=== design 1 ===
$ cat config.mk
export PLATFORM = sky130hd
export DESIGN_NAME = plot_buffer
export DESIGN_NICKNAME = d
export VERILOG_FILES = /design/src/rtl/plot_buffer.sv
export SDC_FILE = /design/constraint.sdc
export NUM_CORES = 1
export LEC_CHECK = 0
export CORE_AREA = 2 2 180 182
export CTS_CLUSTER_DIAMETER = 50
export DETAILED_ROUTE_END_ITERATION = 7
export DIE_AREA = 0 0 182 184
export HOLD_SLACK_MARGIN = 0.02
export PLACE_DENSITY_LB_ADDON = 0.08
export SLEW_MARGIN = 40
export SYNTH_ARGS = -nofsm -noshare
export SYNTH_HDL_FRONTEND = slang
export SYNTH_SLANG_ARGS = --single-unit
$ cat constraint.sdc
create_clock -name clk -period 3.3 [get_ports clk]
set_input_delay 0.495 -clock clk [delete_from_list [all_inputs] [get_ports clk]]
set_output_delay 0.495 -clock clk [all_outputs]
set_load 0.02 [all_outputs]
$ cat src/rtl/plot_buffer.sv
// Pixel FIFO between the shape drawers and the 160x120 framebuffer port.
// Optional `PLOT_BUF_COALESCE_EN: a repeated write to the newest held address is merged into that entry.
module plot_buffer #(
    parameter int DEPTH    = 16,
    parameter int SCREEN_W = 160,
    parameter int SCREEN_H = 120
) (
    input  logic                       clk,
    input  logic                       rst,
    input  logic [7:0]                 in_x,
    input  logic [6:0]                 in_y,
    input  logic [2:0]                 in_colour,
    input  logic                       in_plot,
    output logic                       in_ready,
    output logic [14:0]                fb_addr,
    output logic [2:0]                 fb_data,
    output logic                       fb_we,
    input  logic                       fb_ready,
    output logic [$clog2(DEPTH):0]     level,
    output logic [15:0]                drop_count
);
    localparam int PW = $clog2(DEPTH);
    localparam int LW = PW + 1;
    localparam logic [0:0] EMPTY = 1'b0;
    localparam logic [0:0] VALID = 1'b1;

    typedef struct packed {
        logic [14:0] addr;
        logic [2:0]  colour;
    } pix_t;

    // Storage behind the output register; it never holds more than DEPTH-1 pixels.
    pix_t          mem [DEPTH];
    pix_t          out_q;
    pix_t          pix;
    pix_t          newest;
    logic [0:0]    state;
    logic [PW-1:0] rd_ptr, wr_ptr, wr_last;
    logic [LW-1:0] level_q, level_next;
    logic          on_screen, accept, retire, cand, coal, push, to_out, to_mem, pop;

    assign in_ready = !rst && (level_q != LW'(DEPTH));
    assign fb_we    = (state == VALID);
    assign fb_addr  = out_q.addr;
    assign fb_data  = out_q.colour;
    assign level    = level_q;
    assign wr_last  = wr_ptr - 1'b1;

    always_comb begin
        pix.addr   = ({8'd0, in_y} << 7) + ({8'd0, in_y} << 5) + {7'd0, in_x};
        pix.colour = in_colour;
        on_screen  = (32'(in_x) < SCREEN_W) && (32'(in_y) < SCREEN_H);
        accept     = in_plot && in_ready;
        retire     = fb_we && fb_ready;
        cand       = accept && on_screen;
        newest     = (level_q == LW'(1)) ? out_q : mem[wr_last];
`ifdef PLOT_BUF_COALESCE_EN
        // A newest entry sitting in the output register and leaving this cycle cannot be merged.
        coal = cand && (level_q != '0) && (newest.addr == pix.addr)
               && !((level_q == LW'(1)) && retire);
`else
        coal = 1'b0;
`endif
        push       = cand && !coal;
        to_out     = push && ((level_q == '0) || ((level_q == LW'(1)) && retire));
        to_mem     = push && !to_out;
        pop        = retire && (level_q >= LW'(2));
        level_next = level_q + LW'(push) - LW'(retire);
    end

    always_ff @(posedge clk) begin
        if (!rst) begin
            if (to_mem)
                mem[wr_ptr] <= pix;
            if (coal && (level_q >= LW'(2)))
                mem[wr_last].colour <= in_colour;
        end
    end

    always_ff @(posedge clk) begin
        if (rst) begin
            state      <= EMPTY;
            level_q    <= '0;
            rd_ptr     <= '0;
            wr_ptr     <= '0;
            out_q      <= '0;
            drop_count <= '0;
        end else begin
            if (to_mem)
                wr_ptr <= wr_ptr + 1'b1;
            if (coal && (level_q == LW'(1)))
                out_q.colour <= in_colour;
            if (pop) begin
                out_q  <= mem[rd_ptr];
                rd_ptr <= rd_ptr + 1'b1;
                // At level 2 the entry being merged is the one moving out right now.
                if (coal && (level_q == LW'(2)))
                    out_q.colour <= in_colour;
            end else if (to_out) begin
                out_q <= pix;
            end
            if (accept && !on_screen && (drop_count != 16'hFFFF))
                drop_count <= drop_count + 16'd1;
            level_q <= level_next;
            state   <= (level_next != '0) ? VALID : EMPTY;
        end
    end
endmodule

design_1/util_map.png
The die is cut into 18 by 18 equal tiles; black is low, pale yellow is high, 0 to 100% covered.
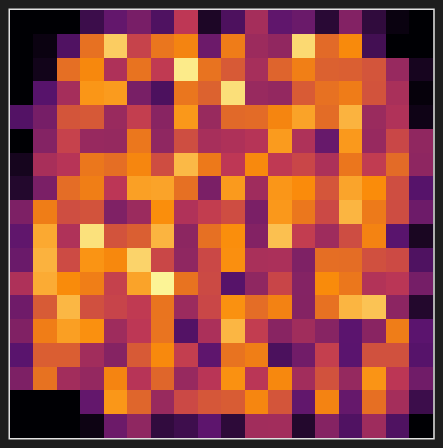
13% of the tiles are over 75% full. 5.6% of the tiles are nearly empty. The mean over all tiles is 49%. The fullest tile reaches 98%.
core area: 31400 µm²
Initial Utilization: 44.6%
final core area utilization: 53.5%

design_1/sizing.png
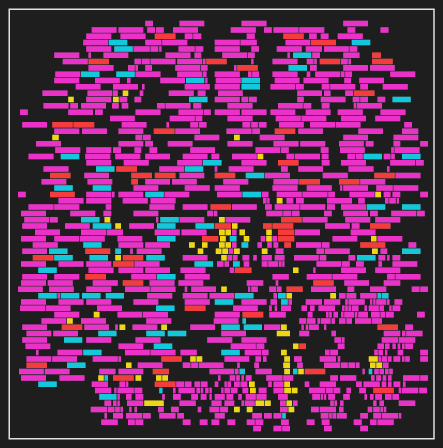
Key: x2 = cyan [cells 75, most used mux4_2]; x3 and x4 = yellow [cells 70, most used buf_4]; x1 and smaller = magenta [cells 762, most used edfxtp_1]; x6 and larger = red [cells 57, most used clkbuf_16]
design area: 16800 µm²
Non-CTS buffers: 130
Layout Area Growth over Synthesis: 20.1%
post-route setup slack: 302 ps

==> impl_metrics.json <==
{
  "dp_hpwl_um": 20400,
  "ant_nets": 0,
  "cp-start-kind": "flip-flop",
  "clk_pin_slew_ps": 60,
  "cp-end-kind": "flip-flop",
  "route.layer.met1.wl_um": 15300,
  "max_stage_delay_ps": 400,
  "finalWeightedCongestion": 0.788,
  "status": "finished, final reports clean",
  "worstSetupPathDepth": 15,
  "hold_depth": 2,
  "die_y_um": 184,
  "syn_area_um2": 14000,
  "pwr-share-clk_pct": 38.1,
  "numSequentialCells": 340,
  "required_ps": 3660,
  "synth_warnings": 0,
  "dieWidth_um": 182,
  "grt_pass1_wl_um": 50000
}

=== design 2 ===
design_2/congestion_map.png
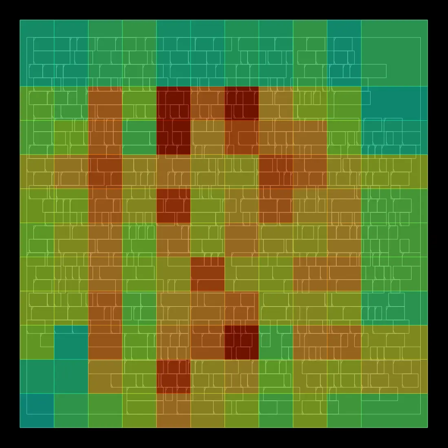
design_2/util_map.png
The die is cut into 8 by 8 equal tiles; black is low, pale yellow is high, 0 to 100% covered.
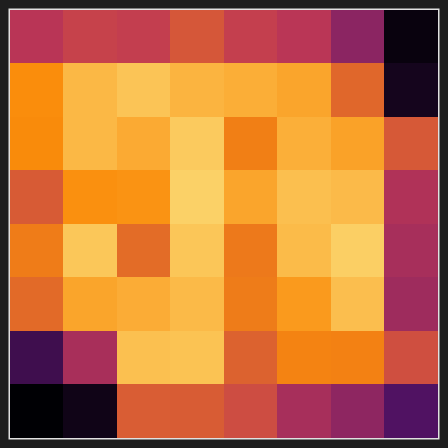
File: src/rtl/mem_access_unit.sv
// Load/store unit: one core request at a time onto a valid/ready memory port.
// Define MEM_ACCESS_MISALIGN_SPLIT_EN to run word-crossing accesses as two bus beats.
module mem_access_unit #(
  parameter int DATA_W  = 16,
  parameter int ADDR_W  = 16,
  parameter int TIMEOUT = 255
) (
  input  logic                  clk,
  input  logic                  rst,
  input  logic                  req_valid,
  output logic                  req_ready,
  input  logic                  req_we,
  input  logic [1:0]            req_size,
  input  logic                  req_signed,
  input  logic [ADDR_W-1:0]     req_addr,
  input  logic [DATA_W-1:0]     req_wdata,
  output logic                  rsp_valid,
  output logic                  rsp_err,
  output logic [DATA_W-1:0]     rsp_rdata,
  output logic                  mem_valid,
  input  logic                  mem_ready,
  output logic [ADDR_W-1:0]     mem_addr,
  output logic [DATA_W/8-1:0]   mem_wstrb,
  output logic [DATA_W-1:0]     mem_wdata,
  input  logic [DATA_W-1:0]     mem_rdata
);
  localparam int BYTES  = DATA_W / 8;
  localparam int LANE_W = $clog2(BYTES);
  localparam int CNT_W  = (TIMEOUT > 0) ? $clog2(TIMEOUT + 1) : 1;
`ifdef MEM_ACCESS_MISALIGN_SPLIT_EN
  localparam int SPAN = 2;
`else
  localparam int SPAN = 1;
`endif

  localparam logic [1:0] IDLE = 2'd0;
  localparam logic [1:0] BUS  = 2'd1;
  localparam logic [1:0] BUS2 = 2'd2;
  localparam logic [1:0] RESP = 2'd3;

  logic [1:0]          state_reg;
  logic                we_reg;
  logic                signed_reg;
  logic                err_reg;
  logic [1:0]          size_reg;
  logic [LANE_W-1:0]   lane_reg;
  logic [CNT_W-1:0]    cnt_reg;
  logic                mem_valid_reg;
  logic [ADDR_W-1:0]   mem_addr_reg;
  logic [BYTES-1:0]    mem_wstrb_reg;
  logic [DATA_W-1:0]   mem_wdata_reg;
  logic [DATA_W-1:0]   rdata_lo_reg;
`ifdef MEM_ACCESS_MISALIGN_SPLIT_EN
  logic                split_reg;
  logic [BYTES-1:0]    wstrb2_reg;
  logic [DATA_W-1:0]   wdata2_reg;
  logic [DATA_W-1:0]   rdata_hi_reg;
`endif

  // Request decode: lanes touched may spill into the next word when split is enabled.
  int                       lane_i;
  int                       nbytes;
  logic                     size_ok;
  logic                     crosses;
  logic [SPAN*BYTES-1:0]    strb_wide;
  logic [SPAN*DATA_W-1:0]   data_wide;

  always_comb begin
    lane_i    = int'(req_addr[LANE_W-1:0]);
    nbytes    = 1 << req_size;
    size_ok   = int'(req_size) <= LANE_W;
    crosses   = (lane_i + nbytes) > BYTES;
    strb_wide = '0;
    for (int b = 0; b < SPAN*BYTES; b++) begin
      strb_wide[b] = (b >= lane_i) && (b < lane_i + nbytes);
    end
    data_wide = (SPAN*DATA_W)'(req_wdata) << (8 * lane_i);
  end

  logic tmo_hit;
  assign tmo_hit = (TIMEOUT != 0) && (int'(cnt_reg) == TIMEOUT - 1);

  always_ff @(posedge clk) begin
    if (!rst) begin
      state_reg     <= IDLE;
      we_reg        <= 1'b0;
      signed_reg    <= 1'b0;
      err_reg       <= 1'b0;
      size_reg      <= '0;
      lane_reg      <= '0;
      cnt_reg       <= '0;
      mem_valid_reg <= 1'b0;
      mem_addr_reg  <= '0;
      mem_wstrb_reg <= '0;
      mem_wdata_reg <= '0;
      rdata_lo_reg  <= '0;
`ifdef MEM_ACCESS_MISALIGN_SPLIT_EN
      split_reg     <= 1'b0;
      wstrb2_reg    <= '0;
      wdata2_reg    <= '0;
      rdata_hi_reg  <= '0;
`endif
    end else begin
      case (state_reg)
        IDLE: begin
          if (req_valid) begin
            we_reg        <= req_we;
            signed_reg    <= req_signed;
            size_reg      <= req_size;
            lane_reg      <= req_addr[LANE_W-1:0];
            err_reg       <= 1'b0;
            cnt_reg       <= '0;
            mem_addr_reg  <= {req_addr[ADDR_W-1:LANE_W], {LANE_W{1'b0}}};
            mem_wstrb_reg <= req_we ? strb_wide[BYTES-1:0] : '0;
            mem_wdata_reg <= req_we ? data_wide[DATA_W-1:0] : '0;
`ifdef MEM_ACCESS_MISALIGN_SPLIT_EN
            split_reg     <= size_ok && crosses;
            wstrb2_reg    <= req_we ? strb_wide[2*BYTES-1:BYTES] : '0;
            wdata2_reg    <= req_we ? data_wide[2*DATA_W-1:DATA_W] : '0;
            if (!size_ok) begin
              err_reg   <= 1'b1;
              state_reg <= RESP;
            end else begin
              mem_valid_reg <= 1'b1;
              state_reg     <= BUS;
            end
`else
            if (!size_ok || crosses) begin
              err_reg   <= 1'b1;
              state_reg <= RESP;
            end else begin
              mem_valid_reg <= 1'b1;
              state_reg     <= BUS;
            end
`endif
          end
        end
`ifdef MEM_ACCESS_MISALIGN_SPLIT_EN
        BUS, BUS2: begin
`else
        BUS: begin
`endif
          if (mem_valid_reg) begin
            if (mem_ready) begin
              mem_valid_reg <= 1'b0;
              cnt_reg       <= '0;
`ifdef MEM_ACCESS_MISALIGN_SPLIT_EN
              if (state_reg == BUS) begin
                rdata_lo_reg <= mem_rdata;
              end else begin
                rdata_hi_reg <= mem_rdata;
              end
              // Second beat re-asserts mem_valid one cycle later from the BUS2 arm below.
              if (split_reg && state_reg == BUS) begin
                mem_addr_reg  <= mem_addr_reg + ADDR_W'(BYTES);
                mem_wstrb_reg <= wstrb2_reg;
                mem_wdata_reg <= wdata2_reg;
                state_reg     <= BUS2;
              end else begin
                state_reg <= RESP;
              end
`else
              rdata_lo_reg <= mem_rdata;
              state_reg    <= RESP;
`endif
            end else if (tmo_hit) begin
              mem_valid_reg <= 1'b0;
              cnt_reg       <= '0;
              err_reg       <= 1'b1;
              state_reg     <= RESP;
            end else if (TIMEOUT != 0) begin
              cnt_reg <= cnt_reg + CNT_W'(1);
            end
          end else begin
            mem_valid_reg <= 1'b1;
          end
        end
        default: begin
          state_reg <= IDLE;
        end
      endcase
    end
  end

  // Load data path: shift captured lanes down, then extend per access size.
  logic [DATA_W-1:0] rd_raw;
  logic [DATA_W-1:0] ext [0:LANE_W];
  logic [DATA_W-1:0] rd_sel;

`ifdef MEM_ACCESS_MISALIGN_SPLIT_EN
  assign rd_raw = DATA_W'({rdata_hi_reg, rdata_lo_reg} >> (8 * int'(lane_reg)));
`else
  assign rd_raw = rdata_lo_reg >> (8 * int'(lane_reg));
`endif

  generate
    for (genvar gi = 0; gi <= LANE_W; gi++) begin : g_ext
      localparam int W = 8 << gi;
      if (W == DATA_W) begin : g_full
        assign ext[gi] = rd_raw;
      end else begin : g_part
        assign ext[gi] = {{(DATA_W-W){signed_reg & rd_raw[W-1]}}, rd_raw[W-1:0]};
      end
    end
  endgenerate

  always_comb begin
    rd_sel = '0;
    for (int s = 0; s <= LANE_W; s++) begin
      if (int'(size_reg) == s) begin
        rd_sel = ext[s];
      end
    end
  end

  assign req_ready = (state_reg == IDLE);
  assign rsp_valid = (state_reg == RESP);
  assign rsp_err   = (state_reg == RESP) && err_reg;
  assign rsp_rdata = ((state_reg == RESP) && !err_reg && !we_reg) ? rd_sel : '0;
  assign mem_valid = mem_valid_reg;
  assign mem_addr  = mem_addr_reg;
  assign mem_wstrb = mem_wstrb_reg;
  assign mem_wdata = mem_wdata_reg;

endmodule
File: config.mk
export PLATFORM = sky130hd
export DESIGN_NAME = mem_access_unit
export DESIGN_NICKNAME = d
export VERILOG_FILES = /design/src/rtl/mem_access_unit.sv
export SDC_FILE = /design/constraint.sdc
export NUM_CORES = 1
export LEC_CHECK = 0
export CORE_MARGIN = 1
export CORE_UTILIZATION = 49
export DETAILED_ROUTE_END_ITERATION = 16
export GPL_TIMING_DRIVEN = 0
export HOLD_SLACK_MARGIN = 0.08
export PLACE_DENSITY = 0.86
export SLEW_MARGIN = 20
export SYNTH_ARGS = -nofsm -noshare
export SYNTH_HDL_FRONTEND = slang
export SYNTH_SLANG_ARGS = --single-unit
File: constraint.sdc
create_clock -name clk -period 2.55 [get_ports clk]
set_input_delay 0.51 -clock clk [delete_from_list [all_inputs] [get_ports clk]]
set_output_delay 0.51 -clock clk [all_outputs]
set_load 0.05 [all_outputs]
==> impl_metrics.json <==
{
  "async_flop_share_pct": 0,
  "wirelength_um": 7760,
  "leakagePower_nw": 1.69,
  "cp-start-kind": "flip-flop",
  "powerSeq_mw": 1.11,
  "status": "finished, final reports clean",
  "final_cell_mix": "nand2_1 (94), clkdlybuf4s50_1 (88), dfxtp_1 (66)",
  "cts_num_sinks": 66,
  "maxPowerGroup": "sequential cells",
  "required_ps": 2040,
  "syn_avg_cell_area_um2": 8.66,
  "dp_hpwl_um": 5770,
  "grt_overflow": 0,
  "setup_violations": 0,
  "clockBufferDepth": 2,
  "cts-htree-levels": 3,
  "cp-end-kind": "primary output",
  "synthTopLogicFamily": "simple AND/OR/NAND/NOR gates",
  "yosysMostFrequentCell": "nand2_1",
  "internal-power_mw": 1.75,
  "finalNonFillerCells": 563,
  "pwr-share-clk_pct": 32.8,
  "synthCells": 366,
  "nFillCells": 481,
  "worstSetupPathDepth": 6,
  "ys.flop_type": "dfxtp_1",
  "cp_data_arrival_time_ps": 1950,
  "chip_area_um2": 6790,
  "tritoncts": "yes",
  "ys_top_cells_by_area": "dfxtp_1 (42%), nand2_1 (11%), a21boi_1 (8.8%)",
  "simple_gate_area_share_pct": 24.7,
  "finalWeightedCongestion": 0.807,
  "ys_sh_mux_pct": 6.08,
  "area.growth.synth_to_final_pct": 40.8,
  "top_area_share_pct": 41.7,
  "fmax_ghz": 0.406,
  "endpoint": "rsp_rdata[10]",
  "syn_area_um2": 3170,
  "dominant_cells": "combinational gates",
  "logic_area_um2": 1670
}
## Picture notes: design_2/congestion_map.png
gr busiest metal: met2
GRT Util Overall: 23.9%
DR WL/cell: 13.8 µm
GRT met1 Usage: 27.4%
met2 usage: 39.5%

## Picture notes: design_2/util_map.png
1.6% of the tiles are nearly empty. The mean over all tiles is 64%. The densest ninth of the die: middle. 44% of the tiles are over 75% full.
final core area utilization: 73.6%
core area: 6060 µm²
Initial Utilization: 52.3%


=== design 3 ===
design_3/util_map.png
The die is cut into 6 by 6 equal tiles; black is low, pale yellow is high, 0 to 100% covered.
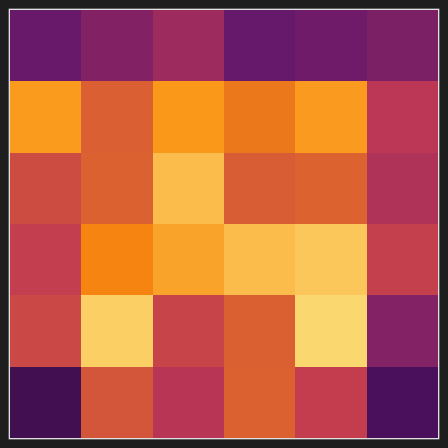
design_3/class_map.png
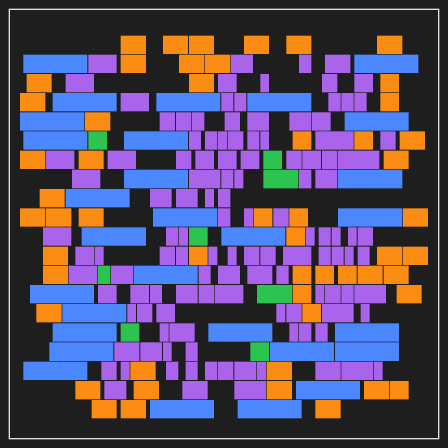
## src/rtl/fetch_decode_unit.sv

```systemverilog
// Front-end sequencer for the 8-bit teaching CPU.
// This block owns the PC, drives the instruction ROM address and clear lines,
// and latches and decodes each instruction. ALU and load ops go to the execute
// stage over a valid/ready handshake. Jump and halt are handled internally.
//
// state   | meaning
// --------+-----------------------------------------------------------
// S_IDLE  | ROM held in clear, PC parked at 0, waiting for start
// S_FETCH | one cycle: sample the ROM word into IR and resolve control ops
// S_ISSUE | decoded op presented to the execute stage until it is accepted
// S_HALT  | halted or overrun; waits for start to rerun from address 0
module fetch_decode_unit #(
    parameter int ADDR_W    = 8,
    parameter int ROM_DEPTH = 32
) (
    input  logic              clk,
    input  logic              rst_n,
    input  logic              start,
    input  logic [7:0]        instruction,
    input  logic              ex_ready,
    output logic [ADDR_W-1:0] address,
    output logic              clear,
    output logic              dec_valid,
    output logic [1:0]        dec_op,
    output logic [1:0]        dec_rs,
    output logic [1:0]        dec_rt,
    output logic [1:0]        dec_rd,
    output logic              halted,
    output logic              overrun,
    output logic [7:0]        instr_count
);

    typedef enum logic [1:0] {
        S_IDLE,
        S_FETCH,
        S_ISSUE,
        S_HALT
    } state_t;

    // One extra bit so that a depth equal to 2^ADDR_W is still representable.
    localparam logic [ADDR_W:0] DEPTH_L = ROM_DEPTH[ADDR_W:0];

    state_t            state;
    state_t            state_nxt;
    logic [ADDR_W-1:0] pc;
    logic [7:0]        ir;
    logic              is_ctrl;
    logic              is_halt;
    logic              in_range;
    logic [ADDR_W-1:0] jump_target;

    // Decode the live ROM word during FETCH, before it is captured in IR.
    always_comb begin
        is_ctrl     = (instruction[7:6] == 2'b11);
        is_halt     = is_ctrl && (instruction[5:0] == 6'b000011);
        in_range    = ({1'b0, pc} < DEPTH_L);
        jump_target = '0;
        jump_target[5:0] = instruction[5:0];
    end

    // State register.
    always_ff @(posedge clk or negedge rst_n) begin
        if (!rst_n) begin
            state <= S_IDLE;
        end else begin
            state <= state_nxt;
        end
    end

    // Next-state logic; start is only honoured in IDLE and HALT.
    always_comb begin
        state_nxt = state;
        case (state)
            S_IDLE: begin
                if (start) state_nxt = S_FETCH;
            end
            S_FETCH: begin
                if (!in_range)    state_nxt = S_HALT;
                else if (is_halt) state_nxt = S_HALT;
                else if (is_ctrl) state_nxt = S_FETCH;
                else              state_nxt = S_ISSUE;
            end
            S_ISSUE: begin
                if (ex_ready) state_nxt = S_FETCH;
            end
            S_HALT: begin
                if (start) state_nxt = S_FETCH;
            end
            default: state_nxt = S_IDLE;
        endcase
    end

    // PC, IR, handshake and status registers.
    always_ff @(posedge clk or negedge rst_n) begin
        if (!rst_n) begin
            pc          <= '0;
            ir          <= '0;
            dec_valid   <= 1'b0;
            halted      <= 1'b0;
            overrun     <= 1'b0;
            instr_count <= '0;
        end else begin
            case (state)
                S_IDLE, S_HALT: begin
                    if (start) begin
                        pc          <= '0;
                        halted      <= 1'b0;
                        overrun     <= 1'b0;
                        instr_count <= '0;
                    end
                end
                S_FETCH: begin
                    if (!in_range) begin
                        // Overrun leaves IR untouched: the word at this address is not real.
                        overrun <= 1'b1;
                    end else begin
                        ir <= instruction;
                        if (is_halt) begin
                            halted <= 1'b1;
                        end else if (is_ctrl) begin
                            pc <= jump_target;
                        end else begin
                            dec_valid <= 1'b1;
                        end
                    end
                end
                S_ISSUE: begin
                    if (ex_ready) begin
                        dec_valid <= 1'b0;
                        pc        <= pc + 1'b1;
                        if (instr_count != 8'hFF) instr_count <= instr_count + 8'd1;
                    end
                end
                default: ;
            endcase
        end
    end

    // ROM interface and decoded fields come straight from PC, state and IR.
    always_comb begin
        address = pc;
        clear   = (state == S_IDLE);
        dec_op  = ir[7:6];
        dec_rs  = ir[5:4];
        dec_rt  = ir[3:2];
        dec_rd  = ir[1:0];
    end

endmodule

```

## config.mk

```make
export PLATFORM = sky130hd
export DESIGN_NAME = fetch_decode_unit
export DESIGN_NICKNAME = d
export VERILOG_FILES = /design/src/rtl/fetch_decode_unit.sv
export SDC_FILE = /design/constraint.sdc
export NUM_CORES = 1
export LEC_CHECK = 0
export CAP_MARGIN = 20
export CORE_UTILIZATION = 46
export CTS_BUF_LIST = sky130_fd_sc_hd__clkbuf_4 sky130_fd_sc_hd__clkbuf_8
export CTS_CLUSTER_SIZE = 10
export DETAILED_ROUTE_END_ITERATION = 8
export GPL_ROUTABILITY_DRIVEN = 0
export PLACE_DENSITY_LB_ADDON = 0.1
export SLEW_MARGIN = 0
export SYNTH_ARGS = -nofsm -noshare
export SYNTH_HDL_FRONTEND = slang
export SYNTH_SLANG_ARGS = --single-unit
```

## constraint.sdc

```tcl
create_clock -name clk -period 2.3 [get_ports clk]
set_clock_uncertainty 0.15 [all_clocks]
set_input_delay 0.46 -clock clk [delete_from_list [all_inputs] [get_ports clk]]
set_output_delay 0.46 -clock clk [all_outputs]
set_load 0.01 [all_outputs]
```

==> impl_metrics.json <==
{
  "synthTopCellsByCount": "dfrtp_1 (29), o21ai_0 (13), nand2_1 (11)",
  "cp_top_family": "AND-OR/OR-AND gates",
  "topRoutingLayerUsed": "met4",
  "finalCritPeriodShare_pct": 94.2,
  "rr_worst_depth": 5,
  "place_ws_ps": -50.1,
  "r2r-start": "address[6]$_DFFE_PN0P_",
  "syn_nets": 174,
  "ys_cells": 157,
  "worstSetupPathDepth": 5,
  "setup_violations": 0,
  "period_needed_ps": 2170,
  "wl_per_cell_um": 15.2,
  "nFillCells": 249,
  "comb_area_share_pct": 37.3,
  "cts-htree-levels": 2,
  "yosysMostFrequentCell": "dfrtp_1",
  "fin_nets": 226,
  "worstHoldPathType": "in -> async",
  "crit_path_max_fanout": 8,
  "grt.met2_usage_pct": 34.1,
  "endpoint": "address[6]$_DFFE_PN0P_",
  "viasPerCell": 5.71,
  "met1_usage_pct": 32.6,
  "powerSeq_mw": 0.757,
  "synth_warnings": 0,
  "final_cell_mix": "clkdlybuf4s50_1 (39), dfrtp_1 (29), buf_4 (14)",
  "buffer_area_share_pct": 22.9,
  "status": "finished, final reports clean",
  "use_met3_pct": 7.68,
  "grt_pass1_wl_um": 6320,
  "ant_nets": 0,
  "seqPwrFrac_pct": 31.5,
  "cts_buffers": 5,
  "fmax_ghz": 0.462,
  "ys_ff": 29,
  "clkCellAreaFrac_pct": 3.24,
  "grt_usage_pct": 23.7,
  "chip_area_um2": 3680,
  "fin_ws_ps": 133,
  "finalNonFillerCells": 254,
  "drt_iter0_drc": 91,
  "antenna_found_initial": 0,
  "cp-start-kind": "flip-flop",
  "syn_area_um2": 1580,
  "cp-end-kind": "flip-flop",
  "leakagePower_nw": 0.956,
  "worstReg2RegEnd": "address[6]$_DFFE_PN0P_",
  "die_y_um": 60.7,
  "p_comb_mw": 1.29,
  "yosys-stat-area_um2": 1580,
  "syn_avg_cell_area_um2": 10.1,
  "p_comb_share_pct": 53.7,
  "yosys.cell_types.count": 44
}
## Picture notes: design_3/util_map.png
The mean over all tiles is 57%. 25% of the tiles are over 75% full. The densest ninth of the die: middle. The fullest tile reaches 91%.
Initial Utilization: 50.2%
core area: 3150 µm²
final core area utilization: 68.7%

## Picture notes: design_3/class_map.png
Key: clock drivers and dummy loads = green [cells 8]; registers = blue [cells 29]; remaining buffers and delay cells = orange [cells 53]; remaining logic cells = purple [cells 120]
Seq/total area: 33.5%
std cell rows: 20
design area: 2170 µm²


=== design 4 ===
design_4/ff_map.png
Other sequential cells in the stronger grey, the rest of the logic in the fainter grey.
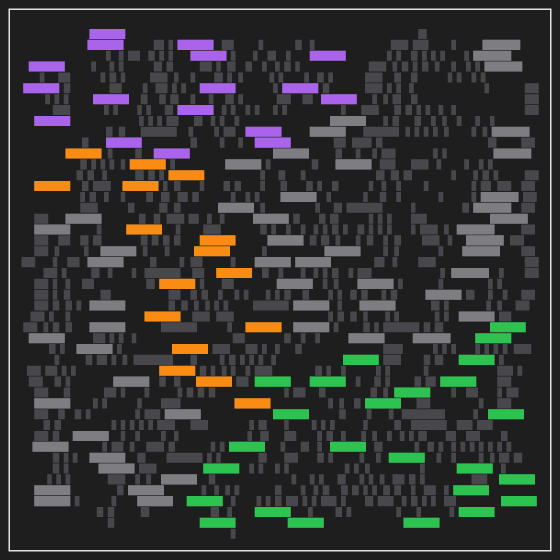
design_4/class_map.png
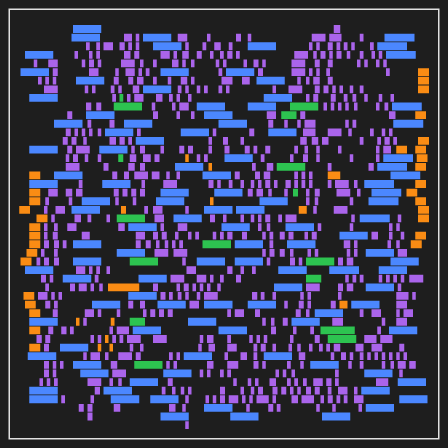
design_4/util_map.png
The die is cut into 14 by 14 equal tiles; black is low, pale yellow is high, 0 to 100% covered.
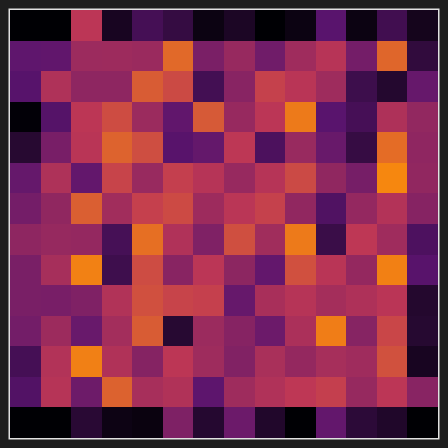
`src/rtl/game_display.sv`:
```
// game_display: display back end for the reaction game.
// Converts the clamped 'number' to BCD with a sequential double-dabble engine,
// scans four multiplexed seven-segment digits, and renders the per-phase
// presentation (menu, blinking target, running count, result).
module game_display #(
  parameter int REFRESH_TICKS = 100000,
  parameter int BLINK_TICKS   = 25000000
) (
  input  logic        clk,
  input  logic        rst,
  input  logic [1:0]  select,
  input  logic [1:0]  mode,
  input  logic [13:0] number,
  output logic [6:0]  seg,
  output logic        dp,
  output logic [3:0]  an
);

  localparam int RW = (REFRESH_TICKS > 1) ? $clog2(REFRESH_TICKS) : 1;
  localparam int BW = (BLINK_TICKS > 1) ? $clog2(BLINK_TICKS) : 1;
  localparam logic [RW-1:0] REFRESH_LAST = RW'(REFRESH_TICKS - 1);
  localparam logic [BW-1:0] BLINK_LAST   = BW'(BLINK_TICKS - 1);

  localparam logic [6:0] SEG_DASH  = 7'b0111111;
  localparam logic [6:0] SEG_BLANK = 7'b1111111;

  typedef enum logic [1:0] {S_IDLE, S_LOAD, S_SHIFT, S_DONE} state_t;

  // Active-low segment pattern for one decimal digit; anything else is blank.
  function automatic logic [6:0] seg_code(input logic [3:0] d);
    logic [6:0] s;
    case (d)
      4'd0:    s = 7'b1000000;
      4'd1:    s = 7'b1111001;
      4'd2:    s = 7'b0100100;
      4'd3:    s = 7'b0110000;
      4'd4:    s = 7'b0011001;
      4'd5:    s = 7'b0010010;
      4'd6:    s = 7'b0000010;
      4'd7:    s = 7'b1111000;
      4'd8:    s = 7'b0000000;
      4'd9:    s = 7'b0010000;
      default: s = SEG_BLANK;
    endcase
    return s;
  endfunction

  // Double-dabble correction: add 3 to every BCD nibble that is 5 or more.
  function automatic logic [15:0] add3(input logic [15:0] v);
    logic [15:0] r;
    r = v;
    for (int i = 0; i < 4; i++) begin
      if (v[4*i +: 4] >= 4'd5) r[4*i +: 4] = v[4*i +: 4] + 4'd3;
      else                      r[4*i +: 4] = v[4*i +: 4];
    end
    return r;
  endfunction

  state_t        r_state, w_state_nxt;
  logic [13:0]   r_snap, w_snap_nxt;
  logic [15:0]   r_scratch, w_scratch_nxt;
  logic [3:0]    r_iter, w_iter_nxt;
  logic [15:0]   r_bcd_disp, w_bcd_disp_nxt;
  logic [13:0]   w_clamped;

  logic [RW-1:0] r_refresh_cnt;
  logic [1:0]    r_digit_idx;

  logic [1:0]    r_sel_prev;
  logic [BW-1:0] r_blink_cnt, w_blink_cnt_nxt;
  logic          r_blink_on, w_blink_on_nxt;

  logic [15:0]   w_upper;
  logic [3:0]    w_nib;
  logic [6:0]    w_seg;
  logic          w_dp;
  logic [3:0]    w_an;

  assign w_clamped = (number > 14'd9999) ? 14'd9999 : number;

  // Converter state and datapath registers; reset throws away any partial scratch.
  always_ff @(posedge clk or posedge rst) begin
    if (rst) begin
      r_state    <= S_IDLE;
      r_snap     <= 14'd0;
      r_scratch  <= 16'd0;
      r_iter     <= 4'd0;
      r_bcd_disp <= 16'd0;
    end else begin
      r_state    <= w_state_nxt;
      r_snap     <= w_snap_nxt;
      r_scratch  <= w_scratch_nxt;
      r_iter     <= w_iter_nxt;
      r_bcd_disp <= w_bcd_disp_nxt;
    end
  end

  // Converter next state: LOAD, 14 correct-and-shift steps, then publish in DONE.
  always_comb begin
    w_state_nxt    = r_state;
    w_snap_nxt     = r_snap;
    w_scratch_nxt  = r_scratch;
    w_iter_nxt     = r_iter;
    w_bcd_disp_nxt = r_bcd_disp;
    case (r_state)
      S_IDLE: begin
        w_state_nxt = S_LOAD;
      end
      S_LOAD: begin
        w_snap_nxt    = w_clamped;
        w_scratch_nxt = 16'd0;
        w_iter_nxt    = 4'd0;
        w_state_nxt   = S_SHIFT;
      end
      S_SHIFT: begin
        w_scratch_nxt = (add3(r_scratch) << 1) | {15'd0, r_snap[13]};
        w_snap_nxt    = {r_snap[12:0], 1'b0};
        w_iter_nxt    = r_iter + 4'd1;
        if (r_iter == 4'd13) w_state_nxt = S_DONE;
        else                 w_state_nxt = S_SHIFT;
      end
      S_DONE: begin
        w_bcd_disp_nxt = r_scratch;
        w_state_nxt    = S_LOAD;
      end
      default: begin
        w_state_nxt = S_IDLE;
      end
    endcase
  end

  // Digit scan: advance to the next digit slot every REFRESH_TICKS clocks.
  always_ff @(posedge clk or posedge rst) begin
    if (rst) begin
      r_refresh_cnt <= '0;
      r_digit_idx   <= 2'd0;
    end else if (r_refresh_cnt == REFRESH_LAST) begin
      r_refresh_cnt <= '0;
      r_digit_idx   <= r_digit_idx + 2'd1;
    end else begin
      r_refresh_cnt <= r_refresh_cnt + 1'b1;
    end
  end

  // Blink timer next values; a phase change restarts the blink in the lit half.
  always_comb begin
    w_blink_cnt_nxt = r_blink_cnt;
    w_blink_on_nxt  = r_blink_on;
    if (select != r_sel_prev) begin
      w_blink_cnt_nxt = '0;
      w_blink_on_nxt  = 1'b1;
    end else if (r_blink_cnt == BLINK_LAST) begin
      w_blink_cnt_nxt = '0;
      w_blink_on_nxt  = ~r_blink_on;
    end else begin
      w_blink_cnt_nxt = r_blink_cnt + 1'b1;
    end
  end

  // Blink timer and registered copy of the phase used for change detection.
  always_ff @(posedge clk or posedge rst) begin
    if (rst) begin
      r_sel_prev  <= 2'd0;
      r_blink_cnt <= '0;
      r_blink_on  <= 1'b1;
    end else begin
      r_sel_prev  <= select;
      r_blink_cnt <= w_blink_cnt_nxt;
      r_blink_on  <= w_blink_on_nxt;
    end
  end

  // Glyph selection for the current digit slot and phase.
  always_comb begin
    w_upper = r_bcd_disp >> {r_digit_idx, 2'b00};
    w_nib   = w_upper[3:0];
    w_seg   = SEG_BLANK;
    w_dp    = 1'b1;
    w_an    = ~(4'b0001 << r_digit_idx);
    case (select)
      2'd0: begin
        if (r_digit_idx != 2'd0) w_seg = SEG_DASH;
        else if (mode == 2'd3)   w_seg = SEG_DASH;
        else                     w_seg = seg_code({2'b00, mode});
      end
      2'd1, 2'd2, 2'd3: begin
        // Leading-zero blanking: this digit and everything above it are zero.
        if ((r_digit_idx != 2'd0) && (w_upper == 16'd0)) w_seg = SEG_BLANK;
        else                                            w_seg = seg_code(w_nib);
        if (select == 2'd2) w_dp = 1'b0;
        else                w_dp = 1'b1;
        if ((select == 2'd3) && !w_blink_on_nxt) w_an = 4'b1111;
        else                                    w_an = ~(4'b0001 << r_digit_idx);
      end
      default: begin
        w_seg = SEG_BLANK;
      end
    endcase
  end

  // Registered pin drivers; everything dark while in reset.
  always_ff @(posedge clk or posedge rst) begin
    if (rst) begin
      seg <= SEG_BLANK;
      dp  <= 1'b1;
      an  <= 4'b1111;
    end else begin
      seg <= w_seg;
      dp  <= w_dp;
      an  <= w_an;
    end
  end

endmodule

```
`config.mk`:
```
export PLATFORM = sky130hd
export DESIGN_NAME = game_display
export DESIGN_NICKNAME = d
export VERILOG_FILES = /design/src/rtl/game_display.sv
export SDC_FILE = /design/constraint.sdc
export NUM_CORES = 1
export LEC_CHECK = 0
export ABC_AREA = 1
export CAP_MARGIN = 5
export CELL_PAD_IN_SITES_DETAIL_PLACEMENT = 1
export CELL_PAD_IN_SITES_GLOBAL_PLACEMENT = 2
export CORE_MARGIN = 2
export CORE_UTILIZATION = 35
export CTS_CLUSTER_SIZE = 10
export DETAILED_ROUTE_END_ITERATION = 10
export GPL_TIMING_DRIVEN = 0
export PLACE_DENSITY_LB_ADDON = 0.1
export SLEW_MARGIN = 10
export SYNTH_ARGS = -nofsm -noshare
export SYNTH_HDL_FRONTEND = slang
export SYNTH_SLANG_ARGS = --single-unit
```
`constraint.sdc`:
```
create_clock -name clk -period 4.6 [get_ports clk]
set_input_delay 0.92 -clock clk [delete_from_list [all_inputs] [get_ports clk]]
set_output_delay 0.92 -clock clk [all_outputs]
set_load 0.03 [all_outputs]
```
==> impl_metrics.json <==
{
  "status": "finished, final reports clean",
  "place_inst": 1007,
  "drive_above_1_share_pct": 9.09,
  "finalNonFillerCells": 1023,
  "ys_seq_share_pct": 46.4,
  "cp_top_family": "buffers and inverters",
  "met1_usage_pct": 23.8,
  "ys_top_cells_by_area": "dfrtp_1 (41%), nand2_1 (11%), inv_1 (6.7%)",
  "grt_pass1_wl_um": 25200,
  "syn_area_um2": 6030,
  "fin_ws_ps": 2150,
  "top_regs": "r_blink_cnt: 25 flops, r_refresh_cnt: 17 flops",
  "root_buffer": "clkbuf_16",
  "drt_iter0_drc": 246,
  "finalWeightedCongestion": 0.772,
  "async_flop_share_pct": 100,
  "worstSetupPathDepth": 1,
  "clkbuf_count": 13,
  "nFillCells": 2036,
  "fmax_ghz": 0.408,
  "logic_area_um2": 2740,
  "cts-htree-levels": 3,
  "crit_chain": "clkdlybuf4s50_1",
  "yosysTopAreaCell": "dfrtp_1",
  "final_cell_mix": "nand2_1 (174), inv_1 (107), dfrtp_1 (98)",
  "ios": 32,
  "clockBufferDepth": 2,
  "clock_latency_ps": 350,
  "simple_gate_area_share_pct": 27.9,
  "wl_per_cell_um": 14.4,
  "comb_area_share_pct": 39.4,
  "grt.met2_usage_pct": 28.2,
  "ys_sh_aoi_pct": 9.59,
  "fin_nets": 842,
  "synth-edff-count": 0,
  "route.layer.met1.wl_um": 7330,
  "rr_worst_depth": 13,
  "top_area_share_pct": 40.7,
  "min_to": "r_refresh_cnt[0]$_DFF_PP0_",
  "use_met3_pct": 2.10,
  "viasPerCell": 4.86,
  "taps": 220,
  "cp-start-kind": "flip-flop",
  "wirelength_um": 14700,
  "tightest_slew_ps": 636,
  "yosys-stat-area_um2": 6030,
  "dr.pass1.iters": 4,
  "max_cap_viol_count": 0,
  "signal_buffers": 44,
  "grt_max_degree": 66,
  "pwr-share-clk_pct": 29.1,
  "synthTopCellsByCount": "nand2_1 (174), inv_1 (108), dfrtp_1 (98)",
  "period_needed_ps": 2450,
  "ys_cells": 755,
  "clk_pin_slew_ps": 70,
  "seqPwrFrac_pct": 43.9,
  "hold_depth": 1,
  "ant_nets": 0,
  "whs_ps": 460,
  "buffer_area_share_pct": 5.74,
  "tritoncts": "yes",
  "clkCellAreaFrac_pct": 4.46,
  "setup_tns_ps": 0
}
Notes on design_4/ff_map.png above:
Key: r_blink_cnt = green [sequential cells 25]; r_scratch = orange [sequential cells 16]; r_refresh_cnt = purple [sequential cells 17]
Seq/total area: 40.2%
storage element area: 2790 µm²
final core area utilization: 41.6%

Notes on design_4/class_map.png above:
Key: remaining logic cells = purple [cells 632]; remaining buffers and delay cells = orange [cells 44]; registers = blue [cells 111]; clock drivers and dummy loads = green [cells 16]
core area: 16700 µm²
design area: 6950 µm²
std cell rows: 47

Notes on design_4/util_map.png above:
The fullest tile reaches 73%. 4.1% of the tiles are nearly empty. The densest ninth of the die: middle.
Initial Utilization: 36.1%


=== design 5 ===
### src/rtl/builtin_type_unpacker_pkg.sv
// Shared types for the builtin integer unpacker: the type code layout, the FSM
// states and the mapping from size code to byte count.
package builtin_type_unpacker_pkg;

    localparam logic [1:0] SZ_BYTE     = 2'd0;
    localparam logic [1:0] SZ_SHORTINT = 2'd1;
    localparam logic [1:0] SZ_INT      = 2'd2;
    localparam logic [1:0] SZ_LONGINT  = 2'd3;

    typedef struct packed {
        logic       is_signed;
        logic [1:0] size;
    } kind_t;

    typedef enum logic [1:0] {
        IDLE,
        COLLECT,
        HOLD
    } state_t;

    function automatic logic [3:0] size_bytes(input logic [1:0] size);
        case (size)
            SZ_BYTE:     return 4'd1;
            SZ_SHORTINT: return 4'd2;
            SZ_INT:      return 4'd4;
            default:     return 4'd8;
        endcase
    endfunction

endpackage

### src/rtl/builtin_type_extend.sv
// Zero/sign extension of an n-byte integer held in the low bytes of a 64-bit
// word. Purely combinational so a packer can share it.
module builtin_type_extend
    import builtin_type_unpacker_pkg::*;
(
    input  logic [63:0] raw_i,
    input  kind_t       kind_i,
    output logic [63:0] value_o
);

    // Bytes above the active width may hold stale data; they are always replaced.
    always_comb begin
        value_o = raw_i;
        case (kind_i.size)
            SZ_BYTE:     value_o = {{56{kind_i.is_signed & raw_i[7]}},  raw_i[7:0]};
            SZ_SHORTINT: value_o = {{48{kind_i.is_signed & raw_i[15]}}, raw_i[15:0]};
            SZ_INT:      value_o = {{32{kind_i.is_signed & raw_i[31]}}, raw_i[31:0]};
            default:     value_o = raw_i;
        endcase
    end

endmodule

### src/rtl/builtin_type_unpacker.sv
// Rebuilds byte/shortint/int/longint values from a byte stream and presents them
// extended to 64 bits. Define BUILTIN_TYPE_UNPACKER_COUNT_EN to add o_count.
module builtin_type_unpacker
    import builtin_type_unpacker_pkg::*;
#(
    parameter bit LITTLE_ENDIAN = 1'b1
)
(
    input  logic        i_clk,
    input  logic        i_rst,
    input  logic        i_byte_valid,
    output logic        o_byte_ready,
    input  logic [7:0]  i_byte,
    input  logic [2:0]  i_kind,
    output logic        o_valid,
    input  logic        i_ready,
    output logic [63:0] o_value,
    output logic [2:0]  o_kind
`ifdef BUILTIN_TYPE_UNPACKER_COUNT_EN
    ,
    output logic [15:0] o_count
`endif
);

    state_t      state_q, state_d;
    kind_t       kind_q, kind_d, cur_kind;
    logic [3:0]  byte_idx_q, byte_idx_d;
    logic [3:0]  n_bytes;
    logic [2:0]  lane_sel;
    logic [7:0]  lane_we;
    logic [63:0] raw_q;
    logic        rdy_q;
    logic        byte_xfer;
    logic        value_xfer;

    // rdy_q keeps o_byte_ready low until the first edge after reset release.
    assign o_byte_ready = rdy_q && (state_q != HOLD);
    assign o_valid      = (state_q == HOLD);
    assign o_kind       = kind_q;
    assign byte_xfer    = i_byte_valid && o_byte_ready;
    assign value_xfer   = o_valid && i_ready;

    // The first byte of a value is sized from the live i_kind, later ones from the latched kind.
    always_comb begin
        cur_kind = (state_q == IDLE) ? kind_t'(i_kind) : kind_q;
        n_bytes  = size_bytes(cur_kind.size);
        lane_sel = LITTLE_ENDIAN ? byte_idx_q[2:0] : 3'(n_bytes - 4'd1 - byte_idx_q);
    end

    genvar gi;
    generate
        for (gi = 0; gi < 8; gi++) begin : g_lane_we
            assign lane_we[gi] = byte_xfer && (lane_sel == 3'(gi));
        end
    endgenerate

    always_comb begin
        state_d    = state_q;
        kind_d     = kind_q;
        byte_idx_d = byte_idx_q;
        case (state_q)
            IDLE: begin
                if (byte_xfer) begin
                    kind_d     = kind_t'(i_kind);
                    byte_idx_d = 4'd1;
                    state_d    = (n_bytes == 4'd1) ? HOLD : COLLECT;
                end
            end
            COLLECT: begin
                if (byte_xfer) begin
                    byte_idx_d = byte_idx_q + 4'd1;
                    if (byte_idx_q == n_bytes - 4'd1) begin
                        state_d = HOLD;
                    end
                end
            end
            HOLD: begin
                if (value_xfer) begin
                    state_d    = IDLE;
                    byte_idx_d = '0;
                end
            end
            default: state_d = IDLE;
        endcase
    end

    always_ff @(posedge i_clk or negedge i_rst) begin
        if (!i_rst) begin
            state_q    <= IDLE;
            kind_q     <= '0;
            byte_idx_q <= '0;
            rdy_q      <= 1'b0;
            raw_q      <= '0;
        end else begin
            state_q    <= state_d;
            kind_q     <= kind_d;
            byte_idx_q <= byte_idx_d;
            rdy_q      <= 1'b1;
            for (int b = 0; b < 8; b++) begin
                if (lane_we[b]) begin
                    raw_q[8*b +: 8] <= i_byte;
                end
            end
        end
    end

    builtin_type_extend u_extend (
        .raw_i   (raw_q),
        .kind_i  (kind_q),
        .value_o (o_value)
    );

`ifdef BUILTIN_TYPE_UNPACKER_COUNT_EN
    logic [15:0] value_cnt_q;

    always_ff @(posedge i_clk or negedge i_rst) begin
        if (!i_rst) begin
            value_cnt_q <= '0;
        end else if (value_xfer && (value_cnt_q != 16'hFFFF)) begin
            value_cnt_q <= value_cnt_q + 16'd1;
        end
    end

    assign o_count = value_cnt_q;
`endif

endmodule

### config.mk
export PLATFORM = sky130hd
export DESIGN_NAME = builtin_type_unpacker
export DESIGN_NICKNAME = d
export VERILOG_FILES = /design/src/rtl/builtin_type_unpacker_pkg.sv /design/src/rtl/builtin_type_extend.sv /design/src/rtl/builtin_type_unpacker.sv
export SDC_FILE = /design/constraint.sdc
export NUM_CORES = 1
export LEC_CHECK = 0
export ABC_CLOCK_PERIOD_IN_PS = 5000
export CELL_PAD_IN_SITES_DETAIL_PLACEMENT = 1
export CELL_PAD_IN_SITES_GLOBAL_PLACEMENT = 2
export CORE_UTILIZATION = 36
export CTS_BUF_LIST = sky130_fd_sc_hd__clkbuf_4
export DETAILED_ROUTE_END_ITERATION = 8
export PLACE_DENSITY = 0.86
export REMOVE_ABC_BUFFERS = 1
export SLEW_MARGIN = 15
export SYNTH_ARGS = -nofsm -noshare
export SYNTH_HDL_FRONTEND = slang
export SYNTH_SLANG_ARGS = --single-unit
### constraint.sdc
create_clock -name i_clk -period 5 [get_ports i_clk]
set_input_delay 1 -clock i_clk [delete_from_list [all_inputs] [get_ports i_clk]]
set_output_delay 1 -clock i_clk [all_outputs]
set_load 0.01 [all_outputs]
==> impl_metrics.json <==
{
  "status": "finished, final reports clean",
  "hold_start": "raw_q[9]$_DFFE_PN0P_",
  "seqPwrFrac_pct": 32.1,
  "use_met3_pct": 2.51,
  "lay_top_count": "clkdlybuf4s50_1",
  "inverters": 5,
  "p_comb_mw": 1.64,
  "dp_hpwl_um": 6520,
  "p_comb_share_pct": 53.9,
  "stdcell_area_um2": 4710,
  "rows": 36,
  "clk_pin_slew_ps": 130,
  "clock_latency_ps": 420,
  "maxPowerGroup": "combinational cells",
  "drc_errors": 0,
  "worstReg2RegEnd": "state_q[0]$_DFFE_PN0P_",
  "root_buffer": "clkbuf_4",
  "clkCellAreaFrac_pct": 3.40,
  "cts-htree-levels": 3,
  "wirelength_um": 9640,
  "hold_depth": 1,
  "nFillCells": 1102,
  "dominant_cells": "registers",
  "cts_num_sinks": 74,
  "setup_tns_ps": 0,
  "met3_length_um": 381,
  "ios": 84,
  "nMultiInputCombCells": 224,
  "dr.pass1.iters": 6,
  "switchingPower_mw": 1.14,
  "finalPower_mw": 3.04,
  "r2r-start": "o_kind[1]$_DFFE_PN0P_",
  "yosys.cell_types.count": 30,
  "cpMaxStageDelayCell": "a21o_1",
  "ys_sh_aoi_pct": 6.75,
  "cts_buffers": 9,
  "grt_usage_pct": 19.2,
  "finalWeightedCongestion": 0.838,
  "logic_area_um2": 1670,
  "timing.final.hold_violations": 0,
  "powerClk_mw": 0.425,
  "r2r_slack_ps": 2630,
  "grt_overflow": 0,
  "ys_sh_mux_pct": 21.6
}
design_5/ff_map.png
Other sequential cells in the stronger grey, the rest of the logic in the fainter grey.
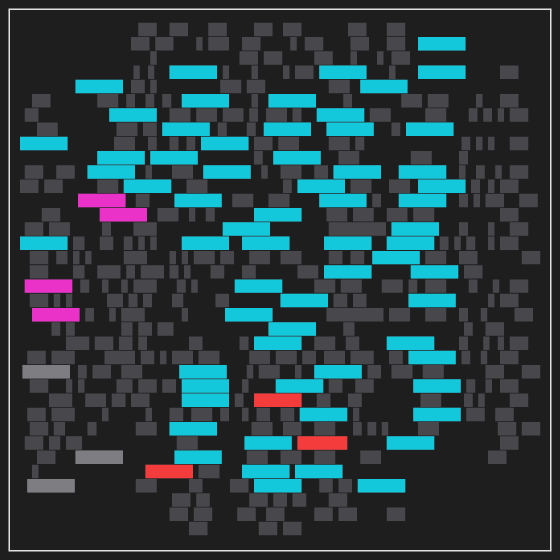
Key: raw_q = cyan [sequential cells 64]; o_kind = red [sequential cells 3]; byte_idx_q = magenta [sequential cells 4, where left middle]
Another 3 sequential cells are not coloured.
final core area utilization: 48.0%
storage element area: 1850 µm²
Seq/total area: 39.3%
seq pwr: 0.976 mW

design_5/congestion_map.png
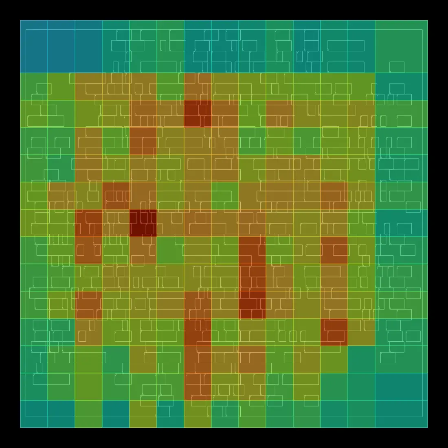
gr busiest metal: met2
DR WL/cell: 17.9 µm
GRT met1 Usage: 25.7%


=== design 6 ===
design_6/util_map.png
The die is cut into 6 by 8 equal tiles; black is low, pale yellow is high, 0 to 100% covered.
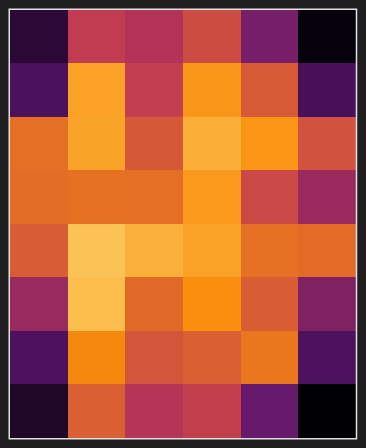
===== src/rtl/stopwatch_pkg.sv =====
// Shared types and constants for the stopwatch controller and its BCD counters.
package stopwatch_pkg;

  typedef enum logic [1:0] {
    IDLE  = 2'd0,
    RUN   = 2'd1,
    PAUSE = 2'd2,
    LAP   = 2'd3
  } state_t;

  localparam int DIGIT_W = 4;
  localparam int CS_MAX  = 99;
  localparam int SEC_MAX = 59;

  // Bit offsets of each digit inside disp_bcd (mm:ss.cc, min tens at the top).
  localparam int CS_U_OFS  = 0;
  localparam int CS_T_OFS  = 4;
  localparam int SEC_U_OFS = 8;
  localparam int SEC_T_OFS = 12;
  localparam int MIN_U_OFS = 16;
  localparam int MIN_T_OFS = 20;

endpackage


===== src/rtl/bcd_mod_counter.sv =====
// Two-digit BCD counter that wraps at MAX; exposes its next value so the
// parent can register a display copy in the same cycle as the count.
module bcd_mod_counter
  import stopwatch_pkg::*;
#(
  parameter int MAX = 99
) (
  input  logic                   clk,
  input  logic                   srst,
  input  logic                   clr,
  input  logic                   en,
  output logic [2*DIGIT_W-1:0]   q_next,
  output logic                   carry
);

  localparam logic [DIGIT_W-1:0] MAX_T = DIGIT_W'(MAX / 10);
  localparam logic [DIGIT_W-1:0] MAX_U = DIGIT_W'(MAX % 10);

  logic [DIGIT_W-1:0] tens_reg, units_reg;
  logic [DIGIT_W-1:0] tens_next, units_next;
  logic               at_max;

  assign at_max = (tens_reg == MAX_T) && (units_reg == MAX_U);
  assign carry  = en && !clr && at_max;
  assign q_next = {tens_next, units_next};

  always_comb begin
    tens_next  = tens_reg;
    units_next = units_reg;
    if (clr) begin
      tens_next  = '0;
      units_next = '0;
    end else if (en) begin
      if (at_max) begin
        tens_next  = '0;
        units_next = '0;
      end else if (units_reg == DIGIT_W'(9)) begin
        units_next = '0;
        tens_next  = tens_reg + DIGIT_W'(1);
      end else begin
        units_next = units_reg + DIGIT_W'(1);
      end
    end
  end

  always_ff @(posedge clk) begin
    if (srst) begin
      tens_reg  <= '0;
      units_reg <= '0;
    end else begin
      tens_reg  <= tens_next;
      units_reg <= units_next;
    end
  end

endmodule


===== src/rtl/stopwatch_ctrl.sv =====
// Run/pause/lap/clear stopwatch controller with BCD mm:ss.cc count.
// Define STOPWATCH_LAP_EN to build the LAP state and lap snapshot register.
module stopwatch_ctrl
  import stopwatch_pkg::*;
#(
  parameter int MAX_MIN = 59
) (
  input  logic        clk_50,
  input  logic        reset,
  input  logic        start_key,
  input  logic        lap_key,
  input  logic        clear_key,
  input  logic        tick_10ms,
  output logic        work,
  output logic        div_rst_n,
  output logic [23:0] disp_bcd,
  output logic        running,
  output logic        lap_active
);

  state_t state_reg, state_next;
  logic   tick_q_reg;
  logic   tick_rise, count_en;
  logic   cs_carry, sec_carry, min_carry_unused;
  logic   counting_next;
  logic [2*DIGIT_W-1:0] cs_next, sec_next, min_next;
  logic [23:0] live_next, disp_next;
  logic        work_reg, div_rst_n_reg, running_reg;
  logic [23:0] disp_reg;

  assign tick_rise = tick_10ms && !tick_q_reg;
  // Ticks are only counted in the counting states; a clear discards them.
  assign count_en  = tick_rise && (state_reg == RUN || state_reg == LAP) && !clear_key;

  bcd_mod_counter #(.MAX(CS_MAX)) u_cs (
    .clk(clk_50), .srst(reset), .clr(clear_key), .en(count_en),
    .q_next(cs_next), .carry(cs_carry)
  );
  bcd_mod_counter #(.MAX(SEC_MAX)) u_sec (
    .clk(clk_50), .srst(reset), .clr(clear_key), .en(cs_carry),
    .q_next(sec_next), .carry(sec_carry)
  );
  bcd_mod_counter #(.MAX(MAX_MIN)) u_min (
    .clk(clk_50), .srst(reset), .clr(clear_key), .en(sec_carry),
    .q_next(min_next), .carry(min_carry_unused)
  );

  always_comb begin
    live_next = '0;
    live_next[CS_U_OFS  +: DIGIT_W] = cs_next[DIGIT_W-1:0];
    live_next[CS_T_OFS  +: DIGIT_W] = cs_next[2*DIGIT_W-1:DIGIT_W];
    live_next[SEC_U_OFS +: DIGIT_W] = sec_next[DIGIT_W-1:0];
    live_next[SEC_T_OFS +: DIGIT_W] = sec_next[2*DIGIT_W-1:DIGIT_W];
    live_next[MIN_U_OFS +: DIGIT_W] = min_next[DIGIT_W-1:0];
    live_next[MIN_T_OFS +: DIGIT_W] = min_next[2*DIGIT_W-1:DIGIT_W];
  end

  always_comb begin
    state_next = state_reg;
    if (clear_key) begin
      state_next = IDLE;
    end else if (start_key) begin
      case (state_reg)
        IDLE, PAUSE: state_next = RUN;
        default:     state_next = PAUSE;
      endcase
    end else if (lap_key) begin
`ifdef STOPWATCH_LAP_EN
      case (state_reg)
        RUN:     state_next = LAP;
        LAP:     state_next = RUN;
        default: state_next = state_reg;
      endcase
`endif
    end
  end

  assign counting_next = (state_next == RUN) || (state_next == LAP);

`ifdef STOPWATCH_LAP_EN
  logic [23:0] lap_reg, lap_next;
  logic        lap_active_reg;

  // Snapshot takes the post-increment count so it matches the live value at capture.
  always_comb begin
    lap_next = lap_reg;
    if (clear_key)
      lap_next = '0;
    else if (state_reg == RUN && state_next == LAP)
      lap_next = live_next;
  end

  assign disp_next = (state_next == LAP) ? lap_next : live_next;

  always_ff @(posedge clk_50) begin
    if (reset) begin
      lap_reg        <= '0;
      lap_active_reg <= 1'b0;
    end else begin
      lap_reg        <= lap_next;
      lap_active_reg <= (state_next == LAP);
    end
  end

  assign lap_active = lap_active_reg;
`else
  logic lap_key_unused;
  assign lap_key_unused = lap_key;
  assign disp_next      = live_next;
  assign lap_active     = 1'b0;
`endif

  always_ff @(posedge clk_50) begin
    if (reset) begin
      state_reg     <= IDLE;
      tick_q_reg    <= 1'b1;
      work_reg      <= 1'b0;
      running_reg   <= 1'b0;
      div_rst_n_reg <= 1'b0;
      disp_reg      <= '0;
    end else begin
      state_reg     <= state_next;
      // Divider output is high right after its clear; preloading 1 hides that edge.
      tick_q_reg    <= clear_key ? 1'b1 : tick_10ms;
      work_reg      <= counting_next;
      running_reg   <= counting_next;
      div_rst_n_reg <= !clear_key;
      disp_reg      <= disp_next;
    end
  end

  assign work      = work_reg;
  assign running   = running_reg;
  assign div_rst_n = div_rst_n_reg;
  assign disp_bcd  = disp_reg;

endmodule


===== config.mk =====
export PLATFORM = sky130hd
export DESIGN_NAME = stopwatch_ctrl
export DESIGN_NICKNAME = d
export VERILOG_FILES = /design/src/rtl/stopwatch_pkg.sv /design/src/rtl/bcd_mod_counter.sv /design/src/rtl/stopwatch_ctrl.sv
export SDC_FILE = /design/constraint.sdc
export NUM_CORES = 1
export LEC_CHECK = 0
export CORE_ASPECT_RATIO = 1.25
export CORE_MARGIN = 1.5
export CORE_UTILIZATION = 52
export CTS_CLUSTER_DIAMETER = 50
export DETAILED_ROUTE_END_ITERATION = 8
export PLACE_DENSITY = 0.77
export RECOVER_POWER = 50
export SETUP_SLACK_MARGIN = 0.2
export SYNTH_ARGS = -nofsm -noshare
export SYNTH_HDL_FRONTEND = slang
export SYNTH_HIERARCHICAL = 1
export SYNTH_SLANG_ARGS = --single-unit

===== constraint.sdc =====
create_clock -name clk_50 -period 5.7 [get_ports clk_50]
set_clock_uncertainty 0.15 [all_clocks]
set_input_delay 0.855 -clock clk_50 [delete_from_list [all_inputs] [get_ports clk_50]]
set_output_delay 0.855 -clock clk_50 [all_outputs]
set_load 0.02 [all_outputs]

==> impl_metrics.json <==
{
  "status": "finished, final reports clean",
  "seq_share_pct": 36.8,
  "ctsHoldBuffers": 0,
  "place_inst": 336,
  "chip_area_um2": 4950,
  "setup_tns_ps": 0,
  "drc_errors": 0,
  "tritoncts": "yes",
  "rsz0062_at_grt": "false",
  "cpMaxStageDelayCell": "dlygate4sd3_1",
  "die_y_um": 78.3,
  "inverters": 10,
  "cts-htree-levels": 2,
  "antenna_found_initial": 0,
  "buffer_area_share_pct": 12.1,
  "cp-start-kind": "input pin",
  "internal-power_mw": 0.475,
  "power_switching_share_pct": 21.5,
  "p_comb_mw": 0.0214,
  "pwr-share-clk_pct": 37.3,
  "worstHoldPathType": "reg -> reg",
  "powerClk_mw": 0.226,
  "flop_area_um2": 1020,
  "powerSeq_mw": 0.358,
  "rr_worst_depth": 13,
  "dieWidth_um": 63.2,
  "comb_area_share_pct": 43.4,
  "drive_above_1_share_pct": 6.64,
  "dominant_cells": "combinational gates",
  "dr.pass1.iters": 4,
  "num_vias": 1875,
  "warnings": 33,
  "finalNonFillerCells": 344,
  "clk_pin_slew_ps": 90,
  "cts_num_sinks": 51,
  "syn_nets": 273,
  "rows": 27,
  "crit_path_max_fanout": 11,
  "whs_ps": 364,
  "maxSlewViolCount": 0,
  "worstReg2RegEnd": "disp_bcd[22]$_SDFF_PP0_",
  "grt_pass1_vias": 1680,
  "endpoint": "disp_bcd[22]$_SDFF_PP0_",
  "grt_pass1_wl_um": 7080
}
About design_6/util_map.png:
4.2% of the tiles are nearly empty. 23% of the tiles are over 75% full. The densest ninth of the die: middle.
core area: 4390 µm²
Initial Utilization: 53.7%
final core area utilization: 63.1%


=== design 7 ===
design_7/util_map.png
The die is cut into 25 by 15 equal tiles; black is low, pale yellow is high, 0 to 100% covered.
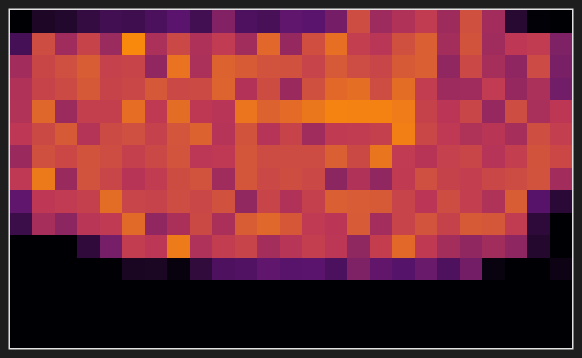
design_7/class_map.png
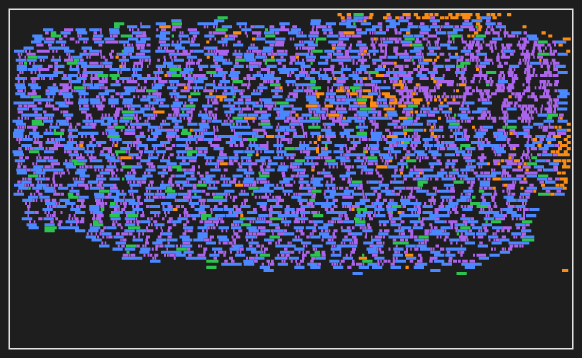
design_7/congestion_map.png
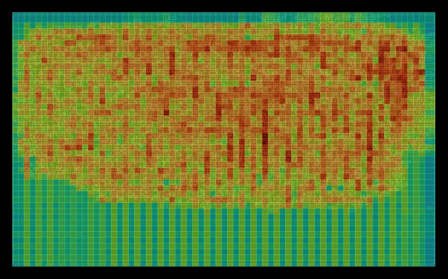
`src/rtl/periwinkle_core.sv`:
```
// periwinkle_core: move-only CPU core; each instruction moves a literal or register into a GPR or SPR.
// Define PERIWINKLE_CYCLE_COUNTER_EN to back SPR 10 with a loadable free-running cycle counter.
module periwinkle_core #(
    parameter int DATA_W   = 32,
    parameter int ADDR_W   = 8,
    parameter int NUM_GPRS = 32,
    parameter int INSTR_W  = DATA_W + 8
) (
    input  logic               i_clk,
    input  logic               i_rst_n,
    output logic               o_imem_req,
    output logic [ADDR_W-1:0]  o_imem_addr,
    input  logic               i_imem_ack,
    input  logic [INSTR_W-1:0] i_imem_data,
    output logic [DATA_W-1:0]  o_pc,
    output logic               o_halted
);
    localparam logic [4:0] SPR_PC   = 5'd0;
    localparam logic [4:0] SPR_SIZ  = 5'd8;
    localparam logic [4:0] SPR_SINZ = 5'd9;
    localparam logic [4:0] SPR_HALT = 5'd11;

    localparam logic [DATA_W-1:0] ZERO_C = {DATA_W{1'b0}};
    localparam logic [DATA_W-1:0] ONE_C  = {{(DATA_W-1){1'b0}}, 1'b1};
    localparam logic [DATA_W-1:0] TWO_C  = {{(DATA_W-2){1'b0}}, 2'b10};

    typedef enum logic [1:0] {
        ST_FETCH = 2'd0,
        ST_EXEC  = 2'd1,
        ST_HALT  = 2'd2
    } state_t;

    state_t             state_r, state_s;
    logic               req_r, req_s;
    logic               halted_r, halted_s;
    logic [DATA_W-1:0]  pc_r, pc_s, next_pc_s;
    logic [INSTR_W-1:0] ir_r, ir_s;
    logic [DATA_W-1:0]  gpr_r [NUM_GPRS];

    logic               xfer_s;
    logic [DATA_W-1:0]  src_s;
    logic [5:0]         dst_s;
    logic [DATA_W-1:0]  src_val_s;
    logic               exec_s, gpr_we_s, halt_wr_s;
    logic               reserved_unused_s;

    function automatic logic gpr_valid(input logic [4:0] idx);
        return (32'(idx) < 32'(NUM_GPRS));
    endfunction

    assign xfer_s            = ir_r[INSTR_W-1];
    assign reserved_unused_s = ir_r[INSTR_W-2];
    assign src_s             = ir_r[DATA_W+5:6];
    assign dst_s             = ir_r[5:0];
    assign exec_s            = (state_r == ST_EXEC);
    assign gpr_we_s          = exec_s && dst_s[5] && gpr_valid(dst_s[4:0]);
    assign halt_wr_s         = exec_s && !dst_s[5] && (dst_s[4:0] == SPR_HALT);

`ifdef PERIWINKLE_CYCLE_COUNTER_EN
    localparam logic [4:0] SPR_CYC = 5'd10;
    logic [DATA_W-1:0] cyc_r;
    logic              cyc_we_s;
    assign cyc_we_s = exec_s && !dst_s[5] && (dst_s[4:0] == SPR_CYC);

    // Cycle counter: a load wins over the increment; it stops once halted.
    always_ff @(posedge i_clk or negedge i_rst_n) begin
        if (!i_rst_n) begin
            cyc_r <= ZERO_C;
        end else if (cyc_we_s) begin
            cyc_r <= src_val_s;
        end else if (!halted_r) begin
            cyc_r <= cyc_r + ONE_C;
        end
    end
`endif

    // Source operand: literal, GPR (0 when unimplemented) or SPR readback.
    always_comb begin
        src_val_s = ZERO_C;
        if (!xfer_s) begin
            src_val_s = src_s;
        end else if (src_s[5]) begin
            if (gpr_valid(src_s[4:0])) begin
                src_val_s = gpr_r[src_s[4:0]];
            end else begin
                src_val_s = ZERO_C;
            end
        end else begin
            case (src_s[4:0])
                SPR_PC:  src_val_s = pc_r;
`ifdef PERIWINKLE_CYCLE_COUNTER_EN
                SPR_CYC: src_val_s = cyc_r;
`endif
                default: src_val_s = ZERO_C;
            endcase
        end
    end

    // Next PC: jumps and conditional skips are side effects of SPR writes.
    always_comb begin
        next_pc_s = pc_r + ONE_C;
        if (!dst_s[5]) begin
            case (dst_s[4:0])
                SPR_PC:   next_pc_s = src_val_s;
                SPR_SIZ:  next_pc_s = (src_val_s == ZERO_C) ? pc_r + TWO_C : pc_r + ONE_C;
                SPR_SINZ: next_pc_s = (src_val_s != ZERO_C) ? pc_r + TWO_C : pc_r + ONE_C;
                default:  next_pc_s = pc_r + ONE_C;
            endcase
        end else begin
            next_pc_s = pc_r + ONE_C;
        end
    end

    // Fetch/execute/halt sequencing; req is registered so it is low straight out of reset.
    always_comb begin
        state_s  = state_r;
        req_s    = req_r;
        halted_s = halted_r;
        pc_s     = pc_r;
        ir_s     = ir_r;
        case (state_r)
            ST_FETCH: begin
                if (req_r && i_imem_ack) begin
                    ir_s    = i_imem_data;
                    req_s   = 1'b0;
                    state_s = ST_EXEC;
                end else begin
                    req_s   = 1'b1;
                    state_s = ST_FETCH;
                end
            end
            ST_EXEC: begin
                pc_s = next_pc_s;
                if (halt_wr_s) begin
                    state_s  = ST_HALT;
                    req_s    = 1'b0;
                    halted_s = 1'b1;
                end else begin
                    state_s  = ST_FETCH;
                    req_s    = 1'b1;
                end
            end
            ST_HALT: begin
                req_s    = 1'b0;
                halted_s = 1'b1;
            end
            default: begin
                state_s  = ST_FETCH;
                req_s    = 1'b0;
                halted_s = 1'b0;
            end
        endcase
    end

    // Control state registers.
    always_ff @(posedge i_clk or negedge i_rst_n) begin
        if (!i_rst_n) begin
            state_r  <= ST_FETCH;
            req_r    <= 1'b0;
            halted_r <= 1'b0;
            pc_r     <= ZERO_C;
            ir_r     <= {INSTR_W{1'b0}};
        end else begin
            state_r  <= state_s;
            req_r    <= req_s;
            halted_r <= halted_s;
            pc_r     <= pc_s;
            ir_r     <= ir_s;
        end
    end

    // GPR file; a self-move reads the old value, so it is a no-op.
    always_ff @(posedge i_clk or negedge i_rst_n) begin
        if (!i_rst_n) begin
            for (int i = 0; i < NUM_GPRS; i++) begin
                gpr_r[i] <= ZERO_C;
            end
        end else if (gpr_we_s) begin
            gpr_r[dst_s[4:0]] <= src_val_s;
        end
    end

    assign o_imem_req  = req_r;
    assign o_imem_addr = pc_r[ADDR_W-1:0];
    assign o_pc        = pc_r;
    assign o_halted    = halted_r;
endmodule

```
`config.mk`:
```
export PLATFORM = sky130hd
export DESIGN_NAME = periwinkle_core
export DESIGN_NICKNAME = d
export VERILOG_FILES = /design/src/rtl/periwinkle_core.sv
export SDC_FILE = /design/constraint.sdc
export NUM_CORES = 2
export LEC_CHECK = 0
export CAP_MARGIN = 40
export CORE_ASPECT_RATIO = 0.6
export CORE_UTILIZATION = 34
export CTS_CLUSTER_DIAMETER = 60
export DETAILED_ROUTE_END_ITERATION = 12
export PLACE_DENSITY_LB_ADDON = 0.25
export SETUP_SLACK_MARGIN = 0.05
export SLEW_MARGIN = 25
export SYNTH_ARGS = -nofsm -noshare
export SYNTH_HDL_FRONTEND = slang
export SYNTH_SLANG_ARGS = --single-unit
```
`constraint.sdc`:
```
create_clock -name i_clk -period 11.25 [get_ports i_clk]
set_clock_uncertainty 0.2 [all_clocks]
set_input_delay 1.6875 -clock i_clk [delete_from_list [all_inputs] [get_ports i_clk]]
set_output_delay 1.6875 -clock i_clk [all_outputs]
set_load 0.005 [all_outputs]
```
==> impl_metrics.json <==
{
  "status": "finished, final reports clean",
  "drive_above_1_share_pct": 11.4,
  "maxSlewViolCount": 0,
  "ys_seq_share_pct": 53.9,
  "root_buffer": "clkbuf_16",
  "buffer_area_share_pct": 4.35,
  "dominant_cells": "registers",
  "cellPowerDensity_nw_per_um2": 279,
  "cp_data_arrival_time_ps": 7480,
  "worstReg2RegEnd": "o_pc[17]$_DFFE_PN0P_",
  "synthTopLogicFamily": "AND-OR/OR-AND gates",
  "r2r_slack_ps": 4240,
  "inverters": 18,
  "area.growth.synth_to_final_pct": 13.4,
  "max_stage_delay_ps": 810,
  "grt_pass1_vias": 37000,
  "cp-end-kind": "flip-flop",
  "cts-htree-levels": 3,
  "p_comb_mw": 6.31,
  "finalNonFillerCells": 7062,
  "period_needed_ps": 7010,
  "clk_pin_slew_ps": 70,
  "final_cell_mix": "dfrtp_1 (1095), nand2_1 (1028), o21ai_0 (874)",
  "maxPowerGroup": "combinational cells",
  "switchingPower_mw": 6.66,
  "use_met3_pct": 5.96,
  "numSequentialCells": 1099,
  "die_y_um": 302,
  "synthTopCellsByCount": "dfrtp_1 (1099), nand2_1 (1056), o21ai_0 (874)",
  "cts_num_sinks": 1099,
  "lay_top_count": "dfrtp_1",
  "dp_hpwl_um": 109000,
  "rsz0062_at_grt": "false",
  "drt_iter0_drc": 4266,
  "num_vias": 39100,
  "cp_common_cell": "buf_4",
  "clock_latency_ps": 730,
  "grt_overflow": 0,
  "crit_chain": "buf_4, buf_4, mux2i_1, o22ai_1, o21ai_1, nand4_1, a21oi_2, and4_1, nand4_2, nor2_2, o21ai_0, clkbuf_2, o32ai_1, a211o_1"
}
## Picture notes: design_7/util_map.png
24% of the tiles are nearly empty. The emptiest ninth of the die: bottom left. The fullest tile reaches 74%. The mean over all tiles is 37%.
final core area utilization: 39.0%
core area: 148000 µm²
Initial Utilization: 34.4%

## Picture notes: design_7/class_map.png
Key: clock drivers and dummy loads = green [cells 185]; remaining buffers and delay cells = orange [cells 232]; remaining logic cells = purple [cells 3545]; registers = blue [cells 1099]
Seq/total area: 47.6%
std cell rows: 109
design area: 57800 µm²

## Picture notes: design_7/congestion_map.png
GRT met1 Usage: 37.6%
GRT Util Overall: 23.5%


=== design 8 ===
design_8/sizing.png
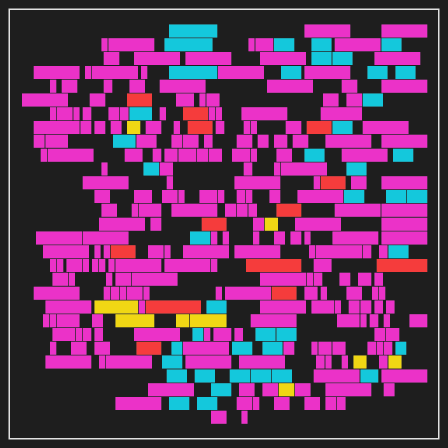
design_8/congestion_map.png
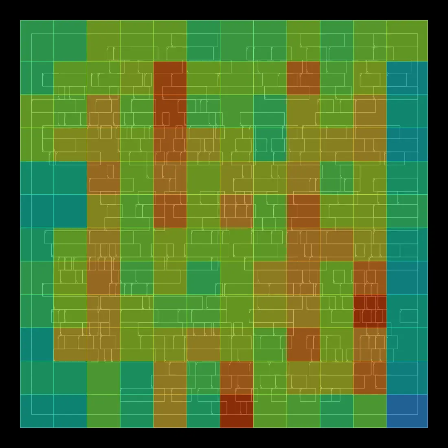
==> src/rtl/uart_pkg.sv <==
// Shared types and helpers for the parameterised UART core.
package uart_pkg;

    typedef enum logic [1:0] {
        PAR_NONE = 2'd0,
        PAR_EVEN = 2'd1,
        PAR_ODD  = 2'd2
    } parity_e;

    typedef enum logic [2:0] {TX_IDLE, TX_START, TX_DATA, TX_PARITY, TX_STOP} tx_state_e;
    typedef enum logic [2:0] {RX_IDLE, RX_START, RX_DATA, RX_PARITY, RX_STOP} rx_state_e;

    typedef struct packed {
        logic parity_err;
        logic frame_err;
    } rx_flags_t;

    function automatic int clks_per_bit(input int clk_hz, input int baud);
        return clk_hz / baud;
    endfunction

endpackage

==> src/rtl/uart_rx_engine.sv <==
// UART receive path: 2-FF synchroniser, start-bit qualification, mid-bit sampling.
// Emits a one-cycle frame_done with data and error flags valid in the same cycle.
module uart_rx_engine
    import uart_pkg::*;
#(
    parameter int CPB    = 10,
    parameter int DATA_W = 8,
    parameter int PARITY = 0
) (
    input  logic              clk,
    input  logic              rst,
    input  logic              rx_line,
    output logic              frame_done,
    output logic [DATA_W-1:0] frame_data,
    output rx_flags_t         frame_flags
);

    localparam int CNT_W = $clog2(CPB);
    localparam int BIT_W = $clog2(DATA_W + 1);
    localparam logic [CNT_W-1:0] CNT_MAX  = CNT_W'(CPB - 1);
    localparam logic [CNT_W-1:0] CNT_HALF = CNT_W'(CPB / 2 - 1);
    localparam logic [BIT_W-1:0] BIT_LAST = BIT_W'(DATA_W - 1);

    rx_state_e         state, state_nxt;
    logic [1:0]        sync_q;
    logic              line_s, line_prev, tick;
    logic [CNT_W-1:0]  cnt;
    logic [BIT_W-1:0]  bit_idx;
    logic [DATA_W-1:0] shreg;
    logic              par_err_q;

    assign line_s = sync_q[1];

    // Line idles high, so the synchroniser resets to 1 to avoid a false start.
    always_ff @(posedge clk or negedge rst) begin
        if (!rst) begin
            sync_q    <= 2'b11;
            line_prev <= 1'b1;
        end else begin
            sync_q    <= {sync_q[0], rx_line};
            line_prev <= line_s;
        end
    end

    always_ff @(posedge clk or negedge rst) begin
        if (!rst) state <= RX_IDLE;
        else      state <= state_nxt;
    end

    // First tick lands half a bit into the start bit; later ticks at bit centres.
    assign tick = (state == RX_START) ? (cnt == CNT_HALF) : (cnt == CNT_MAX);

    always_comb begin
        state_nxt = state;
        case (state)
            RX_IDLE:   if (line_prev && !line_s) state_nxt = RX_START;
            RX_START:  if (tick) state_nxt = line_s ? RX_IDLE : RX_DATA;
            RX_DATA:   if (tick && bit_idx == BIT_LAST)
                           state_nxt = (PARITY != int'(PAR_NONE)) ? RX_PARITY : RX_STOP;
            RX_PARITY: if (tick) state_nxt = RX_STOP;
            RX_STOP:   if (tick) state_nxt = RX_IDLE;
            default:   state_nxt = RX_IDLE;
        endcase
    end

    always_ff @(posedge clk or negedge rst) begin
        if (!rst) begin
            cnt       <= '0;
            bit_idx   <= '0;
            shreg     <= '0;
            par_err_q <= 1'b0;
        end else begin
            cnt <= (state == RX_IDLE || tick) ? '0 : cnt + 1'b1;
            if (state == RX_DATA && tick) begin
                shreg   <= {line_s, shreg[DATA_W-1:1]};
                bit_idx <= bit_idx + 1'b1;
            end else if (state != RX_DATA) begin
                bit_idx <= '0;
            end
            if (state == RX_START)
                par_err_q <= 1'b0;
            else if (state == RX_PARITY && tick)
                par_err_q <= (^{shreg, line_s}) != (PARITY == int'(PAR_ODD));
        end
    end

    always_comb begin
        frame_done             = (state == RX_STOP) && tick;
        frame_data             = shreg;
        frame_flags.parity_err = par_err_q;
        frame_flags.frame_err  = ~line_s;
    end

endmodule

==> src/rtl/uart_param_core.sv <==
// Full-duplex UART core: TX serialiser, RX engine and the RX holding register.
// Define UART_LOOPBACK_EN to feed RX from the internal TX line instead of serial_in.
module uart_param_core
    import uart_pkg::*;
#(
    parameter int CLK_HZ    = 50_000_000,
    parameter int BAUD      = 115_200,
    parameter int DATA_W    = 8,
    parameter int PARITY    = 0,
    parameter int STOP_BITS = 1
) (
    input  logic              clk,
    input  logic              rst,
    input  logic [DATA_W-1:0] tx_data,
    input  logic              tx_valid,
    output logic              tx_ready,
    output logic              serial_out,
    input  logic              serial_in,
    output logic [DATA_W-1:0] rx_data,
    output logic              rx_valid,
    input  logic              rx_ready,
    output logic              rx_parity_err,
    output logic              rx_frame_err,
    output logic              rx_overrun,
    input  logic              err_clr
);

    localparam int CPB   = clks_per_bit(CLK_HZ, BAUD);
    localparam int CNT_W = $clog2(CPB);
    localparam int BIT_W = $clog2(DATA_W + 1);
    localparam logic [CNT_W-1:0] CNT_MAX   = CNT_W'(CPB - 1);
    localparam logic [BIT_W-1:0] DATA_LAST = BIT_W'(DATA_W - 1);
    localparam logic [BIT_W-1:0] STOP_LAST = BIT_W'(STOP_BITS - 1);

    tx_state_e         tx_state, tx_state_nxt;
    logic [CNT_W-1:0]  tx_cnt;
    logic [BIT_W-1:0]  tx_bit;
    logic [DATA_W-1:0] tx_shreg;
    logic              tx_par, tx_tick, tx_line, rx_line;

    assign tx_tick = (tx_cnt == CNT_MAX);

    always_ff @(posedge clk or negedge rst) begin
        if (!rst) tx_state <= TX_IDLE;
        else      tx_state <= tx_state_nxt;
    end

    always_comb begin
        tx_state_nxt = tx_state;
        case (tx_state)
            TX_IDLE:   if (tx_valid) tx_state_nxt = TX_START;
            TX_START:  if (tx_tick) tx_state_nxt = TX_DATA;
            TX_DATA:   if (tx_tick && tx_bit == DATA_LAST)
                           tx_state_nxt = (PARITY != int'(PAR_NONE)) ? TX_PARITY : TX_STOP;
            TX_PARITY: if (tx_tick) tx_state_nxt = TX_STOP;
            TX_STOP:   if (tx_tick && tx_bit == STOP_LAST) tx_state_nxt = TX_IDLE;
            default:   tx_state_nxt = TX_IDLE;
        endcase
    end

    // tx_bit indexes data bits in DATA and stop bits in STOP; cleared on every state change.
    always_ff @(posedge clk or negedge rst) begin
        if (!rst) begin
            tx_cnt   <= '0;
            tx_bit   <= '0;
            tx_shreg <= '0;
            tx_par   <= 1'b0;
        end else if (tx_state == TX_IDLE) begin
            tx_cnt <= '0;
            tx_bit <= '0;
            if (tx_valid) begin
                tx_shreg <= tx_data;
                tx_par   <= (^tx_data) ^ (PARITY == int'(PAR_ODD));
            end
        end else begin
            tx_cnt <= tx_tick ? '0 : tx_cnt + 1'b1;
            if (tx_state != tx_state_nxt) tx_bit <= '0;
            else if (tx_tick)             tx_bit <= tx_bit + 1'b1;
            if (tx_state == TX_DATA && tx_tick) tx_shreg <= tx_shreg >> 1;
        end
    end

    always_comb begin
        tx_ready = (tx_state == TX_IDLE);
        case (tx_state)
            TX_START:  tx_line = 1'b0;
            TX_DATA:   tx_line = tx_shreg[0];
            TX_PARITY: tx_line = tx_par;
            default:   tx_line = 1'b1;
        endcase
    end

    assign serial_out = tx_line;

`ifdef UART_LOOPBACK_EN
    assign rx_line = tx_line;
`else
    assign rx_line = serial_in;
`endif

    logic              frame_done;
    logic [DATA_W-1:0] frame_data;
    rx_flags_t         frame_flags, rx_flags_q;

    uart_rx_engine #(
        .CPB    (CPB),
        .DATA_W (DATA_W),
        .PARITY (PARITY)
    ) u_rx (
        .clk         (clk),
        .rst         (rst),
        .rx_line     (rx_line),
        .frame_done  (frame_done),
        .frame_data  (frame_data),
        .frame_flags (frame_flags)
    );

    // A frame arriving while the held one is unconsumed is dropped; overrun set beats err_clr.
    always_ff @(posedge clk or negedge rst) begin
        if (!rst) begin
            rx_data    <= '0;
            rx_valid   <= 1'b0;
            rx_flags_q <= '0;
            rx_overrun <= 1'b0;
        end else begin
            if (frame_done && (!rx_valid || rx_ready)) begin
                rx_data    <= frame_data;
                rx_flags_q <= frame_flags;
                rx_valid   <= 1'b1;
            end else if (rx_valid && rx_ready) begin
                rx_valid <= 1'b0;
            end
            if (frame_done && rx_valid && !rx_ready) rx_overrun <= 1'b1;
            else if (err_clr)                        rx_overrun <= 1'b0;
        end
    end

    assign rx_parity_err = rx_flags_q.parity_err;
    assign rx_frame_err  = rx_flags_q.frame_err;

endmodule
==> config.mk <==
export PLATFORM = sky130hd
export DESIGN_NAME = uart_param_core
export DESIGN_NICKNAME = d
export VERILOG_FILES = /design/src/rtl/uart_pkg.sv /design/src/rtl/uart_rx_engine.sv /design/src/rtl/uart_param_core.sv
export SDC_FILE = /design/constraint.sdc
export NUM_CORES = 1
export LEC_CHECK = 0
export CAP_MARGIN = 40
export CORE_MARGIN = 2
export CORE_UTILIZATION = 50
export CTS_CLUSTER_DIAMETER = 120
export DETAILED_ROUTE_END_ITERATION = 10
export DONT_BUFFER_PORTS = 1
export SYNTH_ARGS = -nofsm -noshare
export SYNTH_HDL_FRONTEND = slang
export SYNTH_SLANG_ARGS = --single-unit
==> constraint.sdc <==
create_clock -name clk -period 2.8 [get_ports clk]
set_clock_uncertainty 0.2 [all_clocks]
set_input_delay 0.56 -clock clk [delete_from_list [all_inputs] [get_ports clk]]
set_output_delay 0.56 -clock clk [all_outputs]
set_load 0.05 [all_outputs]
==> impl_metrics.json <==
{
  "p_comb_share_pct": 12.0,
  "port_buffers": 0,
  "clkCellAreaFrac_pct": 6.20,
  "synthTopLogicFamily": "simple AND/OR/NAND/NOR gates",
  "cp_top_family": "flip-flops",
  "grt_max_degree": 66,
  "crit_chain": "a22oi_1, or2_2",
  "root_buffer": "clkbuf_8",
  "flop_area_um2": 1630,
  "endpoint": "serial_out",
  "num_vias": 2041,
  "cts-htree-levels": 3,
  "place_area_um2": 3300,
  "comb_area_share_pct": 42.2,
  "r2r-start": "tx_cnt[1]$_DFF_PN0_",
  "seqPwrFrac_pct": 50.6,
  "r2r_slack_ps": 550,
  "grt_pass1_vias": 2038,
  "status": "finished, final reports clean",
  "top_regs": "tx_cnt: 9 flops, u_rx.cnt: 9 flops",
  "dr.pass1.iters": 4,
  "cts_num_sinks": 65,
  "postCtsSetupRepairBufs": 0,
  "syn_avg_cell_area_um2": 11.1,
  "drc_errors": 0,
  "p_comb_mw": 0.277,
  "ys_top_cells_by_area": "dfrtp_1 (48%), mux2_2 (11%), xnor2_1 (5.4%)",
  "synthTopCellsByCount": "dfrtp_1 (62), nor2_1 (41), mux2_2 (32)",
  "top_area_share_pct": 48.0,
  "hold_start": "tx_valid",
  "warnings": 28,
  "worstHoldPathType": "in -> reg",
  "die_y_um": 84.4,
  "rows": 29,
  "grt_pass1_wl_um": 9490,
  "cp-startpoint": "tx_state[0]$_DFF_PN0_"
}
Notes on design_8/sizing.png above:
Key: x6 and larger = red [cells 13, most used clkbuf_8]; x1 and smaller = magenta [cells 236, most used dfrtp_1]; x2 = cyan [cells 42, most used mux2_2]; x3 and x4 = yellow [cells 9, most used buf_4]
design area: 3570 µm²
Layout Area Growth over Synthesis: 10.6%
post-route setup slack: 473 ps
Non-CTS buffers: 7

Notes on design_8/congestion_map.png above:
met2 usage: 24.2%
DR WL/cell: 14.4 µm
final core area utilization: 56.6%
GRT met1 Usage: 23.6%
gr busiest metal: met2


=== design 9 ===
<file path="src/rtl/bram_arb.sv">
// Arbiter/sequencer sharing one single-port block RAM between instruction fetch
// and load/store, with a bounded-wait guard so fetch cannot be starved.
module bram_arb #(
   parameter int XW      = 32,
   parameter int WS      = XW / 8,
   parameter int MAXWAIT = 3
) (
   input  logic          clk,
   input  logic          rst,
   input  logic          creq,
   input  logic [XW-1:0] cadrs_i,
   output logic          cack,
   output logic [XW-1:0] cdata,
   output logic          cerr,
   input  logic          dreq,
   input  logic          drd_i,
   input  logic          dwe_i,
   input  logic [WS-1:0] dwst_i,
   input  logic [XW-1:0] dadrs_i,
   input  logic [XW-1:0] din_i,
   output logic          dack,
   output logic [XW-1:0] ddata,
   output logic          derr,
   output logic          ccs,
   output logic          dcs,
   output logic          drd,
   output logic          dwe,
   output logic [WS-1:0] dwst,
   output logic [XW-1:0] cadrs,
   output logic [XW-1:0] dadrs,
   output logic [XW-1:0] din,
   input  logic [XW-1:0] ram_dout,
   input  logic          ram_irq
);

   typedef enum logic [1:0] {
      IDLE = 2'd0,
      CFLT = 2'd1,
      DFLT = 2'd2
   } state_t;

   localparam logic [3:0] MAXW = 4'(MAXWAIT);

   state_t        state_q, state_d;
   logic [3:0]    cwait_q, cwait_d;
   logic          cack_q, dack_q, cerr_q, derr_q;
   logic [XW-1:0] cadrs_q, dadrs_q, din_q;
   logic          c_elig, d_elig, c_win, d_win;

   // The requester in flight is masked: its req stays high through its ack cycle.
   always_comb begin
      c_elig  = creq && !rst && (state_q != CFLT);
      d_elig  = dreq && !rst && (state_q != DFLT);
      c_win   = c_elig && (!d_elig || (cwait_q >= MAXW));
      d_win   = d_elig && !c_win;
      state_d = c_win ? CFLT : (d_win ? DFLT : IDLE);
      cwait_d = cwait_q;
      if (!creq || c_win) begin
         cwait_d = '0;
      end else if ((state_q != CFLT) && (cwait_q != 4'hF)) begin
         cwait_d = cwait_q + 4'd1;
      end
   end

   always_ff @(posedge clk or posedge rst) begin
      if (rst) begin
         state_q <= IDLE;
         cwait_q <= '0;
         cack_q  <= 1'b0;
         dack_q  <= 1'b0;
         cerr_q  <= 1'b0;
         derr_q  <= 1'b0;
         cadrs_q <= '0;
         dadrs_q <= '0;
         din_q   <= '0;
      end else begin
         state_q <= state_d;
         cwait_q <= cwait_d;
         cack_q  <= c_win;
         dack_q  <= d_win;
         cerr_q  <= c_win & ram_irq;
         derr_q  <= d_win & ram_irq;
         if (c_win) begin
            cadrs_q <= cadrs_i;
         end
         if (d_win) begin
            dadrs_q <= dadrs_i;
            din_q   <= din_i;
         end
      end
   end

   // RAM controls are issued in the request cycle; buses hold their last value when idle.
   assign ccs   = c_win;
   assign dcs   = d_win;
   assign drd   = d_win & drd_i;
   assign dwe   = d_win & dwe_i;
   assign dwst  = d_win ? dwst_i : '0;
   assign cadrs = c_win ? cadrs_i : cadrs_q;
   assign dadrs = d_win ? dadrs_i : dadrs_q;
   assign din   = d_win ? din_i : din_q;

   assign cack  = cack_q;
   assign dack  = dack_q;
   assign cerr  = cerr_q;
   assign derr  = derr_q;
   assign cdata = cack_q ? ram_dout : '0;
   assign ddata = dack_q ? ram_dout : '0;

endmodule
</file>
<file path="config.mk">
export PLATFORM = sky130hd
export DESIGN_NAME = bram_arb
export DESIGN_NICKNAME = d
export VERILOG_FILES = /design/src/rtl/bram_arb.sv
export SDC_FILE = /design/constraint.sdc
export NUM_CORES = 1
export LEC_CHECK = 0
export CAP_MARGIN = 20
export CORE_MARGIN = 4
export CORE_UTILIZATION = 33
export CTS_BUF_LIST = sky130_fd_sc_hd__clkbuf_16
export DETAILED_ROUTE_END_ITERATION = 10
export GPL_ROUTABILITY_DRIVEN = 0
export PLACE_DENSITY = 0.81
export SETUP_SLACK_MARGIN = 0.2
export SYNTH_ARGS = -nofsm -noshare
export SYNTH_HDL_FRONTEND = slang
export SYNTH_SLANG_ARGS = --single-unit
</file>
<file path="constraint.sdc">
create_clock -name clk -period 5.9 [get_ports clk]
set_clock_uncertainty 0.05 [all_clocks]
set_input_delay 1.18 -clock clk [delete_from_list [all_inputs] [get_ports clk]]
set_output_delay 1.18 -clock clk [all_outputs]
set_load 0.03 [all_outputs]
</file>
design_9/congestion_map.png
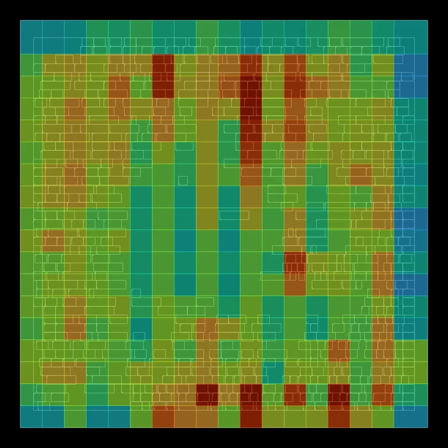
met2 usage: 29.2%
final core area utilization: 59.3%
gr busiest metal: met2
met3 Track Usage GR: 6.71%
DR WL/cell: 17.7 µm

==> impl_metrics.json <==
{
  "place_area_um2": 7990,
  "powerClk_mw": 0.627,
  "top_regs": "cadrs_q: 32 flops, dadrs_q: 32 flops, din_q: 32 flops",
  "clkbuf_count": 9,
  "whs_ps": 441,
  "dp_hpwl_um": 11200,
  "cts_buffers": 9,
  "cp_top_family": "buffers and inverters",
  "power_switching_share_pct": 33.1,
  "finalCritPeriodShare_pct": 86.6,
  "powerSeq_mw": 0.915,
  "antenna_found_initial": 0,
  "synthTopLogicFamily": "multiplexers",
  "seqPwrFrac_pct": 34.4,
  "ys_cells": 318,
  "grt_pass1_wl_um": 22300,
  "synth-edff-count": 0,
  "ys_top_cells_by_area": "dfrtp_1 (55%), mux2_4 (21%), and2_1 (8.4%)",
  "place_ws_ps": 806,
  "ant_nets": 0,
  "cp-start-kind": "input pin",
  "worstSetupPathDepth": 7,
  "lay_top_count": "clkdlybuf4s50_1",
  "drive_above_1_share_pct": 18.9,
  "yosysMostFrequentCell": "dfrtp_1",
  "min_to": "cadrs_q[5]$_DFF_PP0_",
  "period_needed_ps": 5110,
  "syn_avg_cell_area_um2": 14.9,
  "maxPowerGroup": "combinational cells",
  "cp_data_arrival_time_ps": 3880,
  "clk_pin_slew_ps": 70,
  "p_comb_mw": 1.12,
  "dominant_cells": "buffers",
  "fin_ws_ps": 793,
  "dr.pass1.iters": 4,
  "route.layer.met1.wl_um": 5460,
  "setup_tns_ps": 0,
  "topRoutingLayerUsed": "met4",
  "grt_pass1_vias": 4080,
  "synthTopCellsByCount": "dfrtp_1 (105), mux2_4 (66), and2_1 (64)",
  "synth_warnings": 0,
  "status": "finished, final reports clean",
  "inverters": 6,
  "seq_share_pct": 31.7,
  "logic_area_um2": 1970,
  "ys.flop_type": "dfrtp_1",
  "crit_type": "in -> out",
  "cts.repair.resized": 0,
  "nFillCells": 1123,
  "switchingPower_mw": 0.880,
  "clkCellAreaFrac_pct": 3.72,
  "cpMaxStageDelayCell": "clkdlybuf4s50_1"
}

=== design 10 ===
design_10/ff_map.png
Other sequential cells in the stronger grey, the rest of the logic in the fainter grey.
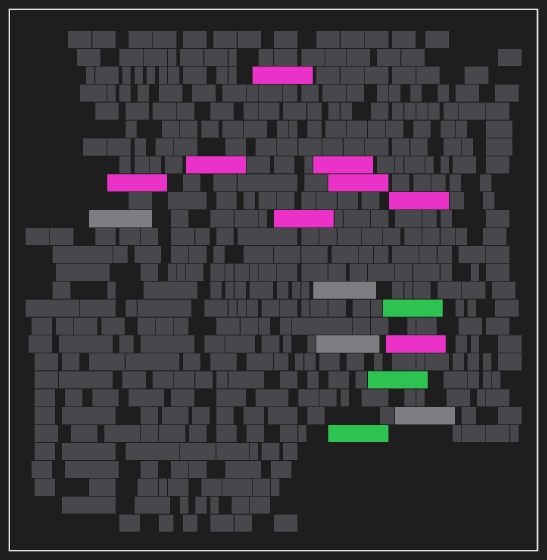
design_10/util_map.png
The die is cut into 8 by 8 equal tiles; black is low, pale yellow is high, 0 to 100% covered.
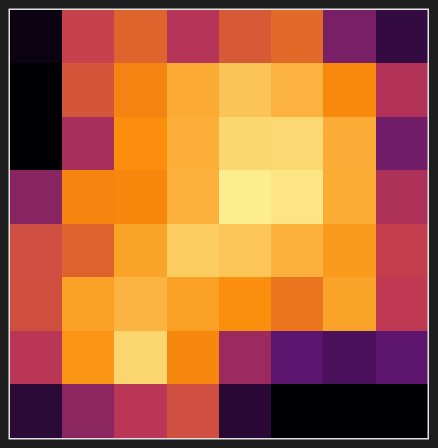
design_10/class_map.png
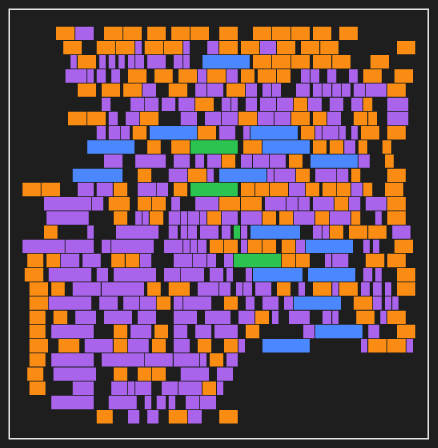
`config.mk`:
```
export PLATFORM = sky130hd
export DESIGN_NAME = rr_mux_arb
export DESIGN_NICKNAME = d
export VERILOG_FILES = /design/src/rtl/rr_mux_arb.sv
export SDC_FILE = /design/constraint.sdc
export NUM_CORES = 1
export LEC_CHECK = 0
export CAP_MARGIN = 10
export CORE_AREA = 2 2 78 80
export CTS_BUF_LIST = sky130_fd_sc_hd__clkbuf_16
export CTS_CLUSTER_SIZE = 40
export DETAILED_ROUTE_END_ITERATION = 7
export DIE_AREA = 0 0 80 82
export GPL_TIMING_DRIVEN = 1
export PLACE_DENSITY = 0.78
export SLEW_MARGIN = 20
export SYNTH_ARGS = -nofsm -noshare
export SYNTH_HDL_FRONTEND = slang
export SYNTH_SLANG_ARGS = --single-unit
```
`constraint.sdc`:
```
create_clock -name clk -period 4 [get_ports clk]
set_input_delay 0.8 -clock clk [delete_from_list [all_inputs] [get_ports clk]]
set_output_delay 0.8 -clock clk [all_outputs]
set_load 0.005 [all_outputs]
```
`src/rtl/rr_mux_arb.sv`:
```
// N-channel registered mux with valid/ready on every input and on the output.
// Channel choice is round-robin over requesters or fixed by sel_in.
module rr_mux_arb #(
  parameter int NUM_CH = 8,
  parameter int DATA_W = 8,
  localparam int CH_W = $clog2(NUM_CH)
) (
  input  logic                     clk,
  input  logic                     rst,
  input  logic [NUM_CH*DATA_W-1:0] in_data,
  input  logic [NUM_CH-1:0]        in_valid,
  output logic [NUM_CH-1:0]        in_ready,
  input  logic                     mode_fixed,
  input  logic [CH_W-1:0]          sel_in,
  output logic [DATA_W-1:0]        out_data,
  output logic [CH_W-1:0]          out_sel,
  output logic                     out_valid,
  input  logic                     out_ready
);

  // Handshake: a word moves on any edge where valid && ready are both high;
  // in_ready never depends on the granted channel's own data.
  typedef enum logic {EMPTY = 1'b0, FULL = 1'b1} state_t;

  state_t            state;
  logic [CH_W-1:0]   ptr;
  logic [CH_W-1:0]   gnt_idx;
  logic              gnt_vld;
  logic [DATA_W-1:0] gnt_data;
  logic              load;
  logic              take;
  int                idx;

  always_comb begin
    gnt_vld = 1'b0;
    gnt_idx = '0;
    idx     = 0;
    if (mode_fixed) begin
      for (int i = 0; i < NUM_CH; i++) begin
        if (sel_in == CH_W'(i) && in_valid[i]) begin
          gnt_vld = 1'b1;
          gnt_idx = CH_W'(i);
        end
      end
    end else begin
      // Walk from farthest to nearest offset so the channel right after ptr wins.
      for (int k = NUM_CH; k >= 1; k--) begin
        idx = int'(ptr) + k;
        if (idx >= NUM_CH) idx = idx - NUM_CH;
        if (in_valid[CH_W'(idx)]) begin
          gnt_vld = 1'b1;
          gnt_idx = CH_W'(idx);
        end
      end
    end
  end

  always_comb begin
    gnt_data = '0;
    for (int i = 0; i < NUM_CH; i++) begin
      if (gnt_idx == CH_W'(i)) gnt_data = in_data[i*DATA_W +: DATA_W];
    end
  end

  assign load      = (state == EMPTY) || out_ready;
  assign take      = load && gnt_vld && !rst;
  assign out_valid = (state == FULL);

  always_comb begin
    in_ready = '0;
    if (take) in_ready[gnt_idx] = 1'b1;
  end

  always_ff @(posedge clk or posedge rst) begin
    if (rst) begin
      state    <= EMPTY;
      out_data <= '0;
      out_sel  <= '0;
      ptr      <= CH_W'(NUM_CH - 1);
    end else if (take) begin
      state    <= FULL;
      out_data <= gnt_data;
      out_sel  <= gnt_idx;
      if (!mode_fixed) ptr <= gnt_idx;
    end else if (state == FULL && out_ready) begin
      state <= EMPTY;
    end
  end

endmodule

```
==> impl_metrics.json <==
{
  "status": "complete, but fails checks",
  "violations": "negative setup slack",
  "power_switching_share_pct": 45.2,
  "num_vias": 2793,
  "finalWeightedCongestion": 0.929,
  "clkbuf_count": 3,
  "ys.flop_type": "dfrtp_1",
  "endpoint": "in_ready[2]",
  "cp-startpoint": "ptr[1]$_DFFE_PP1P_",
  "maxPowerGroup": "combinational cells",
  "dieWidth_um": 80,
  "cellPowerDensity_nw_per_um2": 887,
  "p_comb_share_pct": 85.7,
  "setup_violations": 5,
  "cp-end-kind": "primary output",
  "synth-edff-count": 0,
  "fin_ws_ps": -42.5,
  "whs_ps": 482,
  "nFillCells": 489,
  "synth_warnings": 0,
  "period_needed_ps": 4040,
  "syn_avg_cell_area_um2": 8.36
}
## Picture notes: design_10/ff_map.png
Key: out_sel = green [sequential cells 3]; out_data = magenta [sequential cells 8]
Seq/total area: 9.85%
seq pwr: 0.297 mW
storage element area: 379 µm²

## Picture notes: design_10/util_map.png
The emptiest ninth of the die: bottom right. 38% of the tiles are over 75% full. The mean over all tiles is 57%. 7.8% of the tiles are nearly empty.
final core area utilization: 67.0%
Initial Utilization: 37.8%

## Picture notes: design_10/class_map.png
Key: remaining buffers and delay cells = orange [cells 164]; clock drivers and dummy loads = green [cells 4]; remaining logic cells = purple [cells 229]; registers = blue [cells 15]
core area: 5750 µm²
std cell rows: 28
design area: 3850 µm²


=== design 11 ===
design_11/ff_map.png
Other cells in grey.
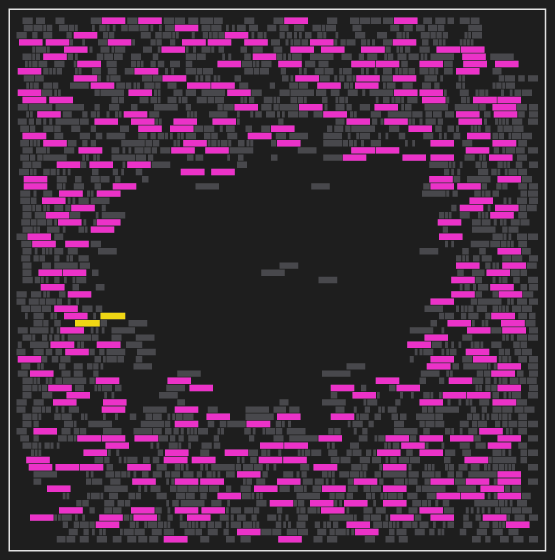
design_11/util_map.png
The die is cut into 20 by 20 equal tiles; black is low, pale yellow is high, 0 to 100% covered.
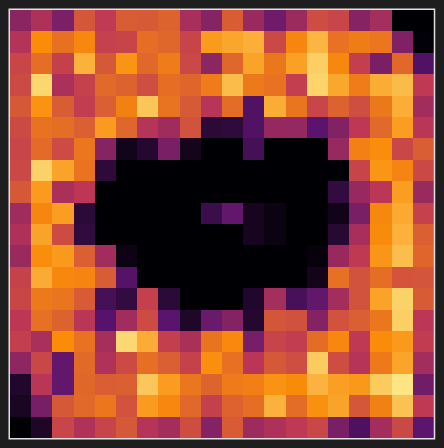
===== src/rtl/pipeline_fork.sv =====
// Registered one-to-N fork: one upstream word held in a register and delivered
// exactly once to each of N independently handshaking branches.
module pipeline_fork #(
    parameter int unsigned N  = 2,
    parameter int unsigned DW = 256
) (
    input  logic          clk,
    input  logic          rst_n,
    input  logic          i_valid,
    output logic          i_ready,
    input  logic [DW-1:0] i_data,
    output logic [N-1:0]  o_valid,
    input  logic [N-1:0]  o_ready,
    output logic [DW-1:0] o_data
);

    logic [N-1:0]  pending;
    logic [N-1:0]  done;
    logic [N-1:0]  remain;
    logic [DW-1:0] data_r;

    always_comb begin
        done    = pending & o_ready;
        remain  = pending & ~done;
        i_ready = (remain == '0);
    end

    // A load overrides the clearing of pending bits so the last takers and a
    // new word can share one cycle without a bubble.
    always_ff @(posedge clk or negedge rst_n) begin
        if (!rst_n) begin
            pending <= '0;
            data_r  <= '0;
        end else if (i_valid && i_ready) begin
            pending <= '1;
            data_r  <= i_data;
        end else begin
            pending <= remain;
        end
    end

    assign o_valid = pending;
    assign o_data  = data_r;

endmodule


===== config.mk =====
export PLATFORM = sky130hd
export DESIGN_NAME = pipeline_fork
export DESIGN_NICKNAME = d
export VERILOG_FILES = /design/src/rtl/pipeline_fork.sv
export SDC_FILE = /design/constraint.sdc
export NUM_CORES = 1
export LEC_CHECK = 0
export ABC_AREA = 1
export ABC_CLOCK_PERIOD_IN_PS = 1300
export CAP_MARGIN = 20
export CORE_AREA = 2 2 200 202
export CTS_CLUSTER_DIAMETER = 40
export DETAILED_ROUTE_END_ITERATION = 8
export DIE_AREA = 0 0 202 204
export PLACE_DENSITY = 0.61
export SYNTH_ARGS = -nofsm -noshare
export SYNTH_HDL_FRONTEND = slang
export SYNTH_SLANG_ARGS = --single-unit

===== constraint.sdc =====
create_clock -name clk -period 1.3 [get_ports clk]
set_clock_uncertainty 0.15 [all_clocks]
set_input_delay 0.26 -clock clk [delete_from_list [all_inputs] [get_ports clk]]
set_output_delay 0.26 -clock clk [all_outputs]
set_load 0.02 [all_outputs]

==> impl_metrics.json <==
{
  "finalPower_mw": 34.4,
  "yosysTopAreaCell": "dfrtp_1",
  "finalNonFillerCells": 2346,
  "grt_max_degree": 48,
  "ys_seq_share_pct": 61.0,
  "signal_buffers": 700,
  "worstHoldPathType": "in -> reg",
  "top_area_share_pct": 61.0,
  "cts_buffers": 49,
  "ant_nets": 0,
  "status": "complete, but fails checks",
  "violations": "negative setup slack",
  "async_flop_share_pct": 100,
  "syn_nets": 1409,
  "powerClk_mw": 12.5,
  "fin_ws_ps": -390,
  "hold_start": "i_valid",
  "setup_violations": 528,
  "inverters": 3,
  "route.layer.met1.wl_um": 16700,
  "maxSlewViolCount": 0
}
Notes on design_11/ff_map.png above:
Key: o_data = magenta [sequential cells 256, where spread over the die]; o_valid = yellow [sequential cells 2]
final core area utilization: 50.1%
storage element area: 6460 µm²
seq pwr: 11.0 mW
Seq/total area: 32.9%

Notes on design_11/util_map.png above:
The emptiest ninth of the die: middle. The mean over all tiles is 46%. 17% of the tiles are nearly empty. 14% of the tiles are over 75% full. The fullest tile reaches 95%.
core area: 39200 µm²
Initial Utilization: 27.0%


=== design 12 ===
$ cat config.mk
export PLATFORM = sky130hd
export DESIGN_NAME = rcp_fifo_flex
export DESIGN_NICKNAME = d
export VERILOG_FILES = /design/src/rtl/rcp_fifo_flex.sv
export SDC_FILE = /design/constraint.sdc
export NUM_CORES = 1
export LEC_CHECK = 0
export ABC_AREA = 1
export CELL_PAD_IN_SITES_DETAIL_PLACEMENT = 1
export CELL_PAD_IN_SITES_GLOBAL_PLACEMENT = 1
export CORE_MARGIN = 2
export CORE_UTILIZATION = 25
export DETAILED_ROUTE_END_ITERATION = 16
export MAX_ROUTING_LAYER = met4
export PLACE_DENSITY_LB_ADDON = 0.08
export SLEW_MARGIN = 10
export SYNTH_ARGS = -nofsm -noshare
export SYNTH_HDL_FRONTEND = slang
export SYNTH_SLANG_ARGS = --single-unit
$ cat constraint.sdc
create_clock -name clk -period 3.1 [get_ports clk]
set_input_delay 0.62 -clock clk [delete_from_list [all_inputs] [get_ports clk]]
set_output_delay 0.62 -clock clk [all_outputs]
set_load 0.05 [all_outputs]
$ cat src/rtl/rcp_fifo_flex.sv
// Synchronous FIFO of arbitrary depth with show-ahead output, occupancy count,
// programmable almost-full/almost-empty levels, flush and overflow/underflow pulses.
module rcp_fifo_flex #(
  parameter int WIDTH    = 8,
  parameter int DEPTH    = 4,
  parameter int AF_LEVEL = DEPTH - 1,
  parameter int AE_LEVEL = 1,
  localparam int ADD_WIDTH = (DEPTH > 1) ? $clog2(DEPTH) : 1,
  localparam int CNT_WIDTH = $clog2(DEPTH + 1)
) (
  input  logic                 clk,
  input  logic                 reset,
  input  logic [WIDTH-1:0]     in_data,
  input  logic                 enq,
  input  logic                 deq,
  input  logic                 flush,
  output logic [WIDTH-1:0]     out_data,
  output logic                 empty,
  output logic                 full,
  output logic                 almost_full,
  output logic                 almost_empty,
  output logic [CNT_WIDTH-1:0] count,
  output logic                 overflow,
  output logic                 underflow
);

  logic [WIDTH-1:0]     mem_q [DEPTH];
  logic [ADD_WIDTH-1:0] head_q, head_d, tail_q, tail_d;
  logic [CNT_WIDTH-1:0] count_q, count_d;
  logic                 empty_q, empty_d, full_q, full_d;
  logic                 af_q, af_d, ae_q, ae_d;
  logic                 ovf_q, ovf_d, unf_q, unf_d;
  logic                 wr_acc, rd_acc;

  // Explicit wrap so non-power-of-two depths never index past DEPTH-1.
  function automatic logic [ADD_WIDTH-1:0] ptr_inc(input logic [ADD_WIDTH-1:0] p);
    if (p == ADD_WIDTH'(DEPTH - 1)) return '0;
    return p + 1'b1;
  endfunction

  // A write into a full FIFO is only legal when the head leaves on the same edge.
  assign wr_acc = enq && (!full_q || deq);
  assign rd_acc = deq && !empty_q;

  always_comb begin
    head_d  = head_q;
    tail_d  = tail_q;
    count_d = count_q;
    ovf_d   = 1'b0;
    unf_d   = 1'b0;
    if (flush) begin
      head_d  = '0;
      tail_d  = '0;
      count_d = '0;
    end else begin
      if (wr_acc) tail_d = ptr_inc(tail_q);
      if (rd_acc) head_d = ptr_inc(head_q);
      count_d = count_q + CNT_WIDTH'(wr_acc) - CNT_WIDTH'(rd_acc);
      ovf_d   = enq && full_q && !deq;
      unf_d   = deq && empty_q;
    end
    // Flags come from the next count so they move on the same edge as count.
    empty_d = (count_d == '0);
    full_d  = (count_d == CNT_WIDTH'(DEPTH));
    af_d    = (count_d >= CNT_WIDTH'(AF_LEVEL));
    ae_d    = (count_d <= CNT_WIDTH'(AE_LEVEL));
  end

  always_ff @(posedge clk) begin
    if (reset) begin
      head_q  <= '0;
      tail_q  <= '0;
      count_q <= '0;
      empty_q <= 1'b1;
      full_q  <= 1'b0;
      af_q    <= 1'b0;
      ae_q    <= 1'b1;
      ovf_q   <= 1'b0;
      unf_q   <= 1'b0;
    end else begin
      head_q  <= head_d;
      tail_q  <= tail_d;
      count_q <= count_d;
      empty_q <= empty_d;
      full_q  <= full_d;
      af_q    <= af_d;
      ae_q    <= ae_d;
      ovf_q   <= ovf_d;
      unf_q   <= unf_d;
    end
  end

  // Storage is not cleared by reset or flush; pointers alone define validity.
  always_ff @(posedge clk) begin
    if (!reset && !flush && wr_acc) mem_q[tail_q] <= in_data;
  end

  assign out_data     = mem_q[head_q];
  assign empty        = empty_q;
  assign full         = full_q;
  assign almost_full  = af_q;
  assign almost_empty = ae_q;
  assign count        = count_q;
  assign overflow     = ovf_q;
  assign underflow    = unf_q;

endmodule

design_12/sizing.png
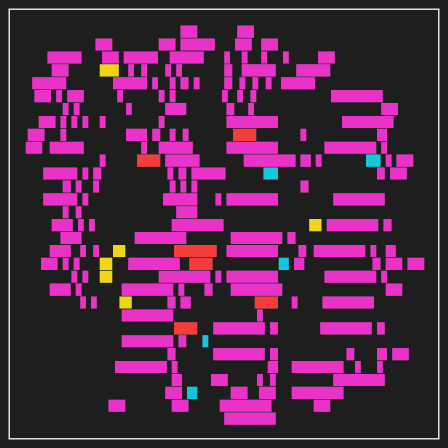
Key: x1 and smaller = magenta [cells 186, most used nor2_1]; x6 and larger = red [cells 6, most used clkbuf_8]; x3 and x4 = yellow [cells 6, most used buf_4]; x2 = cyan [cells 5]
Non-CTS buffers: 34
Layout Area Growth over Synthesis: 28.5%
design area: 2390 µm²
post-route setup slack: 239 ps

design_12/util_map.png
The die is cut into 9 by 9 equal tiles; black is low, pale yellow is high, 0 to 100% covered.
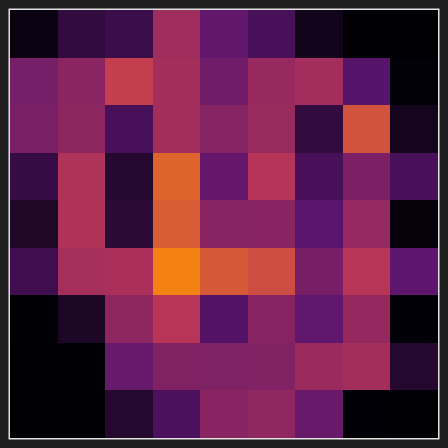
15% of the tiles are nearly empty. The emptiest ninth of the die: bottom left. The densest ninth of the die: middle. The fullest tile reaches 72%. The mean over all tiles is 28%.
core area: 7210 µm²
Initial Utilization: 25.8%
final core area utilization: 33.1%

design_12/class_map.png
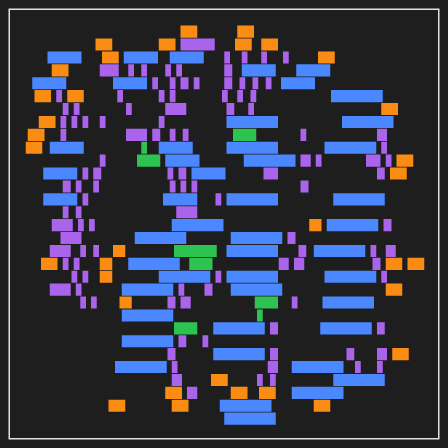
Key: remaining buffers and delay cells = orange [cells 34]; registers = blue [cells 47]; clock drivers and dummy loads = green [cells 8]; remaining logic cells = purple [cells 114]
std cell rows: 31
Seq/total area: 52.8%

==> impl_metrics.json <==
{
  "slew_headroom_pct": 66.1,
  "async_flop_share_pct": 0,
  "hold_start": "full$_SDFF_PP0_",
  "ios": 30,
  "p_comb_mw": 0.163,
  "timing.final.hold_violations": 0,
  "grt_usage_pct": 11.8,
  "chip_area_um2": 8140,
  "wirelength_um": 4230,
  "min_to": "overflow$_SDFF_PP0_",
  "cts.repair.resized": 0,
  "fin_nets": 223,
  "num_vias": 1237,
  "ys.flop_type": "edfxtp_1",
  "dominant_cells": "registers",
  "crit_chain": "buf_4, o21ai_1, o22ai_1, clkdlybuf4s50_1",
  "taps": 99,
  "ant_nets": 0,
  "pwr-share-clk_pct": 32.5,
  "grt.busiest_layer": "met2",
  "yosys-stat-area_um2": 1860,
  "clkbuf_count": 8,
  "ys_cells": 163,
  "place_inst": 294,
  "place_area_um2": 2290,
  "nMultiInputCombCells": 91,
  "grt.met2_usage_pct": 18.9,
  "postCtsSetupRepairBufs": 0,
  "clkCellAreaFrac_pct": 4.24,
  "cp-end-kind": "primary output",
  "worstSetupPathDepth": 4,
  "finalNonFillerCells": 302,
  "skew_ps": 8.24,
  "ctsHoldBuffers": 0,
  "cts_num_sinks": 47,
  "finalCritPeriodShare_pct": 92.3,
  "die_y_um": 90.2,
  "viasPerCell": 4.10,
  "status": "finished, final reports clean",
  "wl_met2_um": 2100,
  "inverters": 23,
  "synthTopLogicFamily": "simple AND/OR/NAND/NOR gates",
  "cpMaxStageDelayCell": "clkdlybuf4s50_1",
  "diodes": 0,
  "path_buffers": 2,
  "wl_per_cell_um": 14.0,
  "drt_iter0_drc": 61,
  "tightest_slew_ps": 508,
  "ys_top_cells_by_area": "edfxtp_1 (52%), dfxtp_1 (16%), nor2_1 (6.7%)",
  "fmax_ghz": 0.350,
  "clock_latency_ps": 300,
  "setup_tns_ps": 0,
  "clockBufferDepth": 2,
  "grt_pass1_wl_um": 7130,
  "cts_buffers": 5
}

=== design 13 ===
design_13/class_map.png
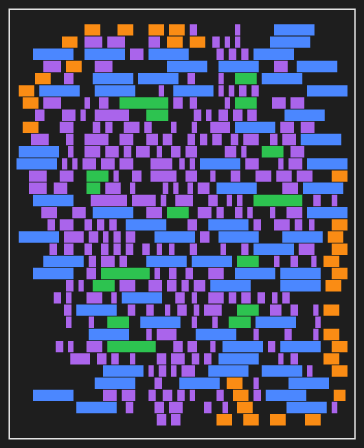
`src/rtl/spike_rate_decoder_if.sv`:
```
// ---------------------------------------------------------------------------
// spike_rate_decoder_if
//   Result channel of the spike rate decoder. It is a one-word valid/ready
//   stream carrying a decoded window result.
//
//   Signals:
//     rate_out  [CNT_W] spike count of the completed window
//     isi_out   [ISI_W] last inter-spike interval at or before the window end
//     rate_sat  [1]     spike count saturated in that window
//     out_valid [1]     a result word is held
//     out_ready [1]     consumer takes the word when out_valid & out_ready
//
//   Modports:
//     master - result producer (the decoder)
//     slave  - result consumer
// ---------------------------------------------------------------------------
interface spike_rate_decoder_if #(
    parameter int unsigned CNT_W = 8,
    parameter int unsigned ISI_W = 8
);
    logic [CNT_W-1:0] rate_out;
    logic [ISI_W-1:0] isi_out;
    logic             rate_sat;
    logic             out_valid;
    logic             out_ready;

    modport master (
        output rate_out, isi_out, rate_sat, out_valid,
        input  out_ready
    );

    modport slave (
        input  rate_out, isi_out, rate_sat, out_valid,
        output out_ready
    );
endinterface

```
`src/rtl/spike_rate_decoder.sv`:
```
// ---------------------------------------------------------------------------
// spike_rate_decoder
//   Decodes a 1-bit LIF spike train into a rate: the number of spikes seen in
//   a programmable window of cycles. It also reports the most recent
//   inter-spike interval. Each window result goes through a one-entry
//   valid/ready buffer. A result that arrives while the buffer is still full
//   is dropped, and the sticky overflow flag is set.
//
//   Ports:
//     clk        in   rising-edge clock
//     reset      in   asynchronous, active-high reset
//     enable     in   run decoding; 0 aborts the current window
//     spike_in   in   spike from the neuron, sampled every edge
//     window_len in   [WIN_W] window length, latched at each window start
//     overflow   out  sticky: a window result was dropped (buffer full)
//     res        if   result channel (master): rate_out, isi_out, rate_sat,
//                     out_valid, out_ready
// ---------------------------------------------------------------------------
module spike_rate_decoder #(
    parameter int unsigned WIN_W = 8,
    parameter int unsigned CNT_W = 8,
    parameter int unsigned ISI_W = 8
) (
    input  logic                 clk,
    input  logic                 reset,
    input  logic                 enable,
    input  logic                 spike_in,
    input  logic [WIN_W-1:0]     window_len,
    output logic                 overflow,
    spike_rate_decoder_if.master res
);
    localparam logic [CNT_W-1:0] CNT_MAX = '1;
    localparam logic [ISI_W-1:0] ISI_MAX = '1;

    typedef enum logic {IDLE, COUNT} state_t;

    state_t           state;
    logic [WIN_W-1:0] len;
    logic [WIN_W-1:0] cyc;
    logic [CNT_W-1:0] spk;
    logic             sat;
    logic [ISI_W-1:0] isi_cnt;
    logic [ISI_W-1:0] last_isi;
    logic             has_prev;

    // Values the window registers take after this cycle's spike is applied.
    // The window-end result is built from these values, so a spike in the
    // last cycle is included.
    logic [CNT_W-1:0] spk_nxt;
    logic             sat_nxt;
    logic [ISI_W-1:0] isi_nxt;
    logic [ISI_W-1:0] last_isi_nxt;
    logic             has_prev_nxt;
    logic             win_end;
    logic             load_ok;

    // NOTE: every signal gets a default at the top of the block, so no path
    // leaves a value unassigned and no latch is inferred.
    always_comb begin
        spk_nxt      = spk;
        sat_nxt      = sat;
        isi_nxt      = (isi_cnt == ISI_MAX) ? isi_cnt : isi_cnt + 1'b1;
        last_isi_nxt = last_isi;
        has_prev_nxt = has_prev;
        if (spike_in) begin
            if (spk == CNT_MAX) sat_nxt = 1'b1;
            else                spk_nxt = spk + 1'b1;
            // The interval closes on the counter value from before this edge.
            if (has_prev) last_isi_nxt = isi_cnt;
            isi_nxt      = ISI_W'(1);
            has_prev_nxt = 1'b1;
        end
        win_end = (state == COUNT) && enable && (cyc == len - 1'b1);
        load_ok = !res.out_valid || res.out_ready;
    end

    // NOTE: all state is updated with non-blocking assignments. Every
    // register then sees the values from before the edge, whatever order the
    // statements are written in.
    always_ff @(posedge clk or posedge reset) begin
        if (reset) begin
            state         <= IDLE;
            len           <= '0;
            cyc           <= '0;
            spk           <= '0;
            sat           <= 1'b0;
            isi_cnt       <= '0;
            last_isi      <= '0;
            has_prev      <= 1'b0;
            overflow      <= 1'b0;
            res.rate_out  <= '0;
            res.isi_out   <= '0;
            res.rate_sat  <= 1'b0;
            res.out_valid <= 1'b0;
        end else begin
            // A handshake empties the buffer. A load later in this block
            // overrides that, because the last assignment wins.
            if (res.out_valid && res.out_ready) res.out_valid <= 1'b0;

            case (state)
                IDLE: begin
                    if (enable && window_len != '0) begin
                        state    <= COUNT;
                        len      <= window_len;
                        cyc      <= '0;
                        spk      <= '0;
                        sat      <= 1'b0;
                        isi_cnt  <= '0;
                        last_isi <= '0;
                        has_prev <= 1'b0;
                    end
                end

                COUNT: begin
                    if (!enable) begin
                        // Abort: the partial window leaves no trace.
                        state <= IDLE;
                    end else begin
                        // ISI tracking carries across back-to-back windows.
                        isi_cnt  <= isi_nxt;
                        last_isi <= last_isi_nxt;
                        has_prev <= has_prev_nxt;
                        if (win_end) begin
                            if (load_ok) begin
                                res.out_valid <= 1'b1;
                                res.rate_out  <= spk_nxt;
                                res.isi_out   <= last_isi_nxt;
                                res.rate_sat  <= sat_nxt;
                            end else begin
                                overflow <= 1'b1;
                            end
                            if (window_len != '0) begin
                                len <= window_len;
                                cyc <= '0;
                                spk <= '0;
                                sat <= 1'b0;
                            end else begin
                                state <= IDLE;
                            end
                        end else begin
                            cyc <= cyc + 1'b1;
                            spk <= spk_nxt;
                            sat <= sat_nxt;
                        end
                    end
                end

                default: state <= IDLE;
            endcase
        end
    end
endmodule

```
`src/flat_wrapper.sv`:
```
// flat-port wrapper written by rule: the top's interface ports become plain ports
module spike_rate_decoder_flat 
#(
    parameter int unsigned WIN_W = 8,
    parameter int unsigned CNT_W = 8,
    parameter int unsigned ISI_W = 8
)
  (clk, reset, enable, spike_in, window_len, overflow, res_rate_out, res_isi_out, res_rate_sat, res_out_valid, res_out_ready);
  spike_rate_decoder_if #(.CNT_W(CNT_W), .ISI_W(ISI_W)) res_i ();
  input  logic clk;
  input  logic reset;
  input  logic enable;
  input  logic spike_in;
  input  logic [WIN_W-1:0] window_len;
  output logic overflow;
  output wire logic [$bits(res_i.rate_out)-1:0] res_rate_out;
  output wire logic [$bits(res_i.isi_out)-1:0] res_isi_out;
  output wire logic [$bits(res_i.rate_sat)-1:0] res_rate_sat;
  output wire logic [$bits(res_i.out_valid)-1:0] res_out_valid;
  input wire logic [$bits(res_i.out_ready)-1:0] res_out_ready;
  assign res_rate_out = res_i.rate_out;
  assign res_isi_out = res_i.isi_out;
  assign res_rate_sat = res_i.rate_sat;
  assign res_out_valid = res_i.out_valid;
  assign res_i.out_ready = res_out_ready;
  spike_rate_decoder #(.WIN_W(WIN_W), .CNT_W(CNT_W), .ISI_W(ISI_W)) u_core (.clk(clk), .reset(reset), .enable(enable), .spike_in(spike_in), .window_len(window_len), .overflow(overflow), .res(res_i));
endmodule
```
`config.mk`:
```
export PLATFORM = sky130hd
export DESIGN_NAME = spike_rate_decoder_flat
export DESIGN_NICKNAME = d
export VERILOG_FILES = /design/src/rtl/spike_rate_decoder_if.sv /design/src/rtl/spike_rate_decoder.sv /design/src/flat_wrapper.sv
export SDC_FILE = /design/constraint.sdc
export NUM_CORES = 1
export LEC_CHECK = 0
export ABC_CLOCK_PERIOD_IN_PS = 5400
export CELL_PAD_IN_SITES_DETAIL_PLACEMENT = 1
export CELL_PAD_IN_SITES_GLOBAL_PLACEMENT = 1
export CORE_ASPECT_RATIO = 1.25
export CORE_MARGIN = 1
export CORE_UTILIZATION = 45
export CTS_CLUSTER_DIAMETER = 30
export DETAILED_ROUTE_END_ITERATION = 8
export PLACE_DENSITY = 0.88
export SLEW_MARGIN = 15
export SYNTH_ARGS = -nofsm -noshare
export SYNTH_HDL_FRONTEND = slang
export SYNTH_SLANG_ARGS = --single-unit
export TNS_END_PERCENT = 30
```
`constraint.sdc`:
```
create_clock -name clk -period 5.4 [get_ports clk]
set_input_delay 0.81 -clock clk [delete_from_list [all_inputs] [get_ports clk]]
set_output_delay 0.81 -clock clk [all_outputs]
set_load 0.05 [all_outputs]
```
==> impl_metrics.json <==
{
  "setup_tns_ps": 0,
  "syn_area_um2": 3150,
  "cpMaxStageDelayCell": "clkdlybuf4s50_1",
  "maxPowerGroup": "sequential cells",
  "finalNonFillerCells": 439,
  "place_ws_ps": 2380,
  "nMultiInputCombCells": 233,
  "met1_usage_pct": 26.4,
  "finalPower_mw": 1.58,
  "p_comb_share_pct": 25.0,
  "path_buffers": 1,
  "yosysMostFrequentCell": "dfrtp_1",
  "comb_area_share_pct": 39.9,
  "dominant_cells": "registers",
  "rsz0062_at_grt": "false",
  "status": "finished, final reports clean",
  "leakagePower_nw": 1.70,
  "r2r_slack_ps": 2720,
  "use_met3_pct": 4.98,
  "cp-end-kind": "flip-flop",
  "clkbuf_count": 11,
  "ys.flop_type": "dfrtp_1",
  "crit_path_max_fanout": 9,
  "cts_num_sinks": 62,
  "syn_nets": 332,
  "fin_ws_ps": 2690,
  "clockBufferDepth": 2,
  "max_cap_viol_count": 0,
  "drt_iter0_drc": 133,
  "chip_area_um2": 7350,
  "grt_usage_pct": 23.2
}
About design_13/class_map.png:
Key: clock drivers and dummy loads = green [cells 16]; remaining logic cells = purple [cells 242]; remaining buffers and delay cells = orange [cells 32]; registers = blue [cells 62]
design area: 3810 µm²
core area: 6650 µm²
final core area utilization: 57.3%
Seq/total area: 40.7%



==> gallery <==
Placed cells, one colour a class.
panel A
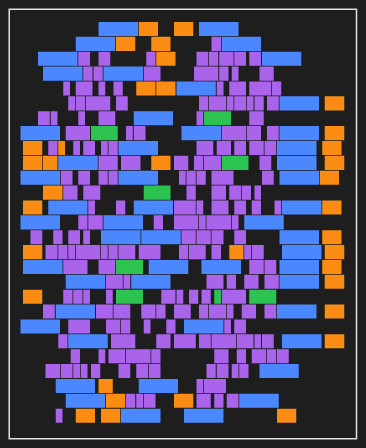
panel B
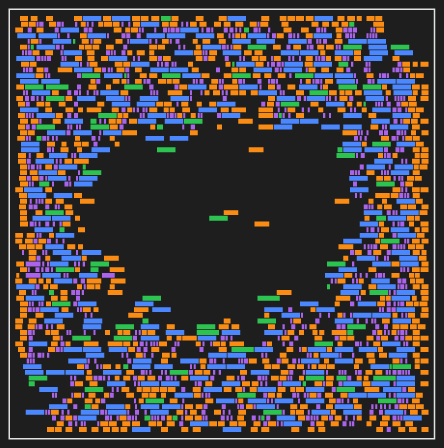
panel C
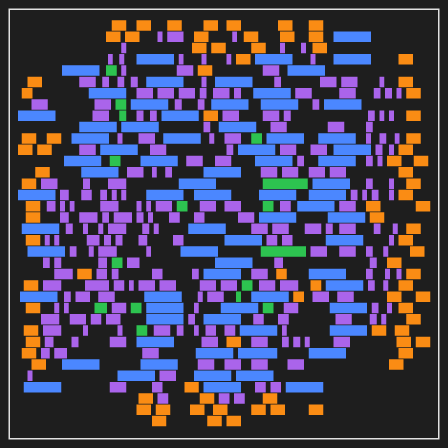
panel D
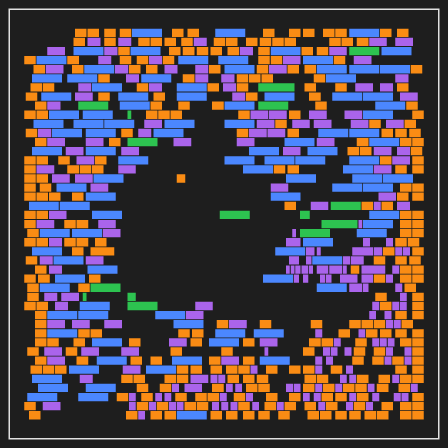
panel E
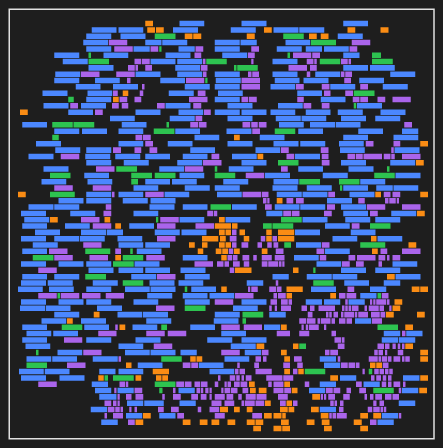
panel F
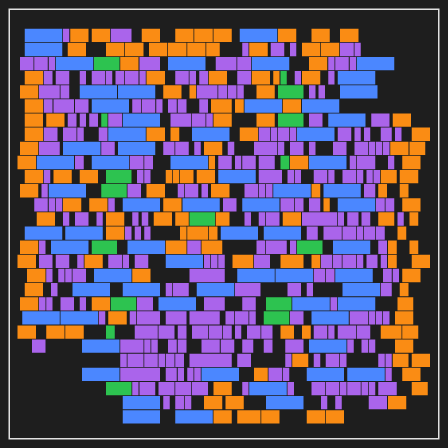
Panel C is design 5.
Panel A is design 6.
Panel F is design 2.
Panel B is design 11.
Panel E is design 1.
Panel D is design 9.
The one with the fewest cells is panel A.
The one with the most sequential cells is panel E.


==> screenshots <==
Cell area per tile.
(a)
The die is cut into 10 by 10 equal tiles; black is low, pale yellow is high, 0 to 100% covered.
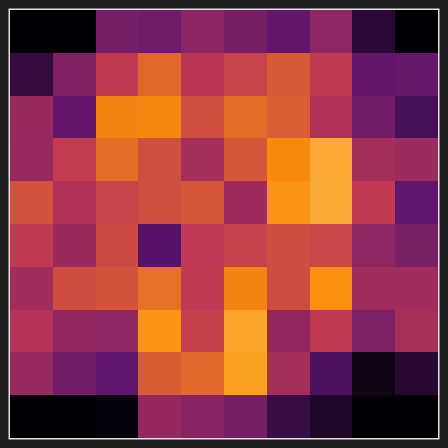
(b)
The die is cut into 8 by 10 equal tiles; black is low, pale yellow is high, 0 to 100% covered.
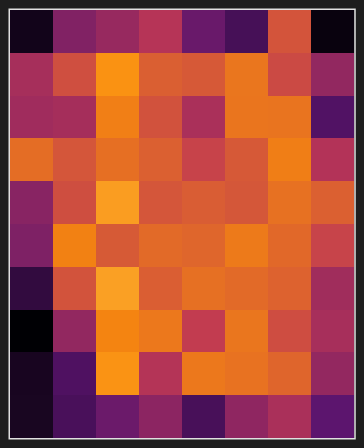
(c)
The die is cut into 13 by 13 equal tiles; black is low, pale yellow is high, 0 to 100% covered.
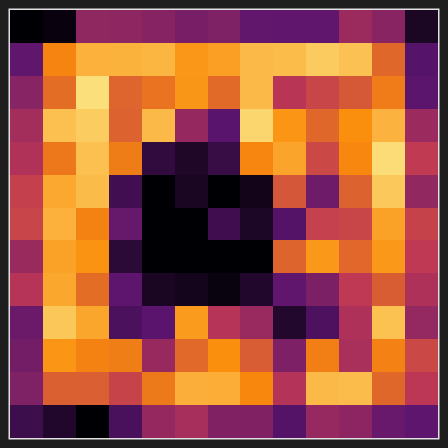
(d)
The die is cut into 8 by 8 equal tiles; black is low, pale yellow is high, 0 to 100% covered.
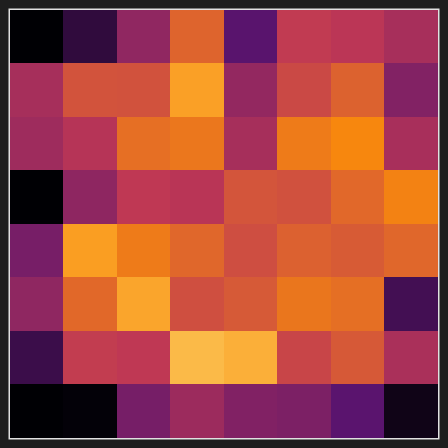
| from | picture |
|---|---|
| design 13 | (b) |
| design 9 | (c) |
| design 8 | (d) |
| design 5 | (a) |

No activity file was given, so power comes from the tool's default toggle rates.
